=== mem_port_arbiter ===
mem_port_arbiter, placed standard cells:
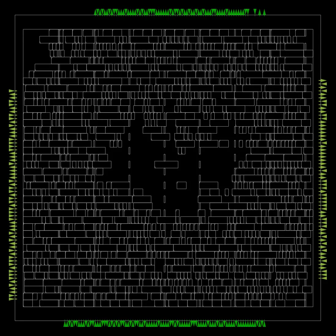
mem_port_arbiter, where the registers sit:
The bar under the picture is 20 µm long.
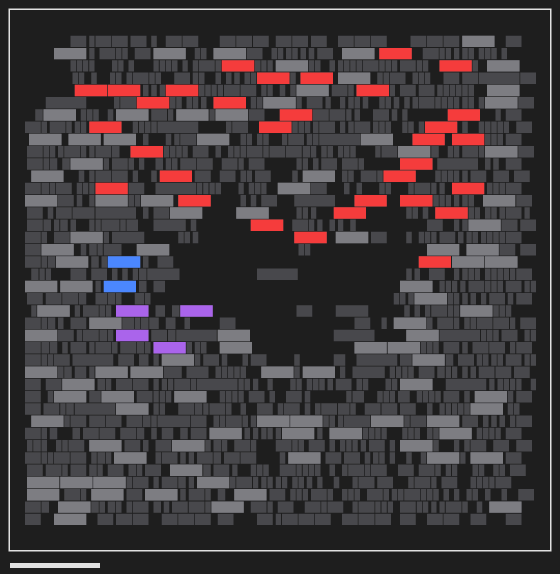
mem_port_arbiter, drive-strength map:
The bar under the picture is 20 µm long.
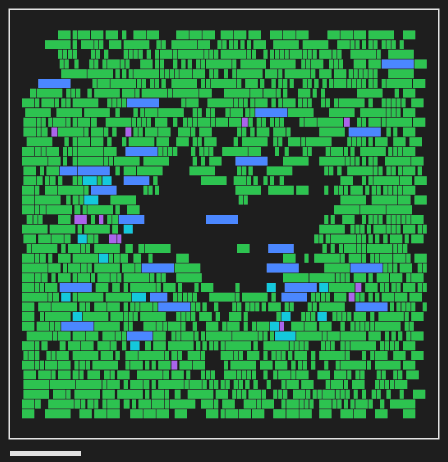
--- src/rtl/mem_arb_pkg.sv ---
// ============================================================================
// Module   : mem_arb_pkg
// Purpose  : Shared types and default widths for the memory port arbiter.
// Revision : 1.0 - initial release
// ============================================================================
`default_nettype none

package mem_arb_pkg;

    localparam int c_DEFAULT_ADDR_WIDTH = 32;
    localparam int c_DEFAULT_DATA_WIDTH = 32;

    typedef enum logic [1:0] {
        IDLE = 2'd0,
        BUSY = 2'd1,
        RESP = 2'd2
    } arb_state_t;

    typedef enum logic {
        REQ_INSTR = 1'b0,
        REQ_DATA  = 1'b1
    } req_id_t;

endpackage

`default_nettype wire

--- src/rtl/arb_grant_select.sv ---
// ============================================================================
// Module   : arb_grant_select
// Purpose  : Combinational winner selection between fetch and load/store.
//            MEM_ARB_ROUND_ROBIN_EN selects alternating priority on ties.
// Revision : 1.0 - initial release
// ============================================================================
`default_nettype none

module arb_grant_select
    import mem_arb_pkg::*;
(
    input  logic    instr_req,
    input  logic    data_req,
`ifdef MEM_ARB_ROUND_ROBIN_EN
    input  req_id_t last_grant,
`endif
    output logic    grant_valid,
    output req_id_t grant_id
);

    always_comb begin
        grant_valid = instr_req | data_req;
        grant_id    = data_req ? REQ_DATA : REQ_INSTR;
`ifdef MEM_ARB_ROUND_ROBIN_EN
        // On a tie the requester that did not win last time goes first
        if (instr_req && data_req) begin
            grant_id = (last_grant == REQ_DATA) ? REQ_INSTR : REQ_DATA;
        end
`endif
    end

endmodule

`default_nettype wire

--- src/rtl/mem_port_arbiter.sv ---
// ============================================================================
// Module   : mem_port_arbiter
// Purpose  : Shares one memory bus between fetch and load/store requesters.
//            Optional macro MEM_ARB_ROUND_ROBIN_EN enables round-robin ties.
// Revision : 1.0 - initial release
// ============================================================================
`default_nettype none

module mem_port_arbiter
    import mem_arb_pkg::*;
#(
    parameter int ADDR_WIDTH = c_DEFAULT_ADDR_WIDTH,
    parameter int DATA_WIDTH = c_DEFAULT_DATA_WIDTH
) (
    input  logic                    clk,
    input  logic                    rst,
    input  logic [ADDR_WIDTH-1:0]   instr_addr,
    input  logic                    instr_req,
    output logic [DATA_WIDTH-1:0]   instr_rdata,
    output logic                    instr_done,
    input  logic [ADDR_WIDTH-1:0]   data_addr,
    input  logic                    data_req,
    input  logic                    data_we,
    input  logic [DATA_WIDTH-1:0]   data_wdata,
    input  logic [DATA_WIDTH/8-1:0] data_wstrb,
    output logic [DATA_WIDTH-1:0]   data_rdata,
    output logic                    data_done,
    output logic [ADDR_WIDTH-1:0]   mem_addr,
    output logic                    mem_req,
    output logic                    mem_we,
    output logic [DATA_WIDTH-1:0]   mem_wdata,
    output logic [DATA_WIDTH/8-1:0] mem_wstrb,
    input  logic [DATA_WIDTH-1:0]   mem_rdata,
    input  logic                    mem_ack
);

    arb_state_t              state_q,       state_d;
    req_id_t                 grant_q,       grant_d;
    logic [ADDR_WIDTH-1:0]   mem_addr_q,    mem_addr_d;
    logic                    mem_req_q,     mem_req_d;
    logic                    mem_we_q,      mem_we_d;
    logic [DATA_WIDTH-1:0]   mem_wdata_q,   mem_wdata_d;
    logic [DATA_WIDTH/8-1:0] mem_wstrb_q,   mem_wstrb_d;
    logic [DATA_WIDTH-1:0]   instr_rdata_q, instr_rdata_d;
    logic [DATA_WIDTH-1:0]   data_rdata_q,  data_rdata_d;
    logic                    instr_done_q,  instr_done_d;
    logic                    data_done_q,   data_done_d;

    logic    w_grant_valid;
    req_id_t w_grant_id;

`ifdef MEM_ARB_ROUND_ROBIN_EN
    req_id_t last_grant_q, last_grant_d;
`endif

    arb_grant_select u_grant_select (
        .instr_req   (instr_req),
        .data_req    (data_req),
`ifdef MEM_ARB_ROUND_ROBIN_EN
        .last_grant  (last_grant_q),
`endif
        .grant_valid (w_grant_valid),
        .grant_id    (w_grant_id)
    );

    always_ff @(posedge clk) begin
        if (rst) begin
            state_q       <= IDLE;
            grant_q       <= REQ_INSTR;
            mem_addr_q    <= '0;
            mem_req_q     <= 1'b0;
            mem_we_q      <= 1'b0;
            mem_wdata_q   <= '0;
            mem_wstrb_q   <= '0;
            instr_rdata_q <= '0;
            data_rdata_q  <= '0;
            instr_done_q  <= 1'b0;
            data_done_q   <= 1'b0;
`ifdef MEM_ARB_ROUND_ROBIN_EN
            last_grant_q  <= REQ_DATA;
`endif
        end else begin
            state_q       <= state_d;
            grant_q       <= grant_d;
            mem_addr_q    <= mem_addr_d;
            mem_req_q     <= mem_req_d;
            mem_we_q      <= mem_we_d;
            mem_wdata_q   <= mem_wdata_d;
            mem_wstrb_q   <= mem_wstrb_d;
            instr_rdata_q <= instr_rdata_d;
            data_rdata_q  <= data_rdata_d;
            instr_done_q  <= instr_done_d;
            data_done_q   <= data_done_d;
`ifdef MEM_ARB_ROUND_ROBIN_EN
            last_grant_q  <= last_grant_d;
`endif
        end
    end

    always_comb begin
        state_d       = state_q;
        grant_d       = grant_q;
        mem_addr_d    = mem_addr_q;
        mem_req_d     = mem_req_q;
        mem_we_d      = mem_we_q;
        mem_wdata_d   = mem_wdata_q;
        mem_wstrb_d   = mem_wstrb_q;
        instr_rdata_d = instr_rdata_q;
        data_rdata_d  = data_rdata_q;
        instr_done_d  = 1'b0;
        data_done_d   = 1'b0;
`ifdef MEM_ARB_ROUND_ROBIN_EN
        last_grant_d  = last_grant_q;
`endif
        case (state_q)
            IDLE: begin
                if (w_grant_valid) begin
                    state_d   = BUSY;
                    mem_req_d = 1'b1;
                    grant_d   = w_grant_id;
`ifdef MEM_ARB_ROUND_ROBIN_EN
                    last_grant_d = w_grant_id;
`endif
                    if (w_grant_id == REQ_DATA) begin
                        mem_addr_d  = data_addr;
                        mem_we_d    = data_we;
                        mem_wdata_d = data_wdata;
                        mem_wstrb_d = data_we ? data_wstrb : '0;
                    end else begin
                        mem_addr_d  = instr_addr;
                        mem_we_d    = 1'b0;
                        mem_wdata_d = '0;
                        mem_wstrb_d = '0;
                    end
                end
            end
            BUSY: begin
                if (mem_ack) begin
                    state_d   = RESP;
                    mem_req_d = 1'b0;
                    // Stores leave the requester's read register untouched
                    if (grant_q == REQ_DATA) begin
                        data_done_d = 1'b1;
                        if (!mem_we_q) data_rdata_d = mem_rdata;
                    end else begin
                        instr_done_d = 1'b1;
                        if (!mem_we_q) instr_rdata_d = mem_rdata;
                    end
                end
            end
            RESP: begin
                state_d = IDLE;
            end
            default: begin
                state_d   = IDLE;
                mem_req_d = 1'b0;
            end
        endcase
    end

    assign mem_addr    = mem_addr_q;
    assign mem_req     = mem_req_q;
    assign mem_we      = mem_we_q;
    assign mem_wdata   = mem_wdata_q;
    assign mem_wstrb   = mem_wstrb_q;
    assign instr_rdata = instr_rdata_q;
    assign data_rdata  = data_rdata_q;
    assign instr_done  = instr_done_q;
    assign data_done   = data_done_q;

endmodule

`default_nettype wire

--- config.mk ---
export PLATFORM = sky130hd
export DESIGN_NAME = mem_port_arbiter
export DESIGN_NICKNAME = d
export VERILOG_FILES = /design/src/rtl/mem_arb_pkg.sv /design/src/rtl/arb_grant_select.sv /design/src/rtl/mem_port_arbiter.sv
export SDC_FILE = /design/constraint.sdc
export NUM_CORES = 1
export LEC_CHECK = 0
export ABC_AREA = 1
export ABC_CLOCK_PERIOD_IN_PS = 1950
export CAP_MARGIN = 30
export CORE_MARGIN = 3
export CORE_UTILIZATION = 44
export CTS_BUF_LIST = sky130_fd_sc_hd__clkbuf_4 sky130_fd_sc_hd__clkbuf_8 sky130_fd_sc_hd__clkbuf_16
export CTS_CLUSTER_SIZE = 10
export DETAILED_ROUTE_END_ITERATION = 7
export PLACE_DENSITY = 0.91
export REMOVE_ABC_BUFFERS = 1
export SLEW_MARGIN = 20
export SYNTH_ARGS = -nofsm -noshare
export SYNTH_HDL_FRONTEND = slang
export SYNTH_SLANG_ARGS = --single-unit
--- constraint.sdc ---
create_clock -name clk -period 1.95 [get_ports clk]
set_input_delay 0.39 -clock clk [delete_from_list [all_inputs] [get_ports clk]]
set_output_delay 0.39 -clock clk [all_outputs]
set_load 0.005 [all_outputs]
==> reports/results.ini <==
[yosys]
ys.flop_type = dfxtp_1
synth_top_cell_by_area = dfxtp_1
topCombFamilyByArea = simple AND/OR/NAND/NOR gates
netlist_top_cells_count = 362 x nand2_1, 195 x nor2_1, 139 x dfxtp_1
async_flop_share = 0
yosysWarnings = 0
ys_ff = 139
yosys.area_share.adder = 0
edf_count = 0
top_cells_by_area = dfxtp_1 49%, nand2_1 24%, nor2_1 13%, inv_1 4.4%, a21oi_1 3.5%

[clock_tree]
cts_tree = done
clkTransAtPathRegs_ns = 0.05
cts_made_buffers = 17
clock_path_buffers = 2
clk_latency_ns = 0.41
cts.sinks = 139
htree_levels = 4
post_cts_buffers = 0

[worst_setup_path]
cp.required_ns = 1.56
cp_top_family = buffers and inverters
cp.arrival_ns = 1.30
cp_slowest_stage_delay_ns = 0.53
endpoint = mem_wdata[28]

[global_route]
met2_usage = 0.428
grtUsageMet1 = 0.249
grt_pass1_wl_um = 27300
grt-ovfl-total = 0
grt_max_degree = 65
antenna_found_initial = 1
grt_usage = 0.238
grt_pass1_vias = 5653

[finish]
logic_area_um2 = 2400
num-fill-cells = 931
layout_top_cell = nand2_1
seq_share = 0.306
mostFrequentLayoutCells = 362 x nand2_1, 273 x clkdlybuf4s50_1, 195 x nor2_1
comb_area_frac = 0.264
largest_class = buffers
buffer_area_frac = 0.321
flop-count = 139

[power_and_ir_drop]
leakage_nw = 3.99
pg_seq_w = 0.00314
comb_power_share = 0.192
clkPwrFrac = 0.382
pwr.group.combinational_w = 0.00141
top_power_group = sequential cells
clockNetworkPower_w = 0.00281

[routing]
num_vias = 5961
drc = 0
wl_met1_um = 6420
drt-pass1-iter-count = 7
dr_wl_met2_um = 9020
routed_wl_um = 17400
drt_iter0_drc = 357
dr.max_layer_used = met5

[placement]
dpl_cell_area_um2 = 8570
dp_slack_ns = 0.118
dp.cells = 1274

[sta]
setup_ws_ns = 0.255
rsz0062_at_grt = no
period_needed_ns = 1.69
hold_viol = 0
finalHoldWorstSlack_ns = 0.459
final.setup.tns_ns = 0

[status]
outcome = finished, final reports clean

[run]
cap_violations = 0
warnings = 25

[floorplanning]
io_pins = 274

[hold_path]
hp-class = register to register

## Picture notes: 'placed standard cells' of mem_port_arbiter
Std-Cell Rows: 40
non-filler instance count after layout: 1304

## Picture notes: 'where the registers sit' of mem_port_arbiter
- blue: state_q (placed flops 2)
- red: data_rdata (placed flops 32)
- purple: mem_wstrb (placed flops 4; where left middle)
- not coloured: 101

## Picture notes: 'drive-strength map' of mem_port_arbiter
- blue: _6 and larger (cells 25; most used clkbuf_16)
- green: _0 and _1 cells (cells 1083; most used nand2_1)
- cyan: _3 and _4 cells (cells 16; most used buf_4)
- purple: _2 cells (cells 12; most used clkinv_2)


=== mmio_timer ===
mmio_timer, where the registers sit:
The bar under the picture is 20 µm long.
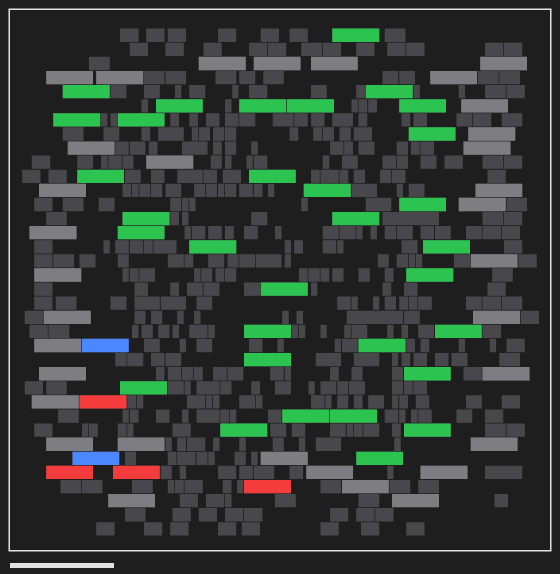
mmio_timer, placed standard cells:
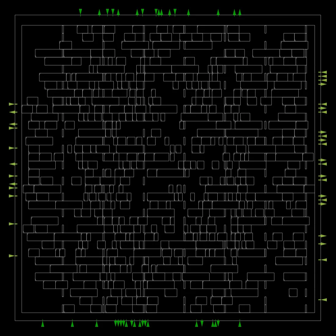
`src/rtl/mmio_timer_pkg.sv`:
```
// Shared definitions for the memory-mapped countdown timer: FSM state
// encoding, register offsets, CTRL field positions and MODE encodings.
package mmio_timer_pkg;

  // Timer FSM states
  typedef enum logic [1:0] {
    StIdle = 2'd0,
    StLoad = 2'd1,
    StCnt  = 2'd2,
    StInt  = 2'd3
  } timer_state_e;

  // Word offsets within the device window (byte address bits [3:2])
  localparam logic [1:0] AddrCtrl   = 2'd0;
  localparam logic [1:0] AddrPreset = 2'd1;
  localparam logic [1:0] AddrCount  = 2'd2;

  // CTRL bit positions
  localparam int unsigned CtrlEnBit   = 0;
  localparam int unsigned CtrlModeLsb = 1;
  localparam int unsigned CtrlImBit   = 3;

  // MODE encodings; the two 1x codes behave like one-shot
  localparam logic [1:0] ModeOneShot    = 2'b00;
  localparam logic [1:0] ModeAutoReload = 2'b01;

  // Decoded CTRL register
  typedef struct packed {
    logic       im;
    logic [1:0] mode;
    logic       en;
  } ctrl_t;

  // Unpack the low CTRL bits of a store into the decoded register
  function automatic ctrl_t word_to_ctrl(input logic [3:0] w);
    ctrl_t c;
    c.en   = w[CtrlEnBit];
    c.mode = w[CtrlModeLsb +: 2];
    c.im   = w[CtrlImBit];
    return c;
  endfunction

  // Pack the decoded register into its bus view; bits [31:4] read 0
  function automatic logic [31:0] ctrl_to_word(input ctrl_t c);
    logic [31:0] w;
    w                     = '0;
    w[CtrlEnBit]          = c.en;
    w[CtrlModeLsb +: 2]   = c.mode;
    w[CtrlImBit]          = c.im;
    return w;
  endfunction

endpackage

```
`src/rtl/mmio_timer.sv`:
```
// Memory-mapped 32-bit countdown timer with one-shot and auto-reload modes
// and a maskable interrupt. Register reads are combinational.
module mmio_timer
  import mmio_timer_pkg::*;
(
  input  logic        clk,
  input  logic        reset,
  input  logic [1:0]  addr,
  input  logic        we,
  input  logic [31:0] wdata,
  output logic [31:0] rdata,
  output logic        irq
);

  timer_state_e state_q;
  ctrl_t        ctrl_q;
  logic [31:0]  preset_q;
  logic [31:0]  count_q;
  logic         irq_flag_q;

  logic ctrl_wr;
  logic preset_wr;

  // Store decode; COUNT and the reserved word silently drop writes
  always_comb begin
    ctrl_wr   = we && (addr == AddrCtrl);
    preset_wr = we && (addr == AddrPreset);
  end

  // Timer FSM and CPU-visible registers. CPU writes are applied after the
  // FSM updates so they override FSM-driven changes in the same cycle.
  always_ff @(posedge clk or negedge reset) begin
    if (!reset) begin
      state_q    <= StIdle;
      ctrl_q     <= '0;
      preset_q   <= '0;
      count_q    <= '0;
      irq_flag_q <= 1'b0;
    end else begin
      case (state_q)
        StIdle: begin
          if (ctrl_q.en) begin
            state_q <= StLoad;
          end
        end
        StLoad: begin
          // PRESET is sampled only here, so mid-count PRESET writes wait
          count_q <= preset_q;
          state_q <= StCnt;
        end
        StCnt: begin
          if (!ctrl_q.en) begin
            state_q <= StIdle;
          end else if (count_q > 32'd1) begin
            count_q <= count_q - 32'd1;
          end else begin
            // Covers COUNT==0 after a zero PRESET: no wrap below zero
            count_q    <= '0;
            irq_flag_q <= 1'b1;
            state_q    <= StInt;
          end
        end
        StInt: begin
          case (ctrl_q.mode)
            ModeAutoReload: begin
              // Flag lives exactly one cycle per period in this mode
              irq_flag_q <= 1'b0;
              state_q    <= StLoad;
            end
            ModeOneShot: begin
              ctrl_q.en <= 1'b0;
              state_q   <= StIdle;
            end
            default: begin
              ctrl_q.en <= 1'b0;
              state_q   <= StIdle;
            end
          endcase
        end
        default: state_q <= StIdle;
      endcase

      if (ctrl_wr) begin
        ctrl_q     <= word_to_ctrl(wdata[3:0]);
        irq_flag_q <= 1'b0;
      end
      if (preset_wr) begin
        preset_q <= wdata;
      end
    end
  end

  // Zero-latency register read mux
  always_comb begin
    rdata = '0;
    case (addr)
      AddrCtrl:   rdata = ctrl_to_word(ctrl_q);
      AddrPreset: rdata = preset_q;
      AddrCount:  rdata = count_q;
      default:    rdata = '0;
    endcase
  end

  // Interrupt output gated by the mask bit
  always_comb begin
    irq = ctrl_q.im & irq_flag_q;
  end

  // The flag can only be pending while parked in INT or IDLE
  a_flag_state : assert property (@(posedge clk) disable iff (!reset)
    irq_flag_q |-> (state_q == StIdle || state_q == StInt));

  // LOAD is a single-cycle state
  a_load_once : assert property (@(posedge clk) disable iff (!reset)
    (state_q == StLoad) |=> (state_q == StCnt));

endmodule

```
`config.mk`:
```
export PLATFORM = sky130hd
export DESIGN_NAME = mmio_timer
export DESIGN_NICKNAME = d
export VERILOG_FILES = /design/src/rtl/mmio_timer_pkg.sv /design/src/rtl/mmio_timer.sv
export SDC_FILE = /design/constraint.sdc
export NUM_CORES = 1
export LEC_CHECK = 0
export CAP_MARGIN = 40
export CORE_MARGIN = 2
export CORE_UTILIZATION = 40
export DETAILED_ROUTE_END_ITERATION = 8
export GPL_TIMING_DRIVEN = 0
export SYNTH_ARGS = -nofsm -noshare
export SYNTH_HDL_FRONTEND = slang
export SYNTH_SLANG_ARGS = --single-unit
export TNS_END_PERCENT = 30
```
`constraint.sdc`:
```
create_clock -name clk -period 5.8 [get_ports clk]
set_input_delay 0.58 -clock clk [delete_from_list [all_inputs] [get_ports clk]]
set_output_delay 0.58 -clock clk [all_outputs]
set_load 0.02 [all_outputs]
```
==> reports/results.ini <==
[status]
outcome = finished, final reports clean

[finish]
clk_share = 0.0452
num-multi-input-gates = 289
flop-count = 71
buffers = 107
comb_area_frac = 0.402
inv_count = 7
n_clock_buffer = 11
antenna_cells = 0
mostFrequentLayoutCells = 71 x dfrtp_1, 67 x clkdlybuf4s50_1, 35 x mux2_1

[global_route]
grt_usage = 0.247
grt_pass1_vias = 3650
grt_max_degree = 38
met2_usage = 0.389
antenna_found_initial = 0
busiest_layer = met2

[floorplanning]
n_tap_cell = 133
die_area_um2 = 10800
fp-row-count = 36
die_w_um = 104
die_y_um = 104

[yosys]
edf_count = 0
ys_sh_aoi = 0.206
top_cells_by_area = dfrtp_1 44%, mux2_1 9.8%, a22o_1 7.2%, nand3_1 3.2%, nand2_1 3.2%
topCombFamilyByArea = AND-OR/OR-AND gates
top_cell_area_share = 0.443
syn-cell-area_um2 = 4010
synth-xor-area-share = 0
syn_nets = 442
netlist_top_cells_count = 71 x dfrtp_1, 35 x mux2_1, 34 x nand2_1
ys_cells = 403
yosysWarnings = 0

[worst_setup_path]
cp_slowest_stage_delay_ns = 0.61
crit_fanout = 10
r2r_end = count_q[16]
crit_top_cell = clkdlybuf4s50_1
r2r_slack_ns = 2.78
startpoint = addr[0]

[sta]
period_needed_ns = 3.85
slew_violations = 0
finalHoldWorstSlack_ns = 0.180
worstMarginPinSlew_ns = 0.948
finClkSkew_ns = 0.0103

[clock_tree]
post_cts_buffers = 0
hold_buffers = 0
cts_made_buffers = 9
cts.sinks = 71

[placement]
dpl_cell_area_um2 = 4890
place.gp.congestion = 0.903
dp.cells = 607

[routing]
dr_wl_met2_um = 6010
post_drt_wl_per_cell_um = 21.1
drtAntennaViolNets = 0
routed_wl_um = 13100
wl_met1_um = 5780
drt-pass1-iter-count = 5

[power_and_ir_drop]
ir_drop_mv = 0.184
clkPwrFrac = 0.202
switchingPower_w = 0.000980
finalPower_w = 0.00232
internal_power_w = 0.00134
pwr.group.combinational_w = 0.00101
comb_power_share = 0.434
sw_frac_of_total = 0.422

[hold_path]
hp-class = primary input to async pin

## Picture notes: 'where the registers sit' of mmio_timer
- red: ctrl_q (placed flops 4; where bottom left)
- green: count_q (placed flops 32)
- blue: state_q (placed flops 2)
- not coloured: 33

## Picture notes: 'placed standard cells' of mmio_timer
Post-Route Utilization: 0.524
Seq area share: 0.347


=== pipe_stage_skid_reg ===
File: config.mk
export PLATFORM = sky130hd
export DESIGN_NAME = pipe_stage_skid_reg
export DESIGN_NICKNAME = d
export VERILOG_FILES = /design/src/rtl/pipe_stage_skid_reg_pkg.sv /design/src/rtl/pipe_stage_skid_reg_slot.sv /design/src/rtl/pipe_stage_skid_reg.sv
export SDC_FILE = /design/constraint.sdc
export NUM_CORES = 1
export LEC_CHECK = 0
export ABC_AREA = 0
export ABC_CLOCK_PERIOD_IN_PS = 6200
export CORE_AREA = 8 8 160 162
export CTS_BUF_LIST = sky130_fd_sc_hd__clkbuf_8
export DETAILED_ROUTE_END_ITERATION = 10
export DIE_AREA = 0 0 168 170
export PLACE_DENSITY = 0.87
export SLEW_MARGIN = 0
export SYNTH_ARGS = -nofsm -noshare
export SYNTH_HDL_FRONTEND = slang
export SYNTH_SLANG_ARGS = --single-unit
export TNS_END_PERCENT = 50
File: constraint.sdc
create_clock -name CLK -period 6.2 [get_ports CLK]
set_input_delay 1.86 -clock CLK [delete_from_list [all_inputs] [get_ports CLK]]
set_output_delay 1.86 -clock CLK [all_outputs]
set_load 0.005 [all_outputs]
File: src/rtl/pipe_stage_skid_reg_pkg.sv
// Shared definitions for the inter-stage pipeline register.
//  - state_t: occupancy of the main/skid slot pair. Bit 0 is main valid, bit 1 is skid valid.
//  - Per-stage payload/control widths and field offsets, so that every stage packs its
//    IN_DATA/IN_CTRL vectors the same way. Offsets count up from bit 0 (LSB field first).
package pipe_stage_skid_reg_pkg;

  typedef enum logic [1:0] {
    ST_EMPTY = 2'b00,
    ST_HALF  = 2'b01,
    ST_FULL  = 2'b11
  } state_t;

  // IF/ID: {pc, instr}
  localparam int IF_ID_DATA_W     = 64;
  localparam int IF_ID_CTRL_W     = 1;
  localparam int IF_ID_INSTR_OFS  = 0;
  localparam int IF_ID_PC_OFS     = 32;

  // ID/EX: {rd, pc, data1, data2, imm}
  localparam int ID_EX_DATA_W     = 133;
  localparam int ID_EX_CTRL_W     = 8;
  localparam int ID_EX_IMM_OFS    = 0;
  localparam int ID_EX_DATA2_OFS  = 32;
  localparam int ID_EX_DATA1_OFS  = 64;
  localparam int ID_EX_PC_OFS     = 96;
  localparam int ID_EX_RD_OFS     = 128;

  // EX/MEM: {rd, pc, alu_result, data2}
  localparam int EX_MEM_DATA_W    = 101;
  localparam int EX_MEM_CTRL_W    = 4;
  localparam int EX_MEM_DATA2_OFS = 0;
  localparam int EX_MEM_ALU_OFS   = 32;
  localparam int EX_MEM_PC_OFS    = 64;
  localparam int EX_MEM_RD_OFS    = 96;

  // MEM/WB: {rd, pc, alu_result, mem_data}
  localparam int MEM_WB_DATA_W    = 101;
  localparam int MEM_WB_CTRL_W    = 3;
  localparam int MEM_WB_MEM_OFS   = 0;
  localparam int MEM_WB_ALU_OFS   = 32;
  localparam int MEM_WB_PC_OFS    = 64;
  localparam int MEM_WB_RD_OFS    = 96;

endpackage

File: src/rtl/pipe_stage_skid_reg_slot.sv
// One storage slot of the pipeline register: payload + control + valid bit.
// Ports:
//  clk, rst_n        rising-edge clock, asynchronous active-low reset
//  load              capture d_data/d_ctrl and mark the slot valid
//  clear             mark the slot invalid; control drops to CTRL_BUBBLE, payload is kept
//  d_data, d_ctrl    value to capture on load
//  vld               slot holds a valid entry
//  q_data, q_ctrl    stored payload / control
// clear has priority over load so a flush always wins.
module pipe_stage_skid_reg_slot
  import pipe_stage_skid_reg_pkg::*;
#(
  parameter int                    DATA_WIDTH  = 133,
  parameter int                    CTRL_WIDTH  = 8,
  parameter logic [CTRL_WIDTH-1:0] CTRL_BUBBLE = '0
) (
  input  logic                  clk,
  input  logic                  rst_n,
  input  logic                  load,
  input  logic                  clear,
  input  logic [DATA_WIDTH-1:0] d_data,
  input  logic [CTRL_WIDTH-1:0] d_ctrl,
  output logic                  vld,
  output logic [DATA_WIDTH-1:0] q_data,
  output logic [CTRL_WIDTH-1:0] q_ctrl
);

  always_ff @(posedge clk or negedge rst_n) begin
    if (!rst_n) begin
      vld    <= 1'b0;
      q_data <= '0;
      q_ctrl <= CTRL_BUBBLE;
    end else if (clear) begin
      vld    <= 1'b0;
      q_ctrl <= CTRL_BUBBLE;
    end else if (load) begin
      vld    <= 1'b1;
      q_data <= d_data;
      q_ctrl <= d_ctrl;
    end
  end

endmodule

File: src/rtl/pipe_stage_skid_reg.sv
// Inter-stage pipeline register with valid/ready handshake and a 2-entry skid buffer.
// Ports:
//  CLK, RESET_N           rising-edge clock, asynchronous active-low reset
//  IN_VALID/IN_READY      upstream handshake; IN_READY is registered except for the BUSYWAIT gate
//  IN_DATA, IN_CTRL       upstream payload and side-effecting control
//  FLUSH                  synchronous discard of every held entry (overrides everything else)
//  BUSYWAIT               global stall: freezes state, blocks both handshakes
//  OUT_VALID/OUT_READY    downstream handshake
//  OUT_DATA, OUT_CTRL     main-slot contents; OUT_CTRL is CTRL_BUBBLE whenever OUT_VALID=0
// The main slot drives the outputs directly; the skid slot catches the one entry accepted
// while the downstream is not taking, which is what allows a registered IN_READY at full rate.
module pipe_stage_skid_reg
  import pipe_stage_skid_reg_pkg::*;
#(
  parameter int                    DATA_WIDTH  = 133,
  parameter int                    CTRL_WIDTH  = 8,
  parameter logic [CTRL_WIDTH-1:0] CTRL_BUBBLE = '0
) (
  input  logic                  CLK,
  input  logic                  RESET_N,
  input  logic                  IN_VALID,
  output logic                  IN_READY,
  input  logic [DATA_WIDTH-1:0] IN_DATA,
  input  logic [CTRL_WIDTH-1:0] IN_CTRL,
  input  logic                  FLUSH,
  input  logic                  BUSYWAIT,
  output logic                  OUT_VALID,
  input  logic                  OUT_READY,
  output logic [DATA_WIDTH-1:0] OUT_DATA,
  output logic [CTRL_WIDTH-1:0] OUT_CTRL
);

  state_t                state_q;
  state_t                state_d;
  logic                  main_vld;
  logic                  skid_vld;
  logic [DATA_WIDTH-1:0] skid_data;
  logic [CTRL_WIDTH-1:0] skid_ctrl;
  logic                  main_load;
  logic                  main_clr;
  logic                  main_from_skid;
  logic                  skid_load;
  logic                  skid_clr;
  logic [DATA_WIDTH-1:0] main_d_data;
  logic [CTRL_WIDTH-1:0] main_d_ctrl;
  logic                  accept;
  logic                  deliver;

  // BUSYWAIT is the only combinational contributor to IN_READY.
  assign IN_READY  = !skid_vld && !BUSYWAIT;
  assign accept    = IN_VALID && IN_READY;
  assign deliver   = main_vld && OUT_READY && !BUSYWAIT;
  assign OUT_VALID = main_vld;

  always_ff @(posedge CLK or negedge RESET_N) begin
    if (!RESET_N) begin
      state_q <= ST_EMPTY;
    end else begin
      state_q <= state_d;
    end
  end

  always_comb begin
    state_d        = state_q;
    main_load      = 1'b0;
    main_clr       = 1'b0;
    main_from_skid = 1'b0;
    skid_load      = 1'b0;
    skid_clr       = 1'b0;
    if (FLUSH) begin
      main_clr = 1'b1;
      skid_clr = 1'b1;
      state_d  = ST_EMPTY;
    end else begin
      case (state_q)
        ST_EMPTY: begin
          if (accept) begin
            main_load = 1'b1;
            state_d   = ST_HALF;
          end
        end
        ST_HALF: begin
          if (accept && deliver) begin
            main_load = 1'b1;
          end else if (accept) begin
            skid_load = 1'b1;
            state_d   = ST_FULL;
          end else if (deliver) begin
            main_clr = 1'b1;
            state_d  = ST_EMPTY;
          end
        end
        ST_FULL: begin
          // IN_READY is low here, so only the skid entry can move forward.
          if (deliver) begin
            main_load      = 1'b1;
            main_from_skid = 1'b1;
            skid_clr       = 1'b1;
            state_d        = ST_HALF;
          end
        end
        default: begin
          state_d = ST_EMPTY;
        end
      endcase
    end
  end

  assign main_d_data = main_from_skid ? skid_data : IN_DATA;
  assign main_d_ctrl = main_from_skid ? skid_ctrl : IN_CTRL;

  pipe_stage_skid_reg_slot #(
    .DATA_WIDTH (DATA_WIDTH),
    .CTRL_WIDTH (CTRL_WIDTH),
    .CTRL_BUBBLE(CTRL_BUBBLE)
  ) u_main (
    .clk   (CLK),
    .rst_n (RESET_N),
    .load  (main_load),
    .clear (main_clr),
    .d_data(main_d_data),
    .d_ctrl(main_d_ctrl),
    .vld   (main_vld),
    .q_data(OUT_DATA),
    .q_ctrl(OUT_CTRL)
  );

  pipe_stage_skid_reg_slot #(
    .DATA_WIDTH (DATA_WIDTH),
    .CTRL_WIDTH (CTRL_WIDTH),
    .CTRL_BUBBLE(CTRL_BUBBLE)
  ) u_skid (
    .clk   (CLK),
    .rst_n (RESET_N),
    .load  (skid_load),
    .clear (skid_clr),
    .d_data(IN_DATA),
    .d_ctrl(IN_CTRL),
    .vld   (skid_vld),
    .q_data(skid_data),
    .q_ctrl(skid_ctrl)
  );

endmodule

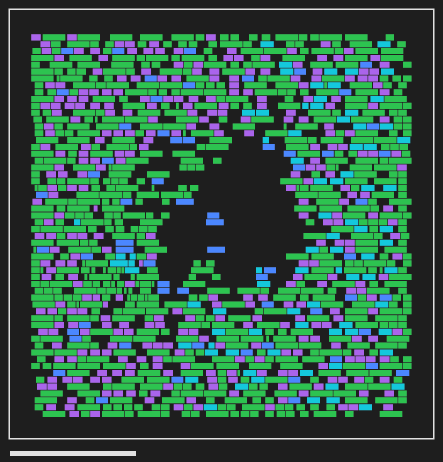
pipe_stage_skid_reg: drive-strength map
The bar under the picture is 50 µm long.
- cyan: _3 and _4 cells (cells 82; most used mux2_4)
- green: _0 and _1 cells (cells 652; most used clkdlybuf4s50_1)
- purple: _2 cells (cells 327; most used mux2_2)
- blue: _6 and larger (cells 62; most used clkbuf_8)

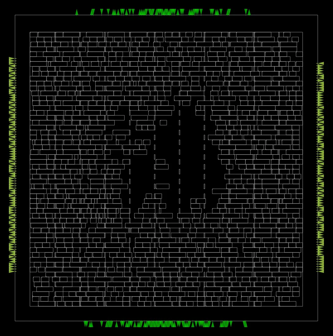
pipe_stage_skid_reg: placed standard cells
Seq area share: 0.428
non-filler instance count after layout: 1414

==> reports/results.ini <==
[status]
outcome = finished, final reports clean

[finish]
logic_area_um2 = 5260
biggestRegsByFlops = u_main.q_data: 133 flops, u_skid.q_data: 133 flops
fin_util = 0.725
final_area_um2 = 16700
antenna_cells = 1
regArea_um2 = 7160
layout_top_cell = mux2_2
final_nets = 1247

[power_and_ir_drop]
clkPwrFrac = 0.236
ir_drop_mv = 0.237

[placement]
dp.cells = 1336
dpl_cell_area_um2 = 15800
dp_slack_ns = 1.30

[clock_tree]
post_cts_buffers = 0
clkTransAtPathRegs_ns = 0.06
cts_resized = 0
cts.sinks = 286
hold_buffers = 0
cts-root-buf = clkbuf_8

[floorplanning]
die_y_um = 170
fp-row-count = 56
io_pins = 290
core_area_um2 = 23100
die_w_um = 168

[worst_setup_path]
crit_fanout = 8
crit_top_cell = clkdlybuf4s50_1
crit_type = primary input to output pin
path_depth = 3
cp_num_buf_inv = 2

[global_route]
grtUsageMet1 = 0.257
busiest_layer = met2
grt_max_degree = 123
grt_usage = 0.208

[sta]
hold_viol = 0
finalHoldWorstSlack_ns = 0.487
finClkSkew_ns = 0.0168
slew_violations = 0

[yosys]
top_cells_by_area = dfrtp_1 56%, mux2_2 29%, mux2_4 8.4%, buf_2 1.5%, buf_6 0.71%
ys_seq_frac = 0.563
netlist_top_cells_count = 322 x mux2_2, 286 x dfrtp_1, 71 x mux2_4
ys.flop_type = dfrtp_1
synth-xor-area-share = 0
mux_area_frac = 0.382
netlist_instances = 792
yosys.area_share.adder = 0.00394
topCombFamilyByArea = multiplexers

[routing]
via_per_inst = 5.47
drt-pass1-iter-count = 4
dr_wl_met2_um = 13900
dr.max_layer_used = met5
wl_met1_um = 12500

[hold_path]
hold_depth = 1
hp-start = u_skid.q_data[26]

[run]
warnings = 31

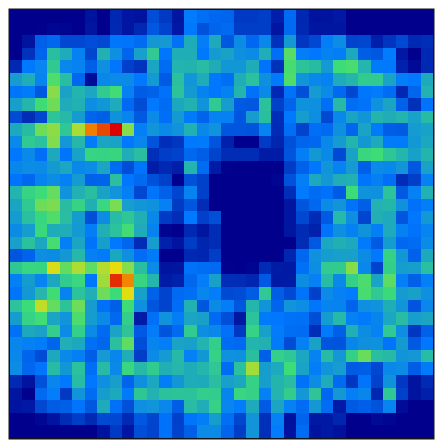
pipe_stage_skid_reg: routed metal per tile
34 x 34 tiles, from dark blue (low) to red (high), scaled to the fullest tile. Values are wire area over tile area, all layers added.
- fullest tile: 0.66
- mean over tiles: 0.17
- tiles over half the peak: 4.7%
- nearly empty tiles: 9.6%
- densest ninth of the die: left middle


=== bus_arbiter_3x16 ===
bus_arbiter_3x16, placed standard cells:
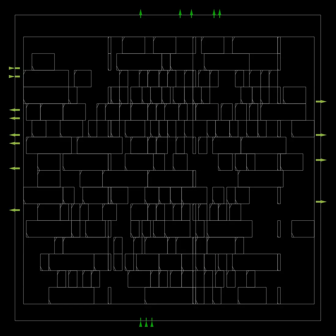
bus_arbiter_3x16, drive-strength map:
The bar under the picture is 10 µm long.
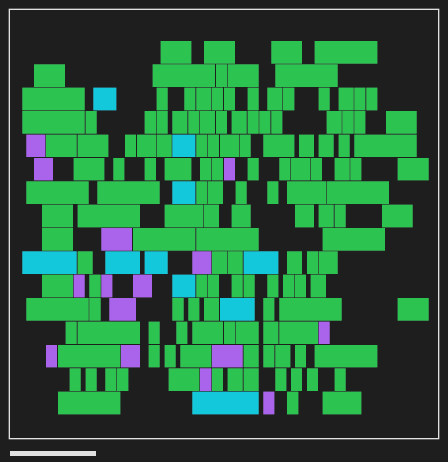
**src/rtl/bus_arbiter_3x16.sv**
```systemverilog
// Round-robin arbiter for the 3-source, 16-bit internal bus; drives the bus mux select.
// Tenures are capped at HOLD_MAX cycles and separated by one idle (zero-bus) cycle.
//
//   state    | meaning
//   ---------+-----------------------------------------------------------
//   ST_IDLE  | bus zero (sel 11); requests scanned from pointer p
//   ST_GRANT | source g owns the bus; cnt counts cycles of the tenure

module bus_arbiter_3x16 #(
    parameter int HOLD_MAX = 8
) (
    input  logic       clk,
    input  logic       rst,
    input  logic [2:0] req_in,
    output logic [2:0] grant_out,
    output logic [1:0] sel_out,
    output logic       busy_out,
    output logic       preempt_out,
    output logic [7:0] hold_cnt_out
);

    localparam logic [7:0] HOLD_MAX_C = 8'(HOLD_MAX);

    typedef enum logic {
        ST_IDLE,
        ST_GRANT
    } state_t;

    state_t     state_q, state_d;
    logic [1:0] g_q, g_d;
    logic [1:0] p_q, p_d;
    logic [7:0] cnt_q, cnt_d;
    logic       preempt_q, preempt_d;
    logic [2:0] grant_q, grant_d;
    logic [1:0] sel_q, sel_d;
    logic       busy_q, busy_d;

    logic [1:0] pick_idx;
    logic [1:0] g_next;

    // First requester scanning p, p+1, p+2 (mod 3); only used when req_in != 0.
    always_comb begin
        pick_idx = 2'd0;
        case (p_q)
            2'd1: begin
                if (req_in[1])      pick_idx = 2'd1;
                else if (req_in[2]) pick_idx = 2'd2;
                else                pick_idx = 2'd0;
            end
            2'd2: begin
                if (req_in[2])      pick_idx = 2'd2;
                else if (req_in[0]) pick_idx = 2'd0;
                else                pick_idx = 2'd1;
            end
            default: begin
                if (req_in[0])      pick_idx = 2'd0;
                else if (req_in[1]) pick_idx = 2'd1;
                else                pick_idx = 2'd2;
            end
        endcase
    end

    assign g_next = (g_q == 2'd2) ? 2'd0 : g_q + 2'd1;

    always_comb begin
        state_d   = state_q;
        g_d       = g_q;
        p_d       = p_q;
        cnt_d     = cnt_q;
        preempt_d = 1'b0;

        case (state_q)
            ST_IDLE: begin
                if (req_in != 3'b000) begin
                    state_d = ST_GRANT;
                    g_d     = pick_idx;
                    cnt_d   = 8'd1;
                end
            end
            ST_GRANT: begin
                // Voluntary release wins over the HOLD_MAX cap, so no preempt pulse then.
                if (!req_in[g_q]) begin
                    state_d = ST_IDLE;
                    p_d     = g_next;
                    cnt_d   = 8'd0;
                end else if (cnt_q == HOLD_MAX_C) begin
                    state_d   = ST_IDLE;
                    p_d       = g_next;
                    cnt_d     = 8'd0;
                    preempt_d = 1'b1;
                end else begin
                    cnt_d = cnt_q + 8'd1;
                end
            end
            default: begin
                state_d = ST_IDLE;
                cnt_d   = 8'd0;
            end
        endcase

        // Outputs are decoded from the next state so they come straight out of flops.
        if (state_d == ST_GRANT) begin
            grant_d = 3'b001 << g_d;
            sel_d   = g_d;
            busy_d  = 1'b1;
        end else begin
            grant_d = 3'b000;
            sel_d   = 2'b11;
            busy_d  = 1'b0;
        end
    end

    always_ff @(posedge clk) begin
        if (rst) begin
            state_q   <= ST_IDLE;
            g_q       <= 2'd0;
            p_q       <= 2'd0;
            cnt_q     <= 8'd0;
            preempt_q <= 1'b0;
            grant_q   <= 3'b000;
            sel_q     <= 2'b11;
            busy_q    <= 1'b0;
        end else begin
            state_q   <= state_d;
            g_q       <= g_d;
            p_q       <= p_d;
            cnt_q     <= cnt_d;
            preempt_q <= preempt_d;
            grant_q   <= grant_d;
            sel_q     <= sel_d;
            busy_q    <= busy_d;
        end
    end

    assign grant_out    = grant_q;
    assign sel_out      = sel_q;
    assign busy_out     = busy_q;
    assign preempt_out  = preempt_q;
    assign hold_cnt_out = cnt_q;

endmodule

```
**config.mk**
```make
export PLATFORM = sky130hd
export DESIGN_NAME = bus_arbiter_3x16
export DESIGN_NICKNAME = d
export VERILOG_FILES = /design/src/rtl/bus_arbiter_3x16.sv
export SDC_FILE = /design/constraint.sdc
export NUM_CORES = 1
export LEC_CHECK = 0
export ABC_AREA = 1
export CORE_UTILIZATION = 45
export DETAILED_ROUTE_END_ITERATION = 12
export PLACE_DENSITY = 0.71
export SKIP_LAST_GASP = 1
export SLEW_MARGIN = 20
export SYNTH_ARGS = -nofsm -noshare
export SYNTH_HDL_FRONTEND = slang
export SYNTH_SLANG_ARGS = --single-unit
```
**constraint.sdc**
```tcl
create_clock -name clk -period 2.45 [get_ports clk]
set_clock_uncertainty 0.05 [all_clocks]
set_input_delay 0.49 -clock clk [delete_from_list [all_inputs] [get_ports clk]]
set_output_delay 0.49 -clock clk [all_outputs]
set_load 0.01 [all_outputs]
```
==> reports/results.ini <==
[status]
outcome = finished, final reports clean

[finish]
inv_count = 22
layout_top_cell = nand2_1
num-multi-input-gates = 102
regArea_um2 = 380

[global_route]
met3_usage = 0.0216
grtUsageMet1 = 0.278
grt_usage = 0.205
grt-ovfl-total = 0
busiest_layer = met2

[yosys]
top_cell_area_share = 0.370
yosysWarnings = 0
async_flop_share = 0
top_cells_by_area = dfxtp_1 37%, nand2_1 13%, nand3_1 5.8%, nor2_1 5.8%, inv_1 5.5%
syn-cell-area_um2 = 1030
ys_types = 23
ys_seq_frac = 0.370
yosys.cell_count.top_type = nand2_1

[clock_tree]
cts_made_buffers = 3
clk_latency_ns = 0.29
hold_buffers = 0

[worst_setup_path]
start_kind = register
startpoint = hold_cnt_out[5]
reg2reg_from = hold_cnt_out[0]
crit_fanout = 8
cp_num_buf_inv = 1

[routing]
drtAntennaViolNets = 0
wl_met1_um = 1090
dr_wl_met2_um = 1090
via_per_inst = 5.11
dr.max_layer_used = met4

[power_and_ir_drop]
clkPwrFrac = 0.221
finalPower_w = 0.000715
comb_power_share = 0.292
switchingPower_w = 0.000234

[sta]
post-route-period-util = 0.765
rsz0062_at_grt = no
hold_viol = 0

[run]
warnings = 28
cap_violations = 0

[hold_path]
hp-start = hold_cnt_out[7]

[placement]
dp_slack_ns = 0.570

About 'placed standard cells' of bus_arbiter_3x16:
fill count: 204
Seq area share: 0.296
Std-Cell Rows: 16
non-filler instance count after layout: 195
Post-Route Utilization: 0.623

About 'drive-strength map' of bus_arbiter_3x16:
- purple: _2 cells (cells 15; most used inv_2)
- cyan: _3 and _4 cells (cells 10)
- green: _0 and _1 cells (cells 143; most used nand2_1)


=== lsu_timeout ===
lsu_timeout, drive-strength map:
The bar under the picture is 20 µm long.
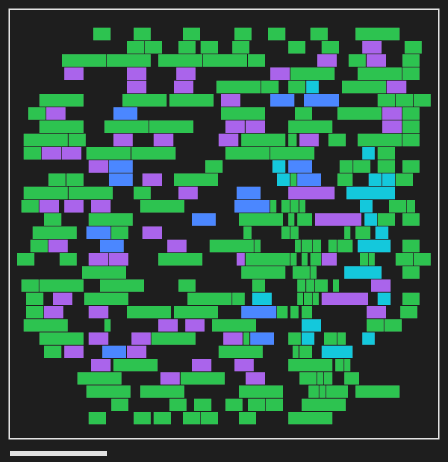
lsu_timeout, placed standard cells:
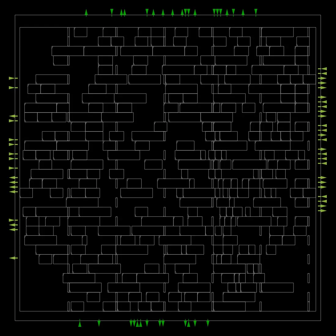
**src/rtl/lsu_timeout.sv**
```systemverilog
// Per-thread load/store unit with a bounded wait on the memory handshake,
// automatic re-issue after a timeout, and an error state once retries run out.
module lsu_timeout #(
  parameter int ADDR_BITS   = 8,
  parameter int DATA_BITS   = 8,
  parameter int TIMEOUT     = 16,
  parameter int MAX_RETRIES = 2,
  localparam int RW         = $clog2(MAX_RETRIES + 1)
) (
  input  logic                 clk,
  input  logic                 reset,
  input  logic                 enable,
  input  logic [2:0]           core_state,
  input  logic                 decoded_mem_read_enable,
  input  logic                 decoded_mem_write_enable,
  input  logic [ADDR_BITS-1:0] rs,
  input  logic [DATA_BITS-1:0] rt,
  output logic                 mem_read_valid,
  output logic [ADDR_BITS-1:0] mem_read_addr,
  input  logic                 mem_read_ready,
  input  logic [DATA_BITS-1:0] mem_read_data,
  output logic                 mem_write_valid,
  output logic [ADDR_BITS-1:0] mem_write_addr,
  output logic [DATA_BITS-1:0] mem_write_data,
  input  logic                 mem_write_ready,
  output logic [DATA_BITS-1:0] lsu_out,
  output logic [2:0]           lsu_state,
  output logic                 lsu_error,
  output logic [RW-1:0]        lsu_retries
);

  localparam logic [2:0] CORE_REQUEST = 3'b011;
  localparam logic [2:0] CORE_UPDATE  = 3'b110;
  localparam int         CW           = $clog2(TIMEOUT);
  localparam logic [CW-1:0] CNT_LAST  = CW'(TIMEOUT - 1);
  localparam logic [RW-1:0] RETRY_MAX = RW'(MAX_RETRIES);

  typedef enum logic [2:0] {
    IDLE       = 3'b000,
    REQUESTING = 3'b001,
    WAITING    = 3'b010,
    DONE       = 3'b011,
    ERROR      = 3'b100
  } state_t;

  state_t               state, state_next;
  logic                 op, op_next;  // 1 = store, 0 = load
  logic [ADDR_BITS-1:0] addr, addr_next;
  logic [DATA_BITS-1:0] data, data_next;
  logic [CW-1:0]        cnt, cnt_next;
  logic                 rvalid, rvalid_next;
  logic                 wvalid, wvalid_next;
  logic [ADDR_BITS-1:0] raddr, raddr_next;
  logic [ADDR_BITS-1:0] waddr, waddr_next;
  logic [DATA_BITS-1:0] wdata, wdata_next;
  logic [DATA_BITS-1:0] out, out_next;
  logic                 err, err_next;
  logic [RW-1:0]        retries, retries_next;
  logic                 ready;

  always_ff @(posedge clk or posedge reset) begin
    if (reset) begin
      state   <= IDLE;
      op      <= 1'b0;
      addr    <= '0;
      data    <= '0;
      cnt     <= '0;
      rvalid  <= 1'b0;
      wvalid  <= 1'b0;
      raddr   <= '0;
      waddr   <= '0;
      wdata   <= '0;
      out     <= '0;
      err     <= 1'b0;
      retries <= '0;
    end else begin
      state   <= state_next;
      op      <= op_next;
      addr    <= addr_next;
      data    <= data_next;
      cnt     <= cnt_next;
      rvalid  <= rvalid_next;
      wvalid  <= wvalid_next;
      raddr   <= raddr_next;
      waddr   <= waddr_next;
      wdata   <= wdata_next;
      out     <= out_next;
      err     <= err_next;
      retries <= retries_next;
    end
  end

  // Only the channel of the latched op is listened to.
  assign ready = op ? mem_write_ready : mem_read_ready;

  always_comb begin
    state_next   = state;
    op_next      = op;
    addr_next    = addr;
    data_next    = data;
    cnt_next     = cnt;
    rvalid_next  = rvalid;
    wvalid_next  = wvalid;
    raddr_next   = raddr;
    waddr_next   = waddr;
    wdata_next   = wdata;
    out_next     = out;
    err_next     = err;
    retries_next = retries;
    case (state)
      IDLE: begin
        if (enable && core_state == CORE_REQUEST &&
            (decoded_mem_read_enable || decoded_mem_write_enable)) begin
          op_next    = !decoded_mem_read_enable;  // read wins when both set
          addr_next  = rs;
          data_next  = rt;
          state_next = REQUESTING;
        end
      end
      REQUESTING: begin
        if (op) begin
          wvalid_next = 1'b1;
          waddr_next  = addr;
          wdata_next  = data;
        end else begin
          rvalid_next = 1'b1;
          raddr_next  = addr;
        end
        cnt_next   = '0;
        state_next = WAITING;
      end
      WAITING: begin
        if (ready) begin
          rvalid_next = 1'b0;
          wvalid_next = 1'b0;
          if (!op) out_next = mem_read_data;
          state_next = DONE;
        end else if (cnt == CNT_LAST) begin
          rvalid_next = 1'b0;
          wvalid_next = 1'b0;
          if (retries < RETRY_MAX) begin
            retries_next = retries + 1'b1;
            state_next   = REQUESTING;
          end else begin
            err_next   = 1'b1;
            state_next = ERROR;
          end
        end else begin
          cnt_next = cnt + 1'b1;
        end
      end
      DONE: begin
        if (core_state == CORE_UPDATE) begin
          retries_next = '0;
          state_next   = IDLE;
        end
      end
      ERROR: begin
        if (core_state == CORE_UPDATE) begin
          err_next     = 1'b0;
          retries_next = '0;
          state_next   = IDLE;
        end
      end
      default: state_next = IDLE;
    endcase
  end

  always_comb begin
    mem_read_valid  = rvalid;
    mem_read_addr   = raddr;
    mem_write_valid = wvalid;
    mem_write_addr  = waddr;
    mem_write_data  = wdata;
    lsu_out         = out;
    lsu_state       = state;
    lsu_error       = err;
    lsu_retries     = retries;
  end

endmodule

```
**config.mk**
```make
export PLATFORM = sky130hd
export DESIGN_NAME = lsu_timeout
export DESIGN_NICKNAME = d
export VERILOG_FILES = /design/src/rtl/lsu_timeout.sv
export SDC_FILE = /design/constraint.sdc
export NUM_CORES = 1
export LEC_CHECK = 0
export CAP_MARGIN = 30
export CORE_UTILIZATION = 35
export DETAILED_ROUTE_END_ITERATION = 10
export SYNTH_ARGS = -nofsm -noshare
export SYNTH_HDL_FRONTEND = slang
export SYNTH_SLANG_ARGS = --single-unit
```
**constraint.sdc**
```tcl
create_clock -name clk -period 1.98 [get_ports clk]
set_input_delay 0.495 -clock clk [delete_from_list [all_inputs] [get_ports clk]]
set_output_delay 0.495 -clock clk [all_outputs]
set_load 0.01 [all_outputs]
```
==> reports/results.ini <==
[worst_setup_path]
crit_type = register to output pin
startpoint = lsu_state[1]
r2r_slack_ns = 0.21
r2r_end = mem_read_addr[3]
cp_num_buf_inv = 1
reg2reg_from = lsu_state[0]

[hold_path]
hold_depth = 1
hp-class = register to register

[power_and_ir_drop]
pg_seq_w = 0.00201
seqPwrFrac = 0.416

[global_route]
grt_max_degree = 62
met2_usage = 0.245

[finish]
seq_share = 0.412
num-multi-input-gates = 109
buffer_area_frac = 0.235
inv_count = 5
fin_util = 0.534
mostFrequentLayoutCells = 73 x clkdlybuf4s50_1, 58 x dfrtp_1, 49 x mux2_2

[yosys]
yosys.area_share.adder = 0.00485
synth_top_cell_by_area = dfrtp_1
netlist_instances = 180
ys_ff = 61
avgSynthCellArea_um2 = 14.3

[sta]
finalHoldWorstSlack_ns = 0.495
setup_ws_ns = 0.101
period_needed_ns = 1.88
slew_violations = 0
finClkSkew_ns = 0.00370

[floorplanning]
n_tap_cell = 96
initial_core_util = 0.372
io_pins = 74
fp-row-count = 30

[routing]
via_per_inst = 4.84
drc = 0
drt_iter0_drc = 44
drtAntennaViolNets = 0

[clock_tree]
clock_path_buffers = 2

[status]
outcome = finished, final reports clean

About 'drive-strength map' of lsu_timeout:
- purple: _2 cells (cells 55; most used mux2_2)
- blue: _6 and larger (cells 15; most used clkbuf_8)
- green: _0 and _1 cells (cells 189; most used clkdlybuf4s50_1)
- cyan: _3 and _4 cells (cells 18; most used buf_4)

About 'placed standard cells' of lsu_timeout:
core area: 6940 µm²
fill count: 616
non-filler instance count after layout: 373
FF+latch count: 61


=== instr_fetch_unit ===
instr_fetch_unit, placed standard cells:
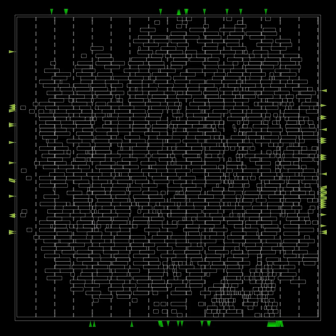
instr_fetch_unit, clock distribution:
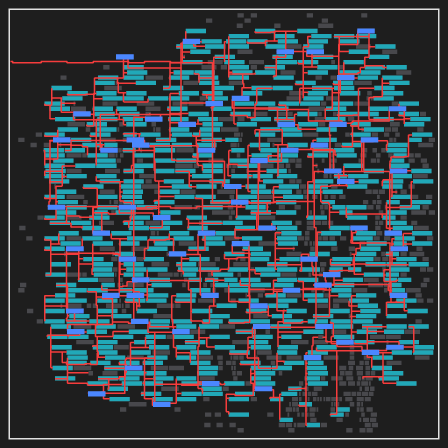
===== src/rtl/instr_fetch_unit.sv =====
// Instruction fetch unit: loadable 32-bit word memory, IDLE/RUN/HALT sequencer, registered NOP-padded issue.
// Optional retired-instruction counter port enabled by defining IFU_PERF_CNT_EN.
module instr_fetch_unit #(
  parameter int DEPTH  = 16,
  parameter int ADDR_W = 4
) (
  input  logic              clk,
  input  logic              rst_n,
  input  logic              load_we,
  input  logic [ADDR_W-1:0] load_addr,
  input  logic [31:0]       load_data,
  input  logic              start,
  input  logic              stall,
  output logic [31:0]       instruction,
  output logic              instr_valid,
  output logic [ADDR_W-1:0] pc,
  output logic              busy,
`ifdef IFU_PERF_CNT_EN
  output logic              done,
  output logic [15:0]       retired_cnt
`else
  output logic              done
`endif
);

  typedef enum logic [1:0] {
    IDLE = 2'd0,
    RUN  = 2'd1,
    HALT = 2'd2
  } state_e;

  localparam logic [31:0]       SENTINEL = 32'hFFFF_FFFF;
  localparam logic [31:0]       NOP      = 32'h0000_0000;
  localparam logic [ADDR_W-1:0] LAST_PC  = ADDR_W'(DEPTH - 1);

  state_e            state_q, state_d;
  logic [ADDR_W-1:0] pc_q, pc_d;
  logic [31:0]       instr_q, instr_d;
  logic              valid_q, valid_d;
  logic [31:0]       mem_q [DEPTH];
  logic [31:0]       fetch_word;
`ifdef IFU_PERF_CNT_EN
  logic [15:0]       cnt_q, cnt_d;
`endif

  assign fetch_word = mem_q[pc_q];

  // NOTE: the memory has no reset so a program survives rst_n; a reset loop here would also block RAM inference.
  always_ff @(posedge clk) begin
    if (rst_n && (state_q == IDLE) && load_we) begin
      mem_q[load_addr] <= load_data;
    end
  end

  // NOTE: sequential state uses non-blocking assignments only, so every flop samples pre-edge values.
  always_ff @(posedge clk) begin
    if (!rst_n) begin
      state_q <= IDLE;
      pc_q    <= '0;
      instr_q <= NOP;
      valid_q <= 1'b0;
`ifdef IFU_PERF_CNT_EN
      cnt_q   <= '0;
`endif
    end else begin
      state_q <= state_d;
      pc_q    <= pc_d;
      instr_q <= instr_d;
      valid_q <= valid_d;
`ifdef IFU_PERF_CNT_EN
      cnt_q   <= cnt_d;
`endif
    end
  end

  // NOTE: every signal gets a default before the case so no path can infer a latch.
  always_comb begin
    state_d = state_q;
    pc_d    = pc_q;
    instr_d = NOP;
    valid_d = 1'b0;
    unique case (state_q)
      IDLE, HALT: begin
        if (start) begin
          state_d = RUN;
          pc_d    = '0;
        end
      end
      RUN: begin
        if (!stall) begin
          if (fetch_word == SENTINEL) begin
            state_d = HALT;
          end else begin
            instr_d = fetch_word;
            valid_d = 1'b1;
            // The last word is issued and then execution stops rather than running off the end.
            if (pc_q == LAST_PC) begin
              pc_d    = '0;
              state_d = HALT;
            end else begin
              pc_d = pc_q + ADDR_W'(1);
            end
          end
        end
      end
      default: begin
        state_d = IDLE;
        pc_d    = '0;
      end
    endcase
  end

`ifdef IFU_PERF_CNT_EN
  always_comb begin
    cnt_d = cnt_q;
    if ((state_q != RUN) && start) begin
      cnt_d = '0;
    end else if (valid_d && (cnt_q != 16'hFFFF)) begin
      cnt_d = cnt_q + 16'd1;
    end
  end
`endif

  always_comb begin
    instruction = instr_q;
    instr_valid = valid_q;
    pc          = pc_q;
    busy        = (state_q == RUN);
    done        = (state_q == HALT);
`ifdef IFU_PERF_CNT_EN
    retired_cnt = cnt_q;
`endif
  end

endmodule


===== config.mk =====
export PLATFORM = sky130hd
export DESIGN_NAME = instr_fetch_unit
export DESIGN_NICKNAME = d
export VERILOG_FILES = /design/src/rtl/instr_fetch_unit.sv
export SDC_FILE = /design/constraint.sdc
export NUM_CORES = 1
export LEC_CHECK = 0
export CAP_MARGIN = 10
export CORE_UTILIZATION = 43
export CTS_CLUSTER_SIZE = 10
export DETAILED_ROUTE_END_ITERATION = 6
export SETUP_SLACK_MARGIN = 0.15
export SLEW_MARGIN = 0
export SYNTH_ARGS = -nofsm -noshare
export SYNTH_HDL_FRONTEND = slang
export SYNTH_SLANG_ARGS = --single-unit

===== constraint.sdc =====
create_clock -name clk -period 9.42 [get_ports clk]
set_input_delay 1.884 -clock clk [delete_from_list [all_inputs] [get_ports clk]]
set_output_delay 1.884 -clock clk [all_outputs]
set_load 0.01 [all_outputs]

==> reports/results.ini <==
[worst_setup_path]
cp_top_family = simple AND/OR/NAND/NOR gates
path_depth = 9
critPathSlowestCell = nor3_4
r2r_end = instruction[26]
rr_worst_depth = 9

[sta]
timing.slew.headroom = 0.200
setup_violations = 0
hold_viol = 0

[yosys]
edf_count = 512
synth-xor-area-share = 0
ys_types = 52
ys_sh_aoi = 0.0336
yosys.cell_count.top_type = edfxtp_1
topCombFamilyByArea = multiplexers
syn-cell-area_um2 = 21300
ys_cells = 981
ys_seq_frac = 0.762

[clock_tree]
cts-root-buf = clkbuf_16
clk_latency_ns = 0.57
cts_resized = 0
cts_tree = done
clock_path_buffers = 3

[status]
outcome = finished, final reports clean

[power_and_ir_drop]
pwr.group.combinational_w = 0.000174
pg_seq_w = 0.00272
power.density_nw_per_um2 = 210

[floorplanning]
fp-row-count = 81

[routing]
drtAntennaViolNets = 0
dr_wl_met2_um = 24500
wl_met3_um = 2390
wl_met1_um = 20500
drc = 0
routed_wl_um = 48300

[hold_path]
hp-start = state_q[1]

[finish]
logic_area_um2 = 4640
n_clock_buffer = 104
clk_share = 0.0768
final_area_um2 = 24600

[placement]
port_buffers = 79
dp.cells = 1698
post-dp-hpwl_um = 24600

Notes on 'placed standard cells' of instr_fetch_unit above:
fill count: 3901
Post-Route Utilization: 0.504
FF+latch count: 555
n_taps: 664

Notes on 'clock distribution' of instr_fetch_unit above:
- cyan: flip-flops (count 555)
- blue: clock drivers (count 66)
- red: clock wires (length 6500 µm)
- flops lie: all over the die


=== ext_pipe ===
==> src/rtl/ext_pkg.sv <==
// rtl/ext_pkg.sv - shared extension op codes for the load/immediate extender
package ext_pkg;

  typedef logic [2:0] ext_op_t;

  localparam ext_op_t OP_IMM_SEXT = 3'd0;
  localparam ext_op_t OP_IMM_ZEXT = 3'd1;
  localparam ext_op_t OP_IMM_LUI  = 3'd2;
  localparam ext_op_t OP_LB       = 3'd3;
  localparam ext_op_t OP_LBU      = 3'd4;
  localparam ext_op_t OP_LH       = 3'd5;
  localparam ext_op_t OP_LHU      = 3'd6;
  localparam ext_op_t OP_LW       = 3'd7;

endpackage

==> src/rtl/ext_core.sv <==
// rtl/ext_core.sv - combinational immediate extension and load-data extraction
module ext_core
  import ext_pkg::*;
#(
  parameter int DATA_W = 32,
  parameter int IMM_W  = 16
) (
  input  ext_op_t                       in_op,
  input  logic [IMM_W-1:0]              in_imm,
  input  logic [DATA_W-1:0]             in_word,
  input  logic [$clog2(DATA_W/8)-1:0]   in_off,
  output logic [DATA_W-1:0]             out_data,
  output logic                          out_err
);

  localparam int OFF_W = $clog2(DATA_W/8);

  // Only 32- and 64-bit datapaths with a strictly narrower immediate are supported.
  if (!(DATA_W == 32 || DATA_W == 64) || IMM_W >= DATA_W) begin : g_bad_params
    $error("ext_core: DATA_W must be 32 or 64 and IMM_W must be less than DATA_W");
  end

  logic [15:0] w_imm16;
  logic [31:0] w_lui;
  logic [7:0]  w_byte;
  logic [15:0] w_half;

  // The LUI field is always 16 bits wide regardless of IMM_W.
  assign w_imm16 = 16'(in_imm);
  assign w_lui   = {w_imm16, 16'h0000};

  // Little-endian lane select; the halfword index drops off[0] so it never
  // runs past the top of the word (odd offsets are flagged as misaligned).
  assign w_byte = in_word[{in_off, 3'b000} +: 8];
  assign w_half = in_word[{in_off[OFF_W-1:1], 4'b0000} +: 16];

  // Select the extension for the requested op; misaligned loads yield zero data with err set.
  always_comb begin
    out_data = '0;
    out_err  = 1'b0;
    case (in_op)
      OP_IMM_SEXT: out_data = {{(DATA_W-IMM_W){in_imm[IMM_W-1]}}, in_imm};
      OP_IMM_ZEXT: out_data = {{(DATA_W-IMM_W){1'b0}}, in_imm};
      OP_IMM_LUI:  out_data = DATA_W'($signed(w_lui));
      OP_LB:       out_data = {{(DATA_W-8){w_byte[7]}}, w_byte};
      OP_LBU:      out_data = {{(DATA_W-8){1'b0}}, w_byte};
      OP_LH, OP_LHU: begin
        if (in_off[0]) begin
          out_err = 1'b1;
        end else if (in_op == OP_LH) begin
          out_data = {{(DATA_W-16){w_half[15]}}, w_half};
        end else begin
          out_data = {{(DATA_W-16){1'b0}}, w_half};
        end
      end
      OP_LW: begin
        if (in_off != '0) begin
          out_err = 1'b1;
        end else begin
          out_data = in_word;
        end
      end
      default: begin
        out_data = '0;
        out_err  = 1'b0;
      end
    endcase
  end

endmodule

==> src/rtl/ext_pipe.sv <==
// rtl/ext_pipe.sv - registered extender with a 2-entry skid buffer on the output
module ext_pipe
  import ext_pkg::*;
#(
  parameter int DATA_W = 32,
  parameter int IMM_W  = 16
) (
  input  logic                          clk,
  input  logic                          reset,
  input  logic                          in_valid,
  output logic                          in_ready,
  input  ext_op_t                       in_op,
  input  logic [IMM_W-1:0]              in_imm,
  input  logic [DATA_W-1:0]             in_word,
  input  logic [$clog2(DATA_W/8)-1:0]   in_off,
  output logic                          out_valid,
  input  logic                          out_ready,
  output logic [DATA_W-1:0]             out_data,
  output logic                          out_err
);

  logic [1:0]        r_count;
  logic [DATA_W-1:0] r_head_data;
  logic              r_head_err;
  logic [DATA_W-1:0] r_tail_data;
  logic              r_tail_err;

  logic [DATA_W-1:0] w_new_data;
  logic              w_new_err;
  logic              w_push;
  logic              w_pop;

  ext_core #(
    .DATA_W (DATA_W),
    .IMM_W  (IMM_W)
  ) u_core (
    .in_op    (in_op),
    .in_imm   (in_imm),
    .in_word  (in_word),
    .in_off   (in_off),
    .out_data (w_new_data),
    .out_err  (w_new_err)
  );

  // Ready and valid depend only on the occupancy register, never on out_ready.
  assign in_ready  = (r_count != 2'd2);
  assign out_valid = (r_count != 2'd0);
  assign out_data  = r_head_data;
  assign out_err   = r_head_err;

  assign w_push = in_valid && in_ready;
  assign w_pop  = out_valid && out_ready;

  // Skid-buffer update: push fills head or tail, pop advances tail to head.
  always_ff @(posedge clk) begin
    if (reset) begin
      r_count     <= 2'd0;
      r_head_data <= '0;
      r_head_err  <= 1'b0;
      r_tail_data <= '0;
      r_tail_err  <= 1'b0;
    end else if (w_push && w_pop) begin
      // Only reachable at count 1: the new entry replaces the departing head.
      r_head_data <= w_new_data;
      r_head_err  <= w_new_err;
    end else if (w_push) begin
      if (r_count == 2'd0) begin
        r_head_data <= w_new_data;
        r_head_err  <= w_new_err;
      end else begin
        r_tail_data <= w_new_data;
        r_tail_err  <= w_new_err;
      end
      r_count <= r_count + 2'd1;
    end else if (w_pop) begin
      if (r_count == 2'd2) begin
        r_head_data <= r_tail_data;
        r_head_err  <= r_tail_err;
      end
      r_count <= r_count - 2'd1;
    end
  end

endmodule

==> config.mk <==
export PLATFORM = sky130hd
export DESIGN_NAME = ext_pipe
export DESIGN_NICKNAME = d
export VERILOG_FILES = /design/src/rtl/ext_pkg.sv /design/src/rtl/ext_core.sv /design/src/rtl/ext_pipe.sv
export SDC_FILE = /design/constraint.sdc
export NUM_CORES = 1
export LEC_CHECK = 0
export CELL_PAD_IN_SITES_DETAIL_PLACEMENT = 0
export CELL_PAD_IN_SITES_GLOBAL_PLACEMENT = 1
export CORE_UTILIZATION = 35
export DETAILED_ROUTE_END_ITERATION = 8
export HOLD_SLACK_MARGIN = 0.08
export PLACE_DENSITY = 0.82
export REMOVE_ABC_BUFFERS = 1
export SLEW_MARGIN = 25
export SYNTH_ARGS = -nofsm -noshare
export SYNTH_HDL_FRONTEND = slang
export SYNTH_HIERARCHICAL = 1
export SYNTH_SLANG_ARGS = --single-unit
==> constraint.sdc <==
create_clock -name clk -period 4.13 [get_ports clk]
set_input_delay 0.413 -clock clk [delete_from_list [all_inputs] [get_ports clk]]
set_output_delay 0.413 -clock clk [all_outputs]
set_load 0.02 [all_outputs]
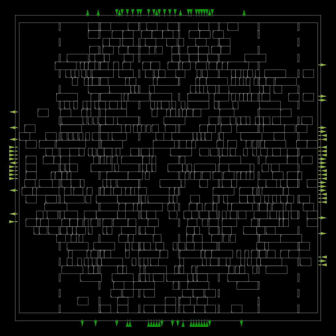
ext_pipe: placed standard cells
Std-Cell Rows: 37
Post-Route Utilization: 0.473
n_taps: 136
FF+latch count: 68

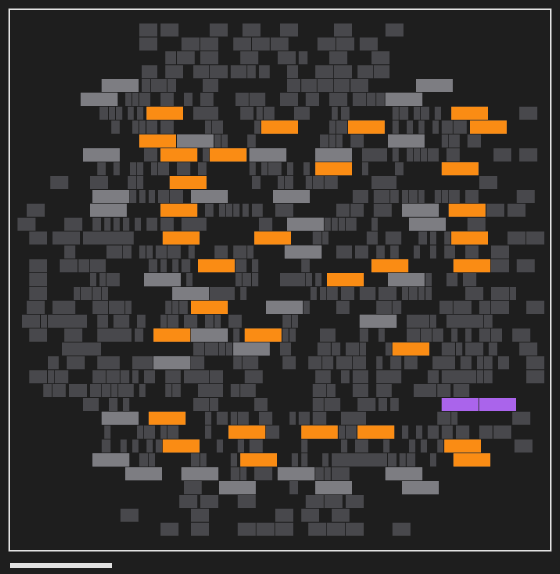
ext_pipe: where the registers sit
The bar under the picture is 20 µm long.
- purple: r_count (placed flops 2)
- orange: out_data (placed flops 32)

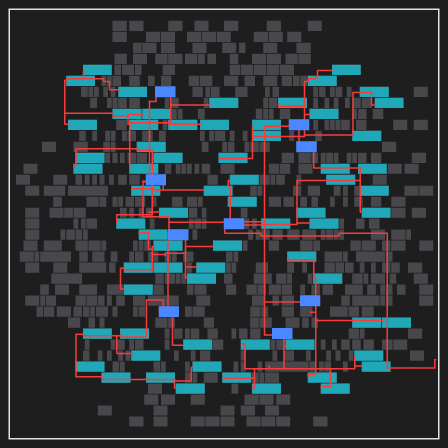
ext_pipe: clock distribution
- blue: clock drivers (count 9)
- cyan: flip-flops (count 68)
- red: clock wires (length 910 µm)
- flops lie: all over the die

==> reports/results.ini <==
[placement]
dp.cells = 681

[yosys]
async_flop_share = 0
topCombFamilyByArea = AND-OR/OR-AND gates
ys_types = 43
ys_sh_aoi = 0.313
netlist_top_cells_count = 139 x nand2_1, 68 x dfxtp_1, 44 x a21oi_1

[finish]
layout_top_cell = nand2_1
stdcell_count = 697
largest_class = multi-input combinational cells

[clock_tree]
cts_resized = 0
clkTransAtPathRegs_ns = 0.07
cts_tree = done
cts-root-buf = clkbuf_8

[sta]
fmax_mhz = 369
worstMarginPinSlew_ns = 0.927
rsz0062_at_grt = no

[routing]
post_drt_wl_per_cell_um = 18.4
via_per_inst = 5.83
drt-pass1-iter-count = 4
routed_wl_um = 12800

[global_route]
grt_max_degree = 37
grt_pass1_wl_um = 20300
busiest_layer = met2

[power_and_ir_drop]
leakage_nw = 1.74
clockNetworkPower_w = 0.000550
top_power_group = combinational logic
comb_power_share = 0.435

[worst_setup_path]
crit_type = primary input to register
cp_num_buf_inv = 3
cp_top_family = buffers and inverters

[hold_path]
hp-start = r_tail_data[24]
hold_depth = 2

[status]
outcome = finished, final reports clean

[floorplanning]
io_pins = 92


=== riscv_muldiv_unit_flat ===
[src/rtl/riscv_muldiv_unit_if.sv]
// Execute-stage handshake between the core and the RV32M multiply/divide unit.
interface riscv_muldiv_unit_if #(
  parameter int XLEN = 32
);
  logic            enabled;
  logic [2:0]      op_funct3;
  logic [XLEN-1:0] reg_s1;
  logic [XLEN-1:0] reg_s2;
  logic [XLEN-1:0] rd_mul;
  logic            is_mul_wait;

  modport master (
    output enabled, op_funct3, reg_s1, reg_s2,
    input  rd_mul, is_mul_wait
  );

  modport slave (
    input  enabled, op_funct3, reg_s1, reg_s2,
    output rd_mul, is_mul_wait
  );
endinterface

[src/rtl/riscv_muldiv_unit.sv]
// Iterative RV32M multiply/divide unit with radix/width parameters, optional
// single-cycle multiplier, zero-wait special-case division and a div/rem cache.
module riscv_muldiv_unit #(
  parameter int XLEN       = 32,
  parameter int RADIX_BITS = 1,
  parameter int FAST_MUL   = 0
) (
  input  logic               clock,
  input  logic               reset,
  riscv_muldiv_unit_if.slave bus
);
  localparam int STEPS = XLEN / RADIX_BITS;
  localparam int CW    = (STEPS > 1) ? $clog2(STEPS) : 1;
  localparam logic [CW-1:0]   CNT_INIT = CW'(STEPS - 1);
  localparam logic [XLEN-1:0] MOST_NEG = {1'b1, {(XLEN-1){1'b0}}};

  // state | meaning
  // IDLE  | accept op; fast paths answer here with no wait
  // BUSY  | RADIX_BITS bits retired per cycle, counter counts down
  // DONE  | sign-corrected result presented for one cycle
  typedef enum logic [1:0] {IDLE, BUSY, DONE} state_t;

  state_t            state_q, state_d;
  logic [CW-1:0]     cnt_q, cnt_d;
  logic [2*XLEN-1:0] acc_q, acc_d;
  logic [XLEN-1:0]   opb_q, opb_d;
  logic [XLEN-1:0]   raw_a_q, raw_a_d, raw_b_q, raw_b_d;
  logic [2:0]        op_q, op_d;
  logic              neg_q, neg_d, neg_rem_q, neg_rem_d;

  logic              cache_v_q, c_sgn_q;
  logic [XLEN-1:0]   c_s1_q, c_s2_q, c_quo_q, c_rem_q;

  logic              fill, fill_sgn;
  logic [XLEN-1:0]   fill_s1, fill_s2, fill_quo, fill_rem;
  logic              wait_c;
  logic [XLEN-1:0]   rd_c;

  logic              in_div, in_sdiv, s1_sg, s2_sg, a_neg, b_neg;
  logic [XLEN-1:0]   mag_a, mag_b;
  logic              div_zero, div_ovf, cache_hit, fast;
  logic [XLEN-1:0]   fast_quo, fast_rem;

  always_comb begin
    in_div    = bus.op_funct3[2];
    in_sdiv   = in_div & ~bus.op_funct3[0];
    s1_sg     = in_div ? in_sdiv
                       : (bus.op_funct3[1:0] == 2'd1 || bus.op_funct3[1:0] == 2'd2);
    s2_sg     = in_div ? in_sdiv : (bus.op_funct3[1:0] == 2'd1);
    a_neg     = s1_sg & bus.reg_s1[XLEN-1];
    b_neg     = s2_sg & bus.reg_s2[XLEN-1];
    mag_a     = a_neg ? -bus.reg_s1 : bus.reg_s1;
    mag_b     = b_neg ? -bus.reg_s2 : bus.reg_s2;
    div_zero  = in_div && (bus.reg_s2 == '0);
    div_ovf   = in_sdiv && (bus.reg_s1 == MOST_NEG) && (bus.reg_s2 == '1);
    cache_hit = in_div && cache_v_q && (c_s1_q == bus.reg_s1) &&
                (c_s2_q == bus.reg_s2) && (c_sgn_q == in_sdiv);
    fast      = div_zero || div_ovf || cache_hit;
    if (div_zero) begin
      fast_quo = '1;
      fast_rem = bus.reg_s1;
    end else if (div_ovf) begin
      fast_quo = bus.reg_s1;
      fast_rem = '0;
    end else begin
      fast_quo = c_quo_q;
      fast_rem = c_rem_q;
    end
  end

  // One iteration step: acc holds {partial product, multiplier} for mul and
  // {partial remainder, dividend/quotient} for div.
  logic [XLEN+RADIX_BITS-1:0] mul_sum;
  logic [2*XLEN-1:0]          mul_next, div_next;
  logic [XLEN:0]              div_trial;
  logic [XLEN-1:0]            div_rem, div_quo;

  always_comb begin
    mul_sum  = {{RADIX_BITS{1'b0}}, acc_q[2*XLEN-1:XLEN]}
             + ({{RADIX_BITS{1'b0}}, opb_q} * {{XLEN{1'b0}}, acc_q[RADIX_BITS-1:0]});
    mul_next = {mul_sum, acc_q[XLEN-1:RADIX_BITS]};
    div_rem   = acc_q[2*XLEN-1:XLEN];
    div_quo   = acc_q[XLEN-1:0];
    div_trial = '0;
    for (int i = 0; i < RADIX_BITS; i++) begin
      div_trial = {div_rem, div_quo[XLEN-1]};
      div_quo   = {div_quo[XLEN-2:0], 1'b0};
      if (div_trial >= {1'b0, opb_q}) begin
        div_trial  = div_trial - {1'b0, opb_q};
        div_quo[0] = 1'b1;
      end
      div_rem = div_trial[XLEN-1:0];
    end
    div_next = {div_rem, div_quo};
  end

  logic [2*XLEN-1:0] prod_fix;
  logic [XLEN-1:0]   quo_fix, rem_fix, res;

  always_comb begin
    prod_fix = neg_q ? -acc_q : acc_q;
    quo_fix  = neg_q ? -acc_q[XLEN-1:0] : acc_q[XLEN-1:0];
    rem_fix  = neg_rem_q ? -acc_q[2*XLEN-1:XLEN] : acc_q[2*XLEN-1:XLEN];
    if (op_q[2]) res = op_q[1] ? rem_fix : quo_fix;
    else         res = (op_q[1:0] == 2'd0) ? prod_fix[XLEN-1:0] : prod_fix[2*XLEN-1:XLEN];
  end

  always_comb begin
    state_d   = state_q;
    cnt_d     = cnt_q;
    acc_d     = acc_q;
    opb_d     = opb_q;
    raw_a_d   = raw_a_q;
    raw_b_d   = raw_b_q;
    op_d      = op_q;
    neg_d     = neg_q;
    neg_rem_d = neg_rem_q;
    wait_c    = 1'b0;
    rd_c      = '0;
    fill      = 1'b0;
    fill_sgn  = 1'b0;
    fill_s1   = '0;
    fill_s2   = '0;
    fill_quo  = '0;
    fill_rem  = '0;
    case (state_q)
      IDLE: begin
        if (bus.enabled) begin
          if (fast) begin
            rd_c     = bus.op_funct3[1] ? fast_rem : fast_quo;
            fill     = div_zero || div_ovf;
            fill_sgn = in_sdiv;
            fill_s1  = bus.reg_s1;
            fill_s2  = bus.reg_s2;
            fill_quo = fast_quo;
            fill_rem = fast_rem;
          end else begin
            wait_c    = 1'b1;
            op_d      = bus.op_funct3;
            raw_a_d   = bus.reg_s1;
            raw_b_d   = bus.reg_s2;
            neg_d     = a_neg ^ b_neg;
            neg_rem_d = a_neg;
            opb_d     = mag_b;
            if (!in_div && FAST_MUL != 0) begin
              acc_d   = {{XLEN{1'b0}}, mag_a} * {{XLEN{1'b0}}, mag_b};
              state_d = DONE;
            end else begin
              acc_d   = {{XLEN{1'b0}}, mag_a};
              cnt_d   = CNT_INIT;
              state_d = BUSY;
            end
          end
        end
      end
      BUSY: begin
        wait_c = 1'b1;
        acc_d  = op_q[2] ? div_next : mul_next;
        cnt_d  = cnt_q - 1'b1;
        if (cnt_q == '0) state_d = DONE;
      end
      DONE: begin
        rd_c     = res;
        state_d  = IDLE;
        fill     = op_q[2];
        fill_sgn = ~op_q[0];
        fill_s1  = raw_a_q;
        fill_s2  = raw_b_q;
        fill_quo = quo_fix;
        fill_rem = rem_fix;
      end
      default: state_d = IDLE;
    endcase
  end

  always_ff @(posedge clock or negedge reset) begin
    if (!reset) begin
      state_q   <= IDLE;
      cnt_q     <= '0;
      acc_q     <= '0;
      opb_q     <= '0;
      raw_a_q   <= '0;
      raw_b_q   <= '0;
      op_q      <= '0;
      neg_q     <= 1'b0;
      neg_rem_q <= 1'b0;
      cache_v_q <= 1'b0;
      c_sgn_q   <= 1'b0;
      c_s1_q    <= '0;
      c_s2_q    <= '0;
      c_quo_q   <= '0;
      c_rem_q   <= '0;
    end else begin
      state_q   <= state_d;
      cnt_q     <= cnt_d;
      acc_q     <= acc_d;
      opb_q     <= opb_d;
      raw_a_q   <= raw_a_d;
      raw_b_q   <= raw_b_d;
      op_q      <= op_d;
      neg_q     <= neg_d;
      neg_rem_q <= neg_rem_d;
      if (fill) begin
        cache_v_q <= 1'b1;
        c_sgn_q   <= fill_sgn;
        c_s1_q    <= fill_s1;
        c_s2_q    <= fill_s2;
        c_quo_q   <= fill_quo;
        c_rem_q   <= fill_rem;
      end
    end
  end

  // Outputs are forced quiet while reset is held so an aborted op never leaks.
  assign bus.is_mul_wait = reset & wait_c;
  assign bus.rd_mul      = reset ? rd_c : '0;
endmodule

[src/flat_wrapper.sv]
// flat-port wrapper written by rule: the top's interface ports become plain ports
module riscv_muldiv_unit_flat 
#(
  parameter int XLEN       = 32,
  parameter int RADIX_BITS = 1,
  parameter int FAST_MUL   = 0
)
  (clock, reset, bus_enabled, bus_op_funct3, bus_reg_s1, bus_reg_s2, bus_rd_mul, bus_is_mul_wait);
  riscv_muldiv_unit_if #(.XLEN(XLEN)) bus_i ();
  input  logic clock;
  input  logic reset;
  input wire logic [$bits(bus_i.enabled)-1:0] bus_enabled;
  input wire logic [$bits(bus_i.op_funct3)-1:0] bus_op_funct3;
  input wire logic [$bits(bus_i.reg_s1)-1:0] bus_reg_s1;
  input wire logic [$bits(bus_i.reg_s2)-1:0] bus_reg_s2;
  output wire logic [$bits(bus_i.rd_mul)-1:0] bus_rd_mul;
  output wire logic [$bits(bus_i.is_mul_wait)-1:0] bus_is_mul_wait;
  assign bus_i.enabled = bus_enabled;
  assign bus_i.op_funct3 = bus_op_funct3;
  assign bus_i.reg_s1 = bus_reg_s1;
  assign bus_i.reg_s2 = bus_reg_s2;
  assign bus_rd_mul = bus_i.rd_mul;
  assign bus_is_mul_wait = bus_i.is_mul_wait;
  riscv_muldiv_unit #(.XLEN(XLEN), .RADIX_BITS(RADIX_BITS), .FAST_MUL(FAST_MUL)) u_core (.clock(clock), .reset(reset), .bus(bus_i));
endmodule
[config.mk]
export PLATFORM = sky130hd
export DESIGN_NAME = riscv_muldiv_unit_flat
export DESIGN_NICKNAME = d
export VERILOG_FILES = /design/src/rtl/riscv_muldiv_unit_if.sv /design/src/rtl/riscv_muldiv_unit.sv /design/src/flat_wrapper.sv
export SDC_FILE = /design/constraint.sdc
export NUM_CORES = 1
export LEC_CHECK = 0
export ABC_AREA = 1
export CAP_MARGIN = 40
export CORE_UTILIZATION = 35
export DETAILED_ROUTE_END_ITERATION = 12
export HOLD_SLACK_MARGIN = 0.06
export PLACE_DENSITY = 0.52
export REMOVE_ABC_BUFFERS = 1
export SLEW_MARGIN = 15
export SYNTH_ARGS = -nofsm -noshare
export SYNTH_HDL_FRONTEND = slang
export SYNTH_SLANG_ARGS = --single-unit
[constraint.sdc]
create_clock -name clock -period 4.65 [get_ports clock]
set_input_delay 1.395 -clock clock [delete_from_list [all_inputs] [get_ports clock]]
set_output_delay 1.395 -clock clock [all_outputs]
set_load 0.02 [all_outputs]
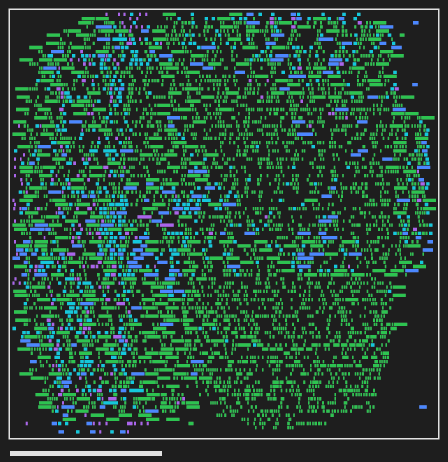
riscv_muldiv_unit_flat: drive-strength map
The bar under the picture is 100 µm long.
- green: _0 and _1 cells (cells 4251; most used nand2_1)
- blue: _6 and larger (cells 157; most used buf_6)
- cyan: _3 and _4 cells (cells 495; most used buf_4)
- purple: _2 cells (cells 189; most used nand2_2)

==> reports/results.ini <==
[sta]
period_needed_ns = 4.87
finalHoldWorstSlack_ns = 0.481
setup_ws_ns = -0.223
setup_violations = 32
finClkSkew_ns = 0.0573

[placement]
dp.cells = 5978

[power_and_ir_drop]
seqPwrFrac = 0.207
internal_power_w = 0.00977
switchingPower_w = 0.0119
pwr.group.combinational_w = 0.0140

[finish]
largest_class = multi-input combinational cells
comb_area_frac = 0.513
clk_share = 0.0377
num-multi-input-gates = 3731

[floorplanning]
fp-row-count = 102
n_tap_cell = 1040

[clock_tree]
cts_resized = 547

[yosys]
synth-simple-area-share = 0.456
ys_cells = 4671
netlist_top_cells_count = 1854 x nand2_1, 543 x nand3_1, 379 x nor2_1
yosysWarnings = 0

[hold_path]
hp-class = register to register

[routing]
via_per_inst = 5.32

[worst_setup_path]
cp.required_ns = 3.25
cp.arrival_ns = 3.48

[global_route]
grt_pass1_wl_um = 193000

[status]
violations = setup timing
outcome = finished, violations left


=== axis_packet_arbiter ===
axis_packet_arbiter, drive-strength map:
The bar under the picture is 10 µm long.
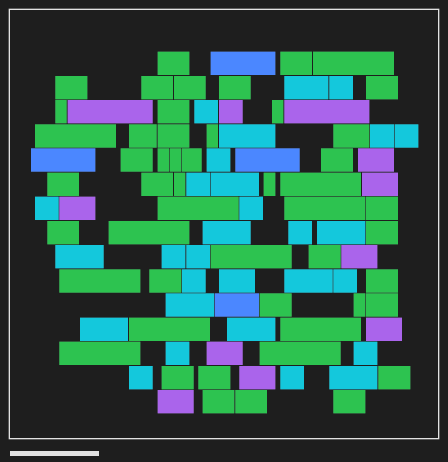
axis_packet_arbiter, placed standard cells:
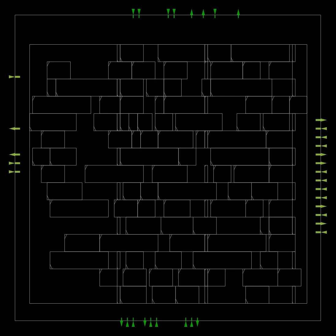
## config.mk

```make
export PLATFORM = sky130hd
export DESIGN_NAME = axis_packet_arbiter
export DESIGN_NICKNAME = d
export VERILOG_FILES = /design/src/rtl/axis_packet_arbiter.sv
export SDC_FILE = /design/constraint.sdc
export NUM_CORES = 1
export LEC_CHECK = 0
export CAP_MARGIN = 20
export CORE_MARGIN = 2
export CORE_UTILIZATION = 39
export DETAILED_ROUTE_END_ITERATION = 8
export PLACE_DENSITY = 0.82
export SETUP_SLACK_MARGIN = 0.05
export SLEW_MARGIN = 25
export SYNTH_ARGS = -nofsm -noshare
export SYNTH_HDL_FRONTEND = slang
export SYNTH_SLANG_ARGS = --single-unit
```

## constraint.sdc

```tcl
create_clock -name clk -period 1.9 [get_ports clk]
set_input_delay 0.38 -clock clk [delete_from_list [all_inputs] [get_ports clk]]
set_output_delay 0.38 -clock clk [all_outputs]
set_load 0.1 [all_outputs]
```

## src/rtl/axis_packet_arbiter.sv

```systemverilog
// axis_packet_arbiter
// Merges NUM_STREAMS AXI-stream inputs onto one registered output.
// Arbitration is round-robin at packet granularity. Once an input is granted,
// it owns the output until its tlast beat is accepted.
// Output tid carries the index of the source input of each beat.
//
// Handshake rule on every port: a beat transfers on a rising clk edge where
// tvalid && tready are both high. A source holds tdata/tlast stable while
// tvalid is high and tready is low. axis_i_tready depends on axis_o_tready
// combinationally, but never on any tvalid.
module axis_packet_arbiter #(
   parameter int AXIS_BYTES  = 1,
   parameter int NUM_STREAMS = 2,
   parameter int ID_BITS     = $clog2(NUM_STREAMS)
) (
   input  logic                                clk,
   input  logic                                areset,
   output logic [NUM_STREAMS-1:0]              axis_i_tready,
   input  logic [NUM_STREAMS-1:0]              axis_i_tvalid,
   input  logic [NUM_STREAMS-1:0]              axis_i_tlast,
   input  logic [NUM_STREAMS*AXIS_BYTES*8-1:0] axis_i_tdata,
   input  logic                                axis_o_tready,
   output logic                                axis_o_tvalid,
   output logic                                axis_o_tlast,
   output logic [AXIS_BYTES*8-1:0]             axis_o_tdata,
   output logic [ID_BITS-1:0]                  axis_o_tid
);

   localparam int W = AXIS_BYTES * 8;

   // Two-state packet FSM: IDLE arbitrates, LOCKED forwards one packet.
   localparam logic [0:0] ST_IDLE   = 1'b0;
   localparam logic [0:0] ST_LOCKED = 1'b1;

   logic [0:0]         state_q, state_d;
   logic [ID_BITS-1:0] grant_q, grant_d;
   logic [ID_BITS-1:0] last_grant_q, last_grant_d;

   logic               o_valid_q, o_valid_d;
   logic               o_last_q, o_last_d;
   logic [W-1:0]       o_data_q, o_data_d;
   logic [ID_BITS-1:0] o_tid_q, o_tid_d;

   // Per-stream view of the flat data bus.
   logic [W-1:0] in_data [NUM_STREAMS];

   genvar gi;
   generate
      for (gi = 0; gi < NUM_STREAMS; gi++) begin : g_unpack
         assign in_data[gi] = axis_i_tdata[(gi+1)*W-1 -: W];
      end
   endgenerate

   // The output register can take a new beat when empty or draining this cycle.
   logic out_free;
   assign out_free = !o_valid_q || axis_o_tready;

   // Signals of the granted input only. Other inputs are ignored.
   logic         sel_valid;
   logic         sel_last;
   logic [W-1:0] sel_data;
   logic         beat_acc;

   assign sel_valid = axis_i_tvalid[grant_q];
   assign sel_last  = axis_i_tlast[grant_q];
   assign sel_data  = in_data[grant_q];

   // Only the granted input is ever ready, and only while LOCKED with room downstream.
   always_comb begin
      axis_i_tready = '0;
      if (state_q == ST_LOCKED) begin
         axis_i_tready[grant_q] = out_free;
      end
   end

   assign beat_acc = (state_q == ST_LOCKED) && sel_valid && out_free;

   // Round-robin search: first valid index starting just after the last grant.
   logic               arb_found;
   logic [ID_BITS-1:0] arb_pick;
   logic [ID_BITS-1:0] arb_idx;
   int                 arb_sum;

   always_comb begin
      arb_found = 1'b0;
      arb_pick  = '0;
      arb_idx   = '0;
      arb_sum   = 0;
      for (int k = 1; k <= NUM_STREAMS; k++) begin
         arb_sum = (int'(last_grant_q) + k) % NUM_STREAMS;
         arb_idx = ID_BITS'(arb_sum);
         if (!arb_found && axis_i_tvalid[arb_idx]) begin
            arb_found = 1'b1;
            arb_pick  = arb_idx;
         end
      end
   end

   // Next-state logic for the FSM and grant bookkeeping.
   always_comb begin
      state_d      = state_q;
      grant_d      = grant_q;
      last_grant_d = last_grant_q;
      case (state_q)
         ST_IDLE: begin
            if (arb_found) begin
               grant_d = arb_pick;
               state_d = ST_LOCKED;
            end
         end
         ST_LOCKED: begin
            // The tlast cycle itself never grants; the next IDLE cycle does.
            if (beat_acc && sel_last) begin
               last_grant_d = grant_q;
               state_d      = ST_IDLE;
            end
         end
         default: state_d = ST_IDLE;
      endcase
   end

   // Output register: a new beat has priority over a drain, otherwise hold.
   always_comb begin
      o_valid_d = o_valid_q;
      o_last_d  = o_last_q;
      o_data_d  = o_data_q;
      o_tid_d   = o_tid_q;
      if (beat_acc) begin
         o_valid_d = 1'b1;
         o_last_d  = sel_last;
         o_data_d  = sel_data;
         o_tid_d   = grant_q;
      end else if (o_valid_q && axis_o_tready) begin
         o_valid_d = 1'b0;
      end
   end

   // State registers. An asynchronous reset abandons any partial packet.
   always_ff @(posedge clk or posedge areset) begin
      if (areset) begin
         state_q      <= ST_IDLE;
         grant_q      <= '0;
         last_grant_q <= ID_BITS'(NUM_STREAMS - 1);
         o_valid_q    <= 1'b0;
         o_last_q     <= 1'b0;
         o_data_q     <= '0;
         o_tid_q      <= '0;
      end else begin
         state_q      <= state_d;
         grant_q      <= grant_d;
         last_grant_q <= last_grant_d;
         o_valid_q    <= o_valid_d;
         o_last_q     <= o_last_d;
         o_data_q     <= o_data_d;
         o_tid_q      <= o_tid_d;
      end
   end

   assign axis_o_tvalid = o_valid_q;
   assign axis_o_tlast  = o_last_q;
   assign axis_o_tdata  = o_data_q;
   assign axis_o_tid    = o_tid_q;

endmodule
```

==> reports/results.ini <==
[status]
outcome = finished, final reports clean

[clock_tree]
cts-root-buf = clkbuf_4
cts.sinks = 14

[worst_setup_path]
r2r_end = axis_o_tdata[7]
path_cells = clkdlybuf4s50_1 -> nand2b_4 -> nand2_1 -> nor2_4 -> buf_12
crit_fanout = 6

[finish]
logic_area_um2 = 370
largest_class = buffers
final_layout_size_suffix_gt1_frac = 0.468

[global_route]
met3_usage = 0.0444
busiest_layer = met2

[sta]
slew_violations = 0
setup_ws_ns = 0.0772

[yosys]
topCombFamilyByArea = multiplexers
synth_chip_area_um2 = 761
top_cell_area_share = 0.428

[floorplanning]
core_area_um2 = 1780

Notes on 'drive-strength map' of axis_packet_arbiter above:
- cyan: _3 and _4 cells (cells 29; most used buf_4)
- green: _0 and _1 cells (cells 50; most used clkdlybuf4s50_1)
- purple: _2 cells (cells 11; most used mux2_2)
- blue: _6 and larger (cells 4; most used buf_12)

Notes on 'placed standard cells' of axis_packet_arbiter above:
Std-Cell Rows: 15
fill count: 147


=== viterbi_traceback ===
viterbi_traceback, where the registers sit:
The bar under the picture is 50 µm long.
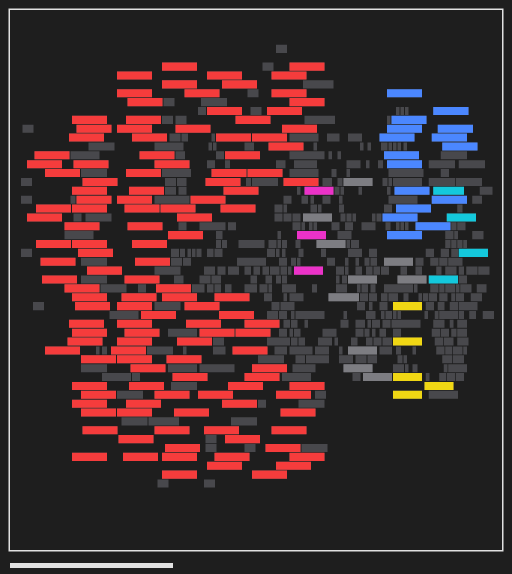
viterbi_traceback, routed metal per tile:
30 x 33 tiles, from dark blue (low) to red (high), scaled to the fullest tile. Values are wire area over tile area, all layers added.
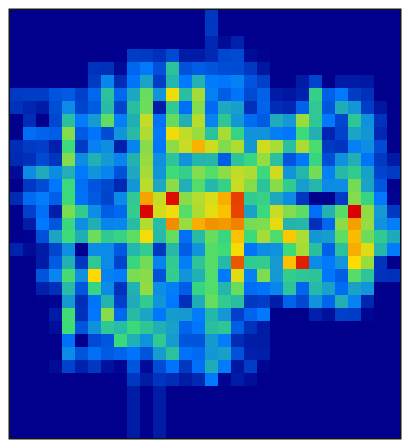
==> src/rtl/viterbi_traceback.sv <==
// Purpose: survivor-path traceback for the 8-state (K=4, rate 1/2) Viterbi decoder; stores ACS decisions, traces back, emits bits in forward order.
// Latency: first dout_valid rises n+1 cycles after the beat that closes a block of n steps (n traceback cycles, then registered EMIT).
// Backpressure: din_ready is low outside FILL; during EMIT dout_bit/dout_last hold stable while dout_ready is low.
module viterbi_traceback #(
    parameter int BLOCK_LEN = 16,
    parameter int CNT_W     = $clog2(BLOCK_LEN)
) (
    input  logic       clk,
    input  logic       rst,
    input  logic       din_valid,
    output logic       din_ready,
    input  logic [7:0] din_sel,
    input  logic       din_last,
    input  logic [2:0] end_state,
    output logic       dout_valid,
    input  logic       dout_ready,
    output logic       dout_bit,
    output logic       dout_last
);

    typedef enum logic [1:0] {
        FILL  = 2'd0,
        TRACE = 2'd1,
        EMIT  = 2'd2
    } state_t;

    localparam logic [CNT_W-1:0] LAST_IDX = CNT_W'(BLOCK_LEN - 1);
    localparam logic [CNT_W:0]   ONE_N    = (CNT_W+1)'(1);

    state_t           state;
    state_t           state_nxt;
    logic [CNT_W-1:0] wr_ptr;
    logic [CNT_W-1:0] idx;
    logic [CNT_W-1:0] rd_ptr;
    logic [CNT_W:0]   n;
    logic [2:0]       tb_state;

    // Decision memory (one 8-bit ACS vector per step) and decoded-bit buffer.
    logic [7:0]       dec    [BLOCK_LEN];
    logic             bitbuf [BLOCK_LEN];

    logic             in_fire;
    logic             close_blk;
    logic             out_fire;
    logic             trace_done;

    // FSM state register; reset aborts any block in flight.
    always_ff @(posedge clk or posedge rst) begin
        if (rst) begin
            state <= FILL;
        end else begin
            state <= state_nxt;
        end
    end

    // Next-state decode plus handshake and output generation.
    always_comb begin
        state_nxt  = state;
        din_ready  = 1'b0;
        dout_valid = 1'b0;
        dout_bit   = 1'b0;
        dout_last  = 1'b0;
        in_fire    = 1'b0;
        close_blk  = 1'b0;
        out_fire   = 1'b0;
        trace_done = 1'b0;
        case (state)
            FILL: begin
                // Held low while reset is asserted so nothing is taken during reset.
                din_ready = !rst;
                in_fire   = din_valid && !rst;
                close_blk = in_fire && ((wr_ptr == LAST_IDX) || din_last);
                if (close_blk) begin
                    state_nxt = TRACE;
                end
            end
            TRACE: begin
                trace_done = (idx == '0);
                if (trace_done) begin
                    state_nxt = EMIT;
                end
            end
            EMIT: begin
                dout_valid = 1'b1;
                dout_bit   = bitbuf[rd_ptr];
                dout_last  = ({1'b0, rd_ptr} == (n - ONE_N));
                out_fire   = dout_ready;
                if (out_fire && dout_last) begin
                    state_nxt = FILL;
                end
            end
            default: begin
                state_nxt = FILL;
            end
        endcase
    end

    // Step counters, block length and the running traceback state.
    always_ff @(posedge clk or posedge rst) begin
        if (rst) begin
            wr_ptr   <= '0;
            idx      <= '0;
            rd_ptr   <= '0;
            n        <= '0;
            tb_state <= '0;
        end else begin
            case (state)
                FILL: begin
                    if (in_fire) begin
                        // Closing beat starts the traceback at the newest step.
                        if (close_blk) begin
                            wr_ptr   <= '0;
                            n        <= {1'b0, wr_ptr} + ONE_N;
                            tb_state <= end_state;
                            idx      <= wr_ptr;
                        end else begin
                            wr_ptr <= wr_ptr + 1'b1;
                        end
                    end
                end
                TRACE: begin
                    // Predecessor of s is {decision(s), s[2:1]}.
                    tb_state <= {dec[idx][tb_state], tb_state[2:1]};
                    idx      <= idx - 1'b1;
                    if (trace_done) begin
                        rd_ptr <= '0;
                    end
                end
                EMIT: begin
                    if (out_fire) begin
                        if (dout_last) begin
                            rd_ptr <= '0;
                            wr_ptr <= '0;
                        end else begin
                            rd_ptr <= rd_ptr + 1'b1;
                        end
                    end
                end
                default: begin
                end
            endcase
        end
    end

    // Memory writes: decisions while filling, decoded bits while tracing back.
    always_ff @(posedge clk) begin
        if (in_fire) begin
            dec[wr_ptr] <= din_sel;
        end
        if (state == TRACE) begin
            bitbuf[idx] <= tb_state[0];
        end
    end

endmodule

==> config.mk <==
export PLATFORM = sky130hd
export DESIGN_NAME = viterbi_traceback
export DESIGN_NICKNAME = d
export VERILOG_FILES = /design/src/rtl/viterbi_traceback.sv
export SDC_FILE = /design/constraint.sdc
export NUM_CORES = 1
export LEC_CHECK = 0
export ABC_AREA = 0
export CORE_ASPECT_RATIO = 1.1
export CORE_MARGIN = 2
export CORE_UTILIZATION = 30
export DETAILED_ROUTE_END_ITERATION = 7
export PLACE_DENSITY_LB_ADDON = 0.3
export RECOVER_POWER = 25
export SLEW_MARGIN = 15
export SYNTH_ARGS = -nofsm -noshare
export SYNTH_HDL_FRONTEND = slang
export SYNTH_SLANG_ARGS = --single-unit
==> constraint.sdc <==
create_clock -name clk -period 2.8 [get_ports clk]
set_clock_uncertainty 0.1 [all_clocks]
set_input_delay 0.84 -clock clk [delete_from_list [all_inputs] [get_ports clk]]
set_output_delay 0.84 -clock clk [all_outputs]
set_load 0.01 [all_outputs]
==> reports/results.ini <==
[status]
outcome = finished, violations left
violations = setup timing

[routing]
dr_wl_met2_um = 8280
drt_iter0_drc = 263

[yosys]
syn_nets = 480
async_flop_share = 0.133
syn-cell-area_um2 = 7120
yosys.cell_count.top_type = edfxtp_1
yosysWarnings = 0

[sta]
setup_ws_ns = -0.243
setup_violations = 3

[worst_setup_path]
cp.required_ns = 1.86
cp_top_family = multiplexers
r2r_end = state[1]

[global_route]
grt_max_degree = 23

[finish]
mostFrequentLayoutCells = 144 x edfxtp_1, 51 x buf_4, 31 x nor2_1
layout_top_cell = edfxtp_1
largest_reg_flops = 128

[hold_path]
hp-start = n[0]

[placement]
dpl_cell_area_um2 = 8000

Notes on 'where the registers sit' of viterbi_traceback above:
- red: dec (placed flops 128)
- cyan: rd_ptr (placed flops 4; where right middle)
- magenta: tb_state (placed flops 3)
- blue: bitbuf (placed flops 16; where top right)
- yellow: n (placed flops 5)

Notes on 'routed metal per tile' of viterbi_traceback above:
- mean over tiles: 0.10
- nearly empty tiles: 37%
- tiles over half the peak: 13%
- fullest tile: 0.47
- densest ninth of the die: middle


=== uart_reg_responder ===
===== config.mk =====
export PLATFORM = sky130hd
export DESIGN_NAME = uart_reg_responder
export DESIGN_NICKNAME = d
export VERILOG_FILES = /design/src/rtl/uart_pkg.sv /design/src/rtl/uart_regbank.sv /design/src/rtl/uart_reg_responder.sv
export SDC_FILE = /design/constraint.sdc
export NUM_CORES = 1
export LEC_CHECK = 0
export CORE_ASPECT_RATIO = 0.75
export CORE_MARGIN = 2
export CORE_UTILIZATION = 40
export DETAILED_ROUTE_END_ITERATION = 8
export MAX_ROUTING_LAYER = met4
export PLACE_DENSITY = 0.64
export SYNTH_ARGS = -nofsm -noshare
export SYNTH_HDL_FRONTEND = slang
export SYNTH_SLANG_ARGS = --single-unit

===== constraint.sdc =====
create_clock -name clk -period 2 [get_ports clk]
set_input_delay 0.2 -clock clk [delete_from_list [all_inputs] [get_ports clk]]
set_output_delay 0.2 -clock clk [all_outputs]
set_load 0.03 [all_outputs]

===== src/rtl/uart_pkg.sv =====
// rtl/uart_pkg.sv - shared types and constants for the UART register responder
//
// Purpose: state encoding, protocol constants and the command-byte decode
// helper used by uart_reg_responder and uart_regbank.
// Ports: none (package).

package uart_pkg;

  typedef enum logic [2:0] {
    ST_IDLE       = 3'd0,
    ST_GET_DATA   = 3'd1,
    ST_SEND_START = 3'd2,
    ST_SEND_BUSY  = 3'd3,
    ST_SEND_DONE  = 3'd4
  } state_t;

  localparam logic [2:0] CMD_TAG = 3'b010;
  localparam logic [7:0] ACK     = 8'h06;
  localparam logic [7:0] NAK     = 8'h15;
  localparam logic [2:0] ID_ADDR = 3'd7;

  // A command is well formed when the tag matches and the reserved bit is 0.
  function automatic logic cmd_is_valid(input logic [7:0] b);
    return (b[6:4] == CMD_TAG) && !b[3];
  endfunction

endpackage


===== src/rtl/uart_regbank.sv =====
// rtl/uart_regbank.sv - 7x8 register storage with write port and read mux
//
// Purpose: holds registers 0-6; register 7 is a read-only ID constant.
// Ports:
//   clk, rst        - clock, asynchronous active-low reset
//   wr_en, wr_addr, wr_data - write port (writes to ID_ADDR are ignored)
//   rd_addr, rd_data        - combinational read port
//   regs_out        - registers 0-6 flattened, reg n at [8n+7:8n]

module uart_regbank
  import uart_pkg::*;
#(
  parameter logic [7:0] ID_VALUE = 8'hA5
) (
  input  logic        clk,
  input  logic        rst,
  input  logic        wr_en,
  input  logic [2:0]  wr_addr,
  input  logic [7:0]  wr_data,
  input  logic [2:0]  rd_addr,
  output logic [7:0]  rd_data,
  output logic [55:0] regs_out
);

  logic [55:0] regs_q;
  logic [55:0] regs_d;

  always_comb begin
    regs_d = regs_q;
    if (wr_en && (wr_addr != ID_ADDR)) begin
      for (int n = 0; n < 7; n++) begin
        if (wr_addr == 3'(n)) regs_d[n*8 +: 8] = wr_data;
      end
    end
  end

  always_ff @(posedge clk or negedge rst) begin
    if (!rst) regs_q <= '0;
    else      regs_q <= regs_d;
  end

  always_comb begin
    rd_data = ID_VALUE;
    for (int n = 0; n < 7; n++) begin
      if (rd_addr == 3'(n)) rd_data = regs_q[n*8 +: 8];
    end
  end

  assign regs_out = regs_q;

endmodule


===== src/rtl/uart_reg_responder.sv =====
// rtl/uart_reg_responder.sv - byte command decoder and responder for a UART register port
//
// Purpose: decodes 1-2 byte read/write commands from the UART receiver,
// updates the register bank and answers through the UART transmitter.
// Ports:
//   clk, rst             - clock, asynchronous active-low reset
//   rx_data, rx_valid    - received byte and its one-cycle strobe
//   tx_busy              - transmitter busy
//   tran_start, trans_data - one-cycle transmit request and byte
//   regs_out             - registers 0-6 flattened
//   resp_busy            - high whenever the FSM is not idle
//   overrun, timeout     - sticky error flags
//   err_clr              - synchronous clear of the error flags

module uart_reg_responder
  import uart_pkg::*;
#(
  parameter int unsigned TIMEOUT_CYCLES = 100000,
  parameter logic [7:0]  ID_VALUE       = 8'hA5
) (
  input  logic        clk,
  input  logic        rst,
  input  logic [7:0]  rx_data,
  input  logic        rx_valid,
  input  logic        tx_busy,
  output logic        tran_start,
  output logic [7:0]  trans_data,
  output logic [55:0] regs_out,
  output logic        resp_busy,
  output logic        overrun,
  output logic        timeout,
  input  logic        err_clr
);

  // Counter only has to reach TIMEOUT_CYCLES-1.
  localparam int unsigned CNT_W = (TIMEOUT_CYCLES > 2) ? $clog2(TIMEOUT_CYCLES) : 1;
  localparam logic [CNT_W-1:0] CNT_LAST = CNT_W'(TIMEOUT_CYCLES - 1);

  state_t           state_q, state_d;
  logic [2:0]       addr_q, addr_d;
  logic [CNT_W-1:0] cnt_q, cnt_d;
  logic [7:0]       trans_data_q, trans_data_d;
  logic             tran_start_q, tran_start_d;
  logic             resp_busy_q;
  logic             overrun_q, overrun_d;
  logic             timeout_q, timeout_d;

  logic             wr_en;
  logic [7:0]       rd_data;
  logic             expired;
  logic             set_ovr;
  logic             set_to;

  uart_regbank #(.ID_VALUE(ID_VALUE)) u_regbank (
    .clk      (clk),
    .rst      (rst),
    .wr_en    (wr_en),
    .wr_addr  (addr_q),
    .wr_data  (rx_data),
    .rd_addr  (rx_data[2:0]),
    .rd_data  (rd_data),
    .regs_out (regs_out)
  );

  assign expired = (cnt_q == CNT_LAST);

  always_comb begin
    state_d      = state_q;
    addr_d       = addr_q;
    trans_data_d = trans_data_q;
    wr_en        = 1'b0;
    set_ovr      = 1'b0;
    set_to       = 1'b0;

    unique case (state_q)
      ST_IDLE: begin
        if (rx_valid) begin
          // Any well-formed write, including the protected address, waits
          // for its data byte so the stream stays in frame.
          if (cmd_is_valid(rx_data) && rx_data[7]) begin
            state_d = ST_GET_DATA;
            addr_d  = rx_data[2:0];
          end else begin
            state_d      = ST_SEND_START;
            trans_data_d = cmd_is_valid(rx_data) ? rd_data : NAK;
          end
        end
      end
      ST_GET_DATA: begin
        if (rx_valid) begin
          state_d = ST_SEND_START;
          if (addr_q == ID_ADDR) begin
            trans_data_d = NAK;
          end else begin
            wr_en        = 1'b1;
            trans_data_d = ACK;
          end
        end else if (expired) begin
          state_d = ST_IDLE;
          set_to  = 1'b1;
        end
      end
      ST_SEND_START: begin
        // Leave only after the cycle in which the request was presented.
        if (tran_start_q) state_d = ST_SEND_BUSY;
        set_ovr = rx_valid;
      end
      ST_SEND_BUSY: begin
        if (tx_busy) begin
          state_d = ST_SEND_DONE;
        end else if (expired) begin
          state_d = ST_IDLE;
          set_to  = 1'b1;
        end
        set_ovr = rx_valid;
      end
      ST_SEND_DONE: begin
        if (!tx_busy) state_d = ST_IDLE;
        set_ovr = rx_valid;
      end
      default: state_d = ST_IDLE;
    endcase

    // Counting only while staying in a wait state; any entry starts from 0.
    if (((state_q == ST_GET_DATA) || (state_q == ST_SEND_BUSY)) && (state_d == state_q))
      cnt_d = cnt_q + CNT_W'(1);
    else
      cnt_d = '0;

    // Registered request: raised for the SEND_START cycle, deferred while the
    // transmitter is still busy.
    tran_start_d = (state_d == ST_SEND_START) && !tran_start_q && !tx_busy;

    overrun_d = set_ovr | (overrun_q & ~err_clr);
    timeout_d = set_to  | (timeout_q & ~err_clr);
  end

  always_ff @(posedge clk or negedge rst) begin
    if (!rst) begin
      state_q      <= ST_IDLE;
      addr_q       <= '0;
      cnt_q        <= '0;
      trans_data_q <= '0;
      tran_start_q <= 1'b0;
      resp_busy_q  <= 1'b0;
      overrun_q    <= 1'b0;
      timeout_q    <= 1'b0;
    end else begin
      state_q      <= state_d;
      addr_q       <= addr_d;
      cnt_q        <= cnt_d;
      trans_data_q <= trans_data_d;
      tran_start_q <= tran_start_d;
      resp_busy_q  <= (state_d != ST_IDLE);
      overrun_q    <= overrun_d;
      timeout_q    <= timeout_d;
    end
  end

  assign tran_start = tran_start_q;
  assign trans_data = trans_data_q;
  assign resp_busy  = resp_busy_q;
  assign overrun    = overrun_q;
  assign timeout    = timeout_q;

endmodule


==> reports/results.ini <==
[power_and_ir_drop]
finalPower_w = 0.00631
ir_drop_mv = 0.589

[finish]
final_nets = 481
final_layout_size_suffix_gt1_frac = 0.280

[placement]
port_buffers = 80
dp_slack_ns = -0.0287

[worst_setup_path]
path_depth = 6
rr_worst_depth = 6
cp_num_buf_inv = 0
cp_slowest_stage_delay_ns = 0.55
r2r_slack_ns = 0.11

[yosys]
synth-xor-area-share = 0.0244
topCombFamilyByArea = multiplexers

[clock_tree]
cts_made_buffers = 9
hold_buffers = 1

[floorplanning]
fp-row-count = 32
die_area_um2 = 11600

[sta]
period_needed_ns = 1.89
timing.slew.headroom = 0.563
post-route-period-util = 0.946
hold_viol = 0
final.setup.tns_ns = 0

[global_route]
grt_max_degree = 45
busiest_layer = met1

[status]
outcome = finished, final reports clean

[routing]
post_drt_wl_per_cell_um = 18.0

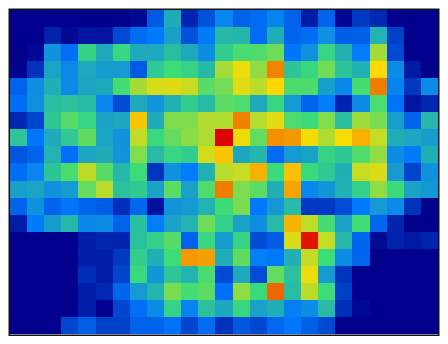
uart_reg_responder: routed metal per tile
25 x 19 tiles, from dark blue (low) to red (high), scaled to the fullest tile. Values are wire area over tile area, all layers added.
- densest ninth of the die: middle
- emptiest ninth of the die: bottom left
- nearly empty tiles: 16%
- mean over tiles: 0.15
- fullest tile: 0.45

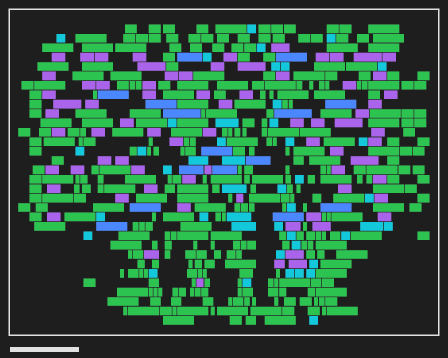
uart_reg_responder: drive-strength map
The bar under the picture is 20 µm long.
- blue: _6 and larger (cells 15; most used clkbuf_16)
- cyan: _3 and _4 cells (cells 44; most used buf_4)
- purple: _2 cells (cells 73; most used mux2_2)
- green: _0 and _1 cells (cells 340; most used dfrtp_1)


=== gate_sweep_ctrl ===
gate_sweep_ctrl, routed metal per tile:
11 x 11 tiles, from dark blue (low) to red (high), scaled to the fullest tile. Values are wire area over tile area, all layers added.
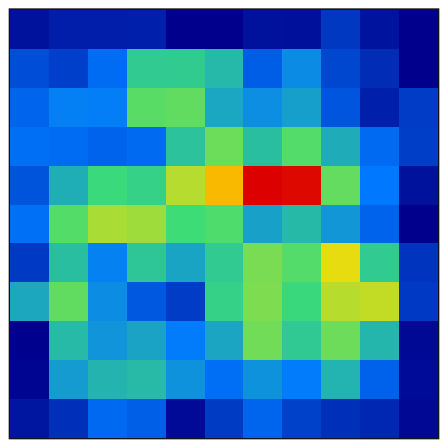
gate_sweep_ctrl, placed standard cells:
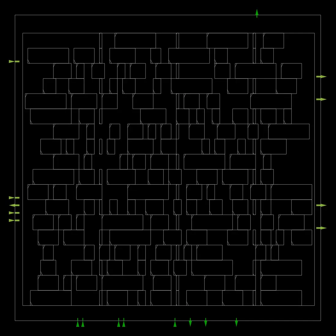
`src/rtl/gate_sweep_pkg.sv`:
```
// Shared types and constants for the 2-input gate sweep sequencer.
package gate_sweep_pkg;

    typedef enum logic [1:0] {
        S_IDLE   = 2'd0,
        S_SETTLE = 2'd1,
        S_SAMPLE = 2'd2,
        S_DONE   = 2'd3
    } state_t;

    localparam int IDX_W   = 2;
    localparam int TABLE_W = 4;

    localparam logic [TABLE_W-1:0] TT_AND2 = 4'b1000;

endpackage

```
`src/rtl/gate_sweep_ctrl_settle_timer.sv`:
```
// Settle counter: counts up while enabled, clears to zero, flags the last settle cycle.
module settle_timer #(
    parameter int SETTLE_CYCLES = 2,
    parameter int CNT_W         = 4
) (
    input  logic clk,
    input  logic rst_n,
    input  logic clr,
    input  logic en,
    output logic tc
);

    logic [CNT_W-1:0] cnt;

    always_ff @(posedge clk) begin
        if (!rst_n) begin
            cnt <= '0;
        end else if (clr) begin
            cnt <= '0;
        end else if (en) begin
            cnt <= cnt + CNT_W'(1);
        end
    end

    assign tc = (cnt == CNT_W'(SETTLE_CYCLES - 1));

endmodule

```
`src/rtl/gate_sweep_ctrl.sv`:
```
// Drives a shared 2-input gate through all four input vectors, captures its
// truth table and compares it against the expected table latched at start.
//
// state    | meaning
// ---------+------------------------------------------------
// S_IDLE   | waiting for start, drives 00
// S_SETTLE | holding the current vector while the gate settles
// S_SAMPLE | last hold cycle, gate_out captured at its end
// S_DONE   | one-cycle done pulse with pass valid
module gate_sweep_ctrl
    import gate_sweep_pkg::*;
#(
    parameter int SETTLE_CYCLES = 2,
    parameter int CNT_W         = 4
) (
    input  logic               clk,
    input  logic               rst_n,
    input  logic               start,
    input  logic               abort,
    input  logic [TABLE_W-1:0] exp_table,
    input  logic               gate_out,
    output logic               drv_a,
    output logic               drv_b,
    output logic               busy,
    output logic               done,
    output logic               pass,
    output logic [TABLE_W-1:0] table_out
);

    if (SETTLE_CYCLES < 1 || SETTLE_CYCLES > 15) begin : g_bad_settle
        $error("gate_sweep_ctrl: SETTLE_CYCLES must be in 1..15");
    end
    if ((2 ** CNT_W) <= SETTLE_CYCLES) begin : g_bad_cnt_w
        $error("gate_sweep_ctrl: CNT_W too narrow for SETTLE_CYCLES");
    end

    state_t             state;
    logic [IDX_W-1:0]   idx;
    logic [TABLE_W-1:0] exp_q;
    logic [TABLE_W-1:0] table_nxt;
    logic               tc;

    settle_timer #(
        .SETTLE_CYCLES(SETTLE_CYCLES),
        .CNT_W        (CNT_W)
    ) u_settle_timer (
        .clk  (clk),
        .rst_n(rst_n),
        .clr  (state != S_SETTLE),
        .en   (state == S_SETTLE),
        .tc   (tc)
    );

    // Table including the bit being captured this cycle, so pass lines up with done.
    always_comb begin
        table_nxt      = table_out;
        table_nxt[idx] = gate_out;
    end

    always_ff @(posedge clk) begin
        if (!rst_n) begin
            state     <= S_IDLE;
            idx       <= '0;
            exp_q     <= '0;
            drv_a     <= 1'b0;
            drv_b     <= 1'b0;
            busy      <= 1'b0;
            done      <= 1'b0;
            pass      <= 1'b0;
            table_out <= '0;
        end else begin
            done <= 1'b0;
            case (state)
                S_IDLE: begin
                    if (start) begin
                        exp_q     <= exp_table;
                        table_out <= '0;
                        idx       <= '0;
                        pass      <= 1'b0;
                        drv_a     <= 1'b0;
                        drv_b     <= 1'b0;
                        busy      <= 1'b1;
                        state     <= S_SETTLE;
                    end
                end
                S_SETTLE: begin
                    if (abort) begin
                        drv_a <= 1'b0;
                        drv_b <= 1'b0;
                        busy  <= 1'b0;
                        state <= S_IDLE;
                    end else if (tc) begin
                        state <= S_SAMPLE;
                    end
                end
                S_SAMPLE: begin
                    if (abort) begin
                        drv_a <= 1'b0;
                        drv_b <= 1'b0;
                        busy  <= 1'b0;
                        state <= S_IDLE;
                    end else begin
                        table_out <= table_nxt;
                        if (idx == '1) begin
                            done  <= 1'b1;
                            pass  <= (table_nxt == exp_q);
                            drv_a <= 1'b0;
                            drv_b <= 1'b0;
                            state <= S_DONE;
                        end else begin
                            idx            <= idx + IDX_W'(1);
                            {drv_a, drv_b} <= idx + IDX_W'(1);
                            state          <= S_SETTLE;
                        end
                    end
                end
                S_DONE: begin
                    busy  <= 1'b0;
                    state <= S_IDLE;
                end
                default: begin
                    state <= S_IDLE;
                end
            endcase
        end
    end

endmodule
```
`config.mk`:
```
export PLATFORM = sky130hd
export DESIGN_NAME = gate_sweep_ctrl
export DESIGN_NICKNAME = d
export VERILOG_FILES = /design/src/rtl/gate_sweep_pkg.sv /design/src/rtl/gate_sweep_ctrl_settle_timer.sv /design/src/rtl/gate_sweep_ctrl.sv
export SDC_FILE = /design/constraint.sdc
export NUM_CORES = 1
export LEC_CHECK = 0
export CAP_MARGIN = 20
export CELL_PAD_IN_SITES_DETAIL_PLACEMENT = 1
export CELL_PAD_IN_SITES_GLOBAL_PLACEMENT = 1
export CORE_MARGIN = 1
export CORE_UTILIZATION = 43
export CTS_CLUSTER_SIZE = 16
export DETAILED_ROUTE_END_ITERATION = 8
export PLACE_DENSITY = 0.8
export SYNTH_ARGS = -nofsm -noshare
export SYNTH_HDL_FRONTEND = slang
export SYNTH_HIERARCHICAL = 1
export SYNTH_SLANG_ARGS = --single-unit
```
`constraint.sdc`:
```
create_clock -name clk -period 3.35 [get_ports clk]
set_input_delay 1.005 -clock clk [delete_from_list [all_inputs] [get_ports clk]]
set_output_delay 1.005 -clock clk [all_outputs]
set_load 0.05 [all_outputs]
```
==> reports/results.ini <==
[clock_tree]
hold_buffers = 0
clock_path_buffers = 2
clk_latency_ns = 0.31
cts_made_buffers = 3
cts_resized = 0

[global_route]
met2_usage = 0.325
antenna_found_initial = 0

[worst_setup_path]
critPathSlowestCell = clkdlybuf4s50_1
r2r_end = table_out[2]

[finish]
buffers = 18
mostFrequentLayoutCells = 21 x dfxtp_1, 17 x clkdlybuf4s50_1, 14 x nand2_1
buffer_area_frac = 0.125
final_layout_size_suffix_gt1_frac = 0.0733

[yosys]
synth_top_cell_by_area = dfxtp_1
top_cells_by_area = dfxtp_1 35%, ha_1 10%, nand2_1 4.4%, mux2i_1 4.2%, nor2b_1 4.2%

[power_and_ir_drop]
comb_power_share = 0.200
pg_seq_w = 0.000263
power.density_nw_per_um2 = 346
finalPower_w = 0.000490

[sta]
fmax_mhz = 397
rsz0062_at_grt = no
final.setup.tns_ns = 0

[routing]
wl_met1_um = 1340
wl_met3_um = 63
num_vias = 1017
drc = 0
via_per_inst = 5.65

[status]
outcome = finished, final reports clean

[hold_path]
hp-class = register to register

About 'routed metal per tile' of gate_sweep_ctrl:
- fullest tile: 0.44
- tiles over half the peak: 19%
- nearly empty tiles: 7.4%
- mean over tiles: 0.14

About 'placed standard cells' of gate_sweep_ctrl:
FF+latch count: 21
Seq area share: 0.296
n_taps: 30
Post-Route Utilization: 0.553


=== vx_tcu_fedp_scale_seq ===
**src/rtl/vx_tcu_fedp_scale_seq.sv**
```systemverilog
// Scale-factor sequencer for the TCU FEDP datapath. It buffers E8M0 (sf_a, sf_b) block
// scale pairs in a ring and presents the head pair with each issue, retiring it after BLK_STEPS issues.
module vx_tcu_fedp_scale_seq #(
  parameter int unsigned DEPTH     = 4,
  parameter int unsigned BLK_STEPS = 4,
  parameter int unsigned SF_W      = 8
) (
  input  logic            clk,
  input  logic            reset,
  input  logic            scale_en,
  input  logic            flush,
  input  logic            sf_valid_in,
  input  logic [SF_W-1:0] sf_a_in,
  input  logic [SF_W-1:0] sf_b_in,
  output logic            sf_ready_out,
  input  logic            issue_valid,
  output logic            issue_ready,
  output logic [SF_W-1:0] sf_a,
  output logic [SF_W-1:0] sf_b,
  output logic            blk_last
);

  localparam int unsigned PTR_W  = (DEPTH > 1) ? $clog2(DEPTH) : 1;
  localparam int unsigned CNT_W  = $clog2(DEPTH + 1);
  localparam int unsigned STEP_W = (BLK_STEPS > 1) ? $clog2(BLK_STEPS) : 1;

  localparam logic [CNT_W-1:0]  CNT_FULL  = CNT_W'(DEPTH);
  localparam logic [STEP_W-1:0] STEP_LAST = STEP_W'(BLK_STEPS - 1);
  // E8M0 encoding of 2^0 is the exponent bias.
  localparam logic [SF_W-1:0]   SF_ONE    = SF_W'((1 << (SF_W - 1)) - 1);

  logic [SF_W-1:0]   ring_a [DEPTH];
  logic [SF_W-1:0]   ring_b [DEPTH];

  logic [PTR_W-1:0]  rd_ptr, rd_ptr_n;
  logic [PTR_W-1:0]  wr_ptr, wr_ptr_n;
  logic [CNT_W-1:0]  count,  count_n;
  logic [STEP_W-1:0] step,   step_n;

  logic head_valid, step_last, push, fire, advance, pop;

  // Handshakes and head presentation, all off registered state (zero latency to fire)
  always_comb begin
    head_valid   = (count != '0);
    step_last    = (step == STEP_LAST);
    sf_ready_out = (count < CNT_FULL);
    issue_ready  = !scale_en || head_valid;
    push         = sf_valid_in && sf_ready_out;
    fire         = issue_valid && issue_ready;
    advance      = fire && scale_en;
    pop          = advance && step_last;

    sf_a     = SF_ONE;
    sf_b     = SF_ONE;
    blk_last = 1'b0;
    if (scale_en && head_valid) begin
      sf_a     = ring_a[rd_ptr];
      sf_b     = ring_b[rd_ptr];
      blk_last = step_last;
    end
  end

  // Next-state for pointers, occupancy and block step; flush wins over push/pop
  always_comb begin
    rd_ptr_n = rd_ptr;
    wr_ptr_n = wr_ptr;
    count_n  = count;
    step_n   = step;

    if (flush) begin
      rd_ptr_n = '0;
      wr_ptr_n = '0;
      count_n  = '0;
      step_n   = '0;
    end else begin
      if (push) wr_ptr_n = wr_ptr + PTR_W'(1);
      if (pop)  rd_ptr_n = rd_ptr + PTR_W'(1);
      if (push && !pop)      count_n = count + CNT_W'(1);
      else if (pop && !push) count_n = count - CNT_W'(1);
      if (advance) step_n = step_last ? '0 : step + STEP_W'(1);
    end
  end

  always_ff @(posedge clk) begin
    if (reset) begin
      rd_ptr <= '0;
      wr_ptr <= '0;
      count  <= '0;
      step   <= '0;
    end else begin
      rd_ptr <= rd_ptr_n;
      wr_ptr <= wr_ptr_n;
      count  <= count_n;
      step   <= step_n;
    end
  end

  // Ring storage carries no reset; occupancy alone qualifies its contents
  always_ff @(posedge clk) begin
    if (push && !flush && !reset) begin
      ring_a[wr_ptr] <= sf_a_in;
      ring_b[wr_ptr] <= sf_b_in;
    end
  end

  a_count_bound: assert property (@(posedge clk) disable iff (reset) count <= CNT_FULL);
  a_no_empty_fire: assert property (@(posedge clk) disable iff (reset)
    !(issue_valid && issue_ready && scale_en && count == '0));

endmodule
```
**config.mk**
```make
export PLATFORM = sky130hd
export DESIGN_NAME = vx_tcu_fedp_scale_seq
export DESIGN_NICKNAME = d
export VERILOG_FILES = /design/src/rtl/vx_tcu_fedp_scale_seq.sv
export SDC_FILE = /design/constraint.sdc
export NUM_CORES = 1
export LEC_CHECK = 0
export ABC_CLOCK_PERIOD_IN_PS = 2070
export CORE_ASPECT_RATIO = 1.1
export CORE_UTILIZATION = 35
export CTS_BUF_LIST = sky130_fd_sc_hd__clkbuf_8
export DETAILED_ROUTE_END_ITERATION = 16
export PLACE_DENSITY = 0.68
export SYNTH_ARGS = -nofsm -noshare
export SYNTH_HDL_FRONTEND = slang
export SYNTH_SLANG_ARGS = --single-unit
export TNS_END_PERCENT = 5
```
**constraint.sdc**
```tcl
create_clock -name clk -period 2.07 [get_ports clk]
set_input_delay 0.3105 -clock clk [delete_from_list [all_inputs] [get_ports clk]]
set_output_delay 0.3105 -clock clk [all_outputs]
set_load 0.005 [all_outputs]
```
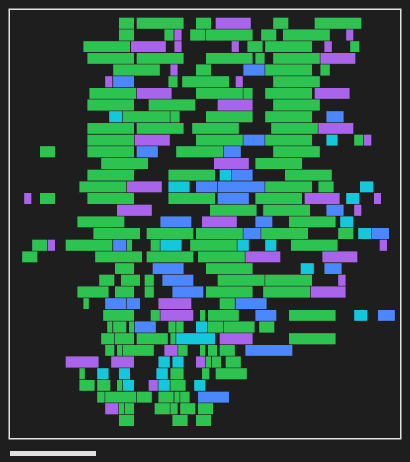
vx_tcu_fedp_scale_seq: drive-strength map
The bar under the picture is 20 µm long.
- purple: _2 cells (cells 40; most used mux4_2)
- green: _0 and _1 cells (cells 146; most used edfxtp_1)
- cyan: _3 and _4 cells (cells 23; most used buf_4)
- blue: _6 and larger (cells 28; most used clkbuf_8)

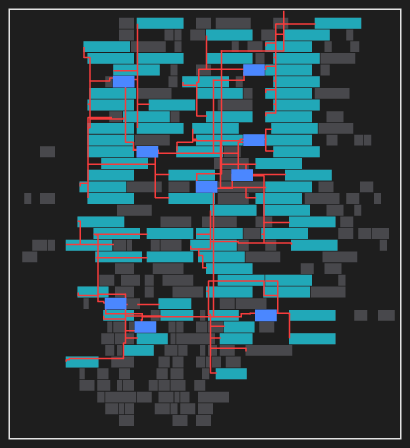
vx_tcu_fedp_scale_seq: clock distribution
- cyan: flip-flops (count 75)
- red: clock wires (length 805 µm)
- blue: clock drivers (count 9)
- routed clock nets: 10

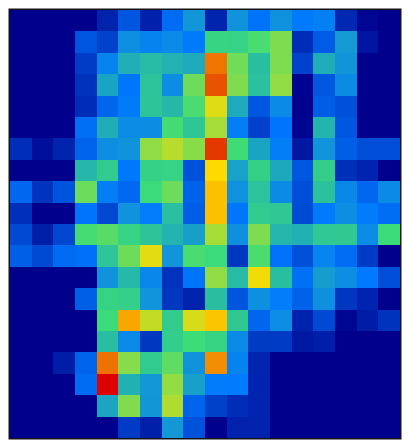
vx_tcu_fedp_scale_seq: routed metal per tile
18 x 20 tiles, from dark blue (low) to red (high), scaled to the fullest tile. Values are wire area over tile area, all layers added.
- mean over tiles: 0.089
- nearly empty tiles: 28%
- fullest tile: 0.37
- emptiest ninth of the die: bottom right

==> reports/results.ini <==
[clock_tree]
cts_made_buffers = 9
post_cts_buffers = 6
clk_latency_ns = 0.34

[global_route]
grt_usage = 0.125
grt_pass1_vias = 1656
met3_usage = 0.0390
met2_usage = 0.216
busiest_layer = met2

[power_and_ir_drop]
top_power_group = sequential cells
clockNetworkPower_w = 0.00123
comb_power_share = 0.062
pg_seq_w = 0.00166
pwr.group.combinational_w = 0.000190
leakage_nw = 1.38

[yosys]
yosys.cell_count.top_type = edfxtp_1
yosys.area_share.adder = 0.0313
async_flop_share = 0
yosysWarnings = 0
synth_chip_area_um2 = 3030

[routing]
dr.max_layer_used = met4
drt_iter0_drc = 82
dr_wl_met2_um = 2780
drt-pass1-iter-count = 4

[finish]
seq_share = 0.537
num-fill-cells = 735
final_nets = 261
fin_util = 0.476

[worst_setup_path]
critPathSlowestCell = mux4_2
path_depth = 5

[hold_path]
hold_depth = 2

[status]
outcome = finished, violations left
violations = setup timing

[floorplanning]
io_pins = 41

[sta]
setup_violations = 4
period_needed_ns = 2.10
setup_ws_ns = -0.0302

[placement]
port_buffers = 40
dp.cells = 327
dpl_cell_area_um2 = 3760



==> layout pictures side by side <==
Placed standard cells.
image #1
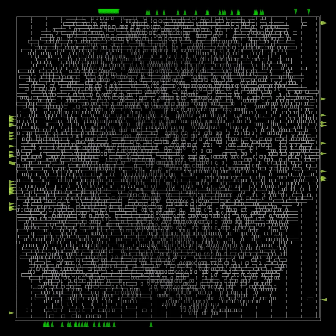
image #2
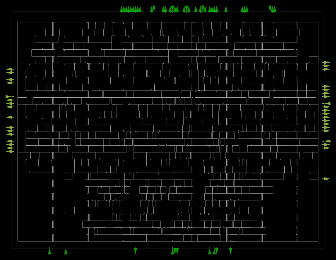
image #3
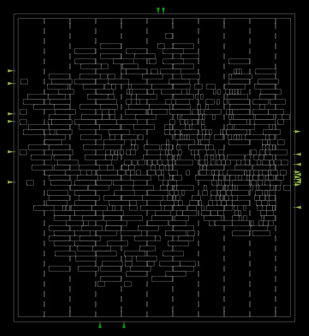
image #4
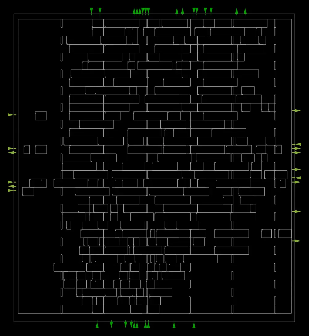
image #3 -> viterbi_traceback
image #2 -> uart_reg_responder
image #1 -> riscv_muldiv_unit_flat
image #4 -> vx_tcu_fedp_scale_seq


==> screenshots <==
Where the registers sit.
Plate I
The bar under the picture is 100 µm long.
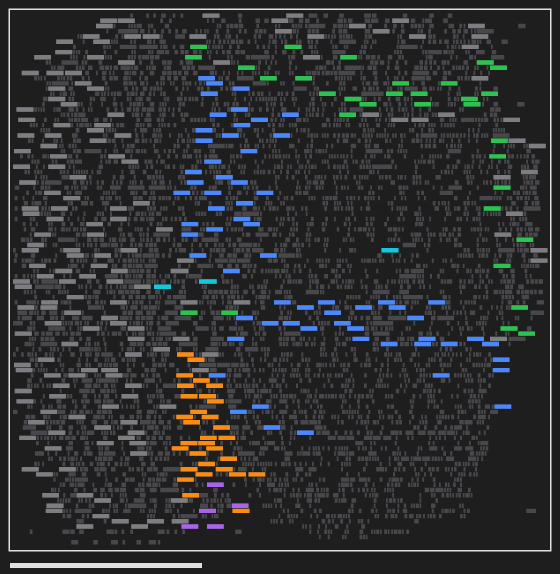
Plate II
The bar under the picture is 10 µm long.
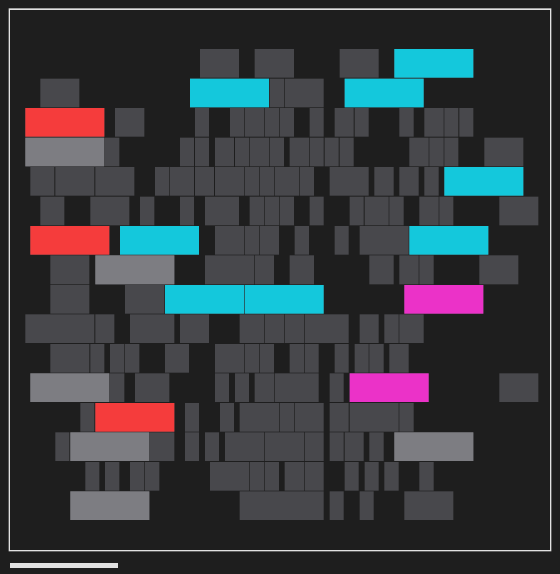
Plate III
The bar under the picture is 20 µm long.
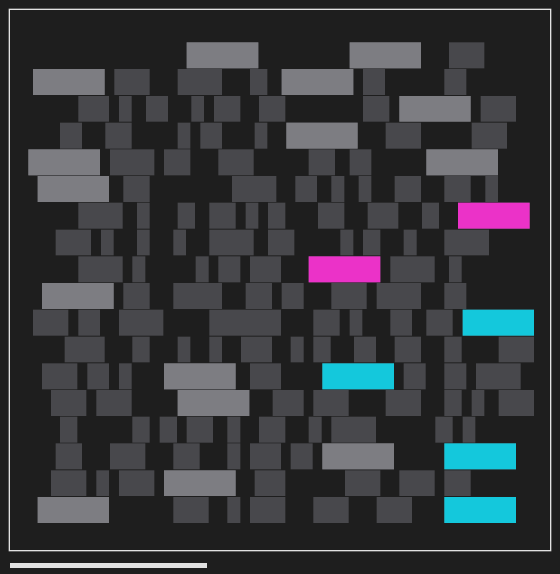
Plate IV
The bar under the picture is 20 µm long.
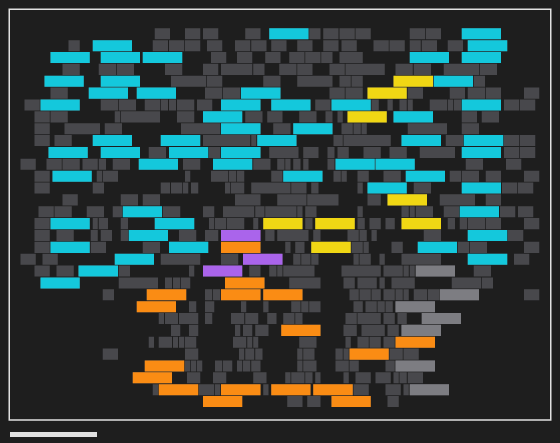
Plate V
The bar under the picture is 50 µm long.
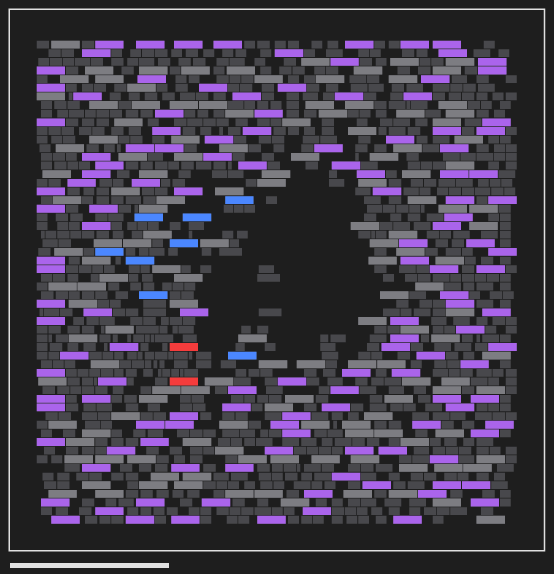
Plate VI
The bar under the picture is 50 µm long.
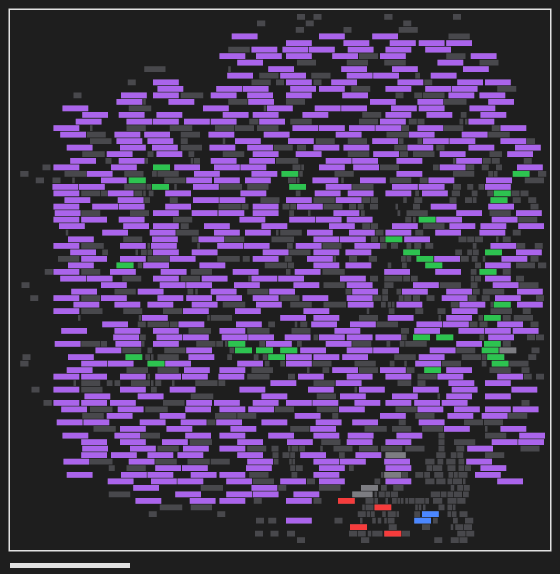
| from | picture |
|---|---|
| riscv_muldiv_unit_flat | Plate I |
| gate_sweep_ctrl | Plate III |
| pipe_stage_skid_reg | Plate V |
| instr_fetch_unit | Plate VI |
| bus_arbiter_3x16 | Plate II |
| uart_reg_responder | Plate IV |
- most sequential cells: Plate VI

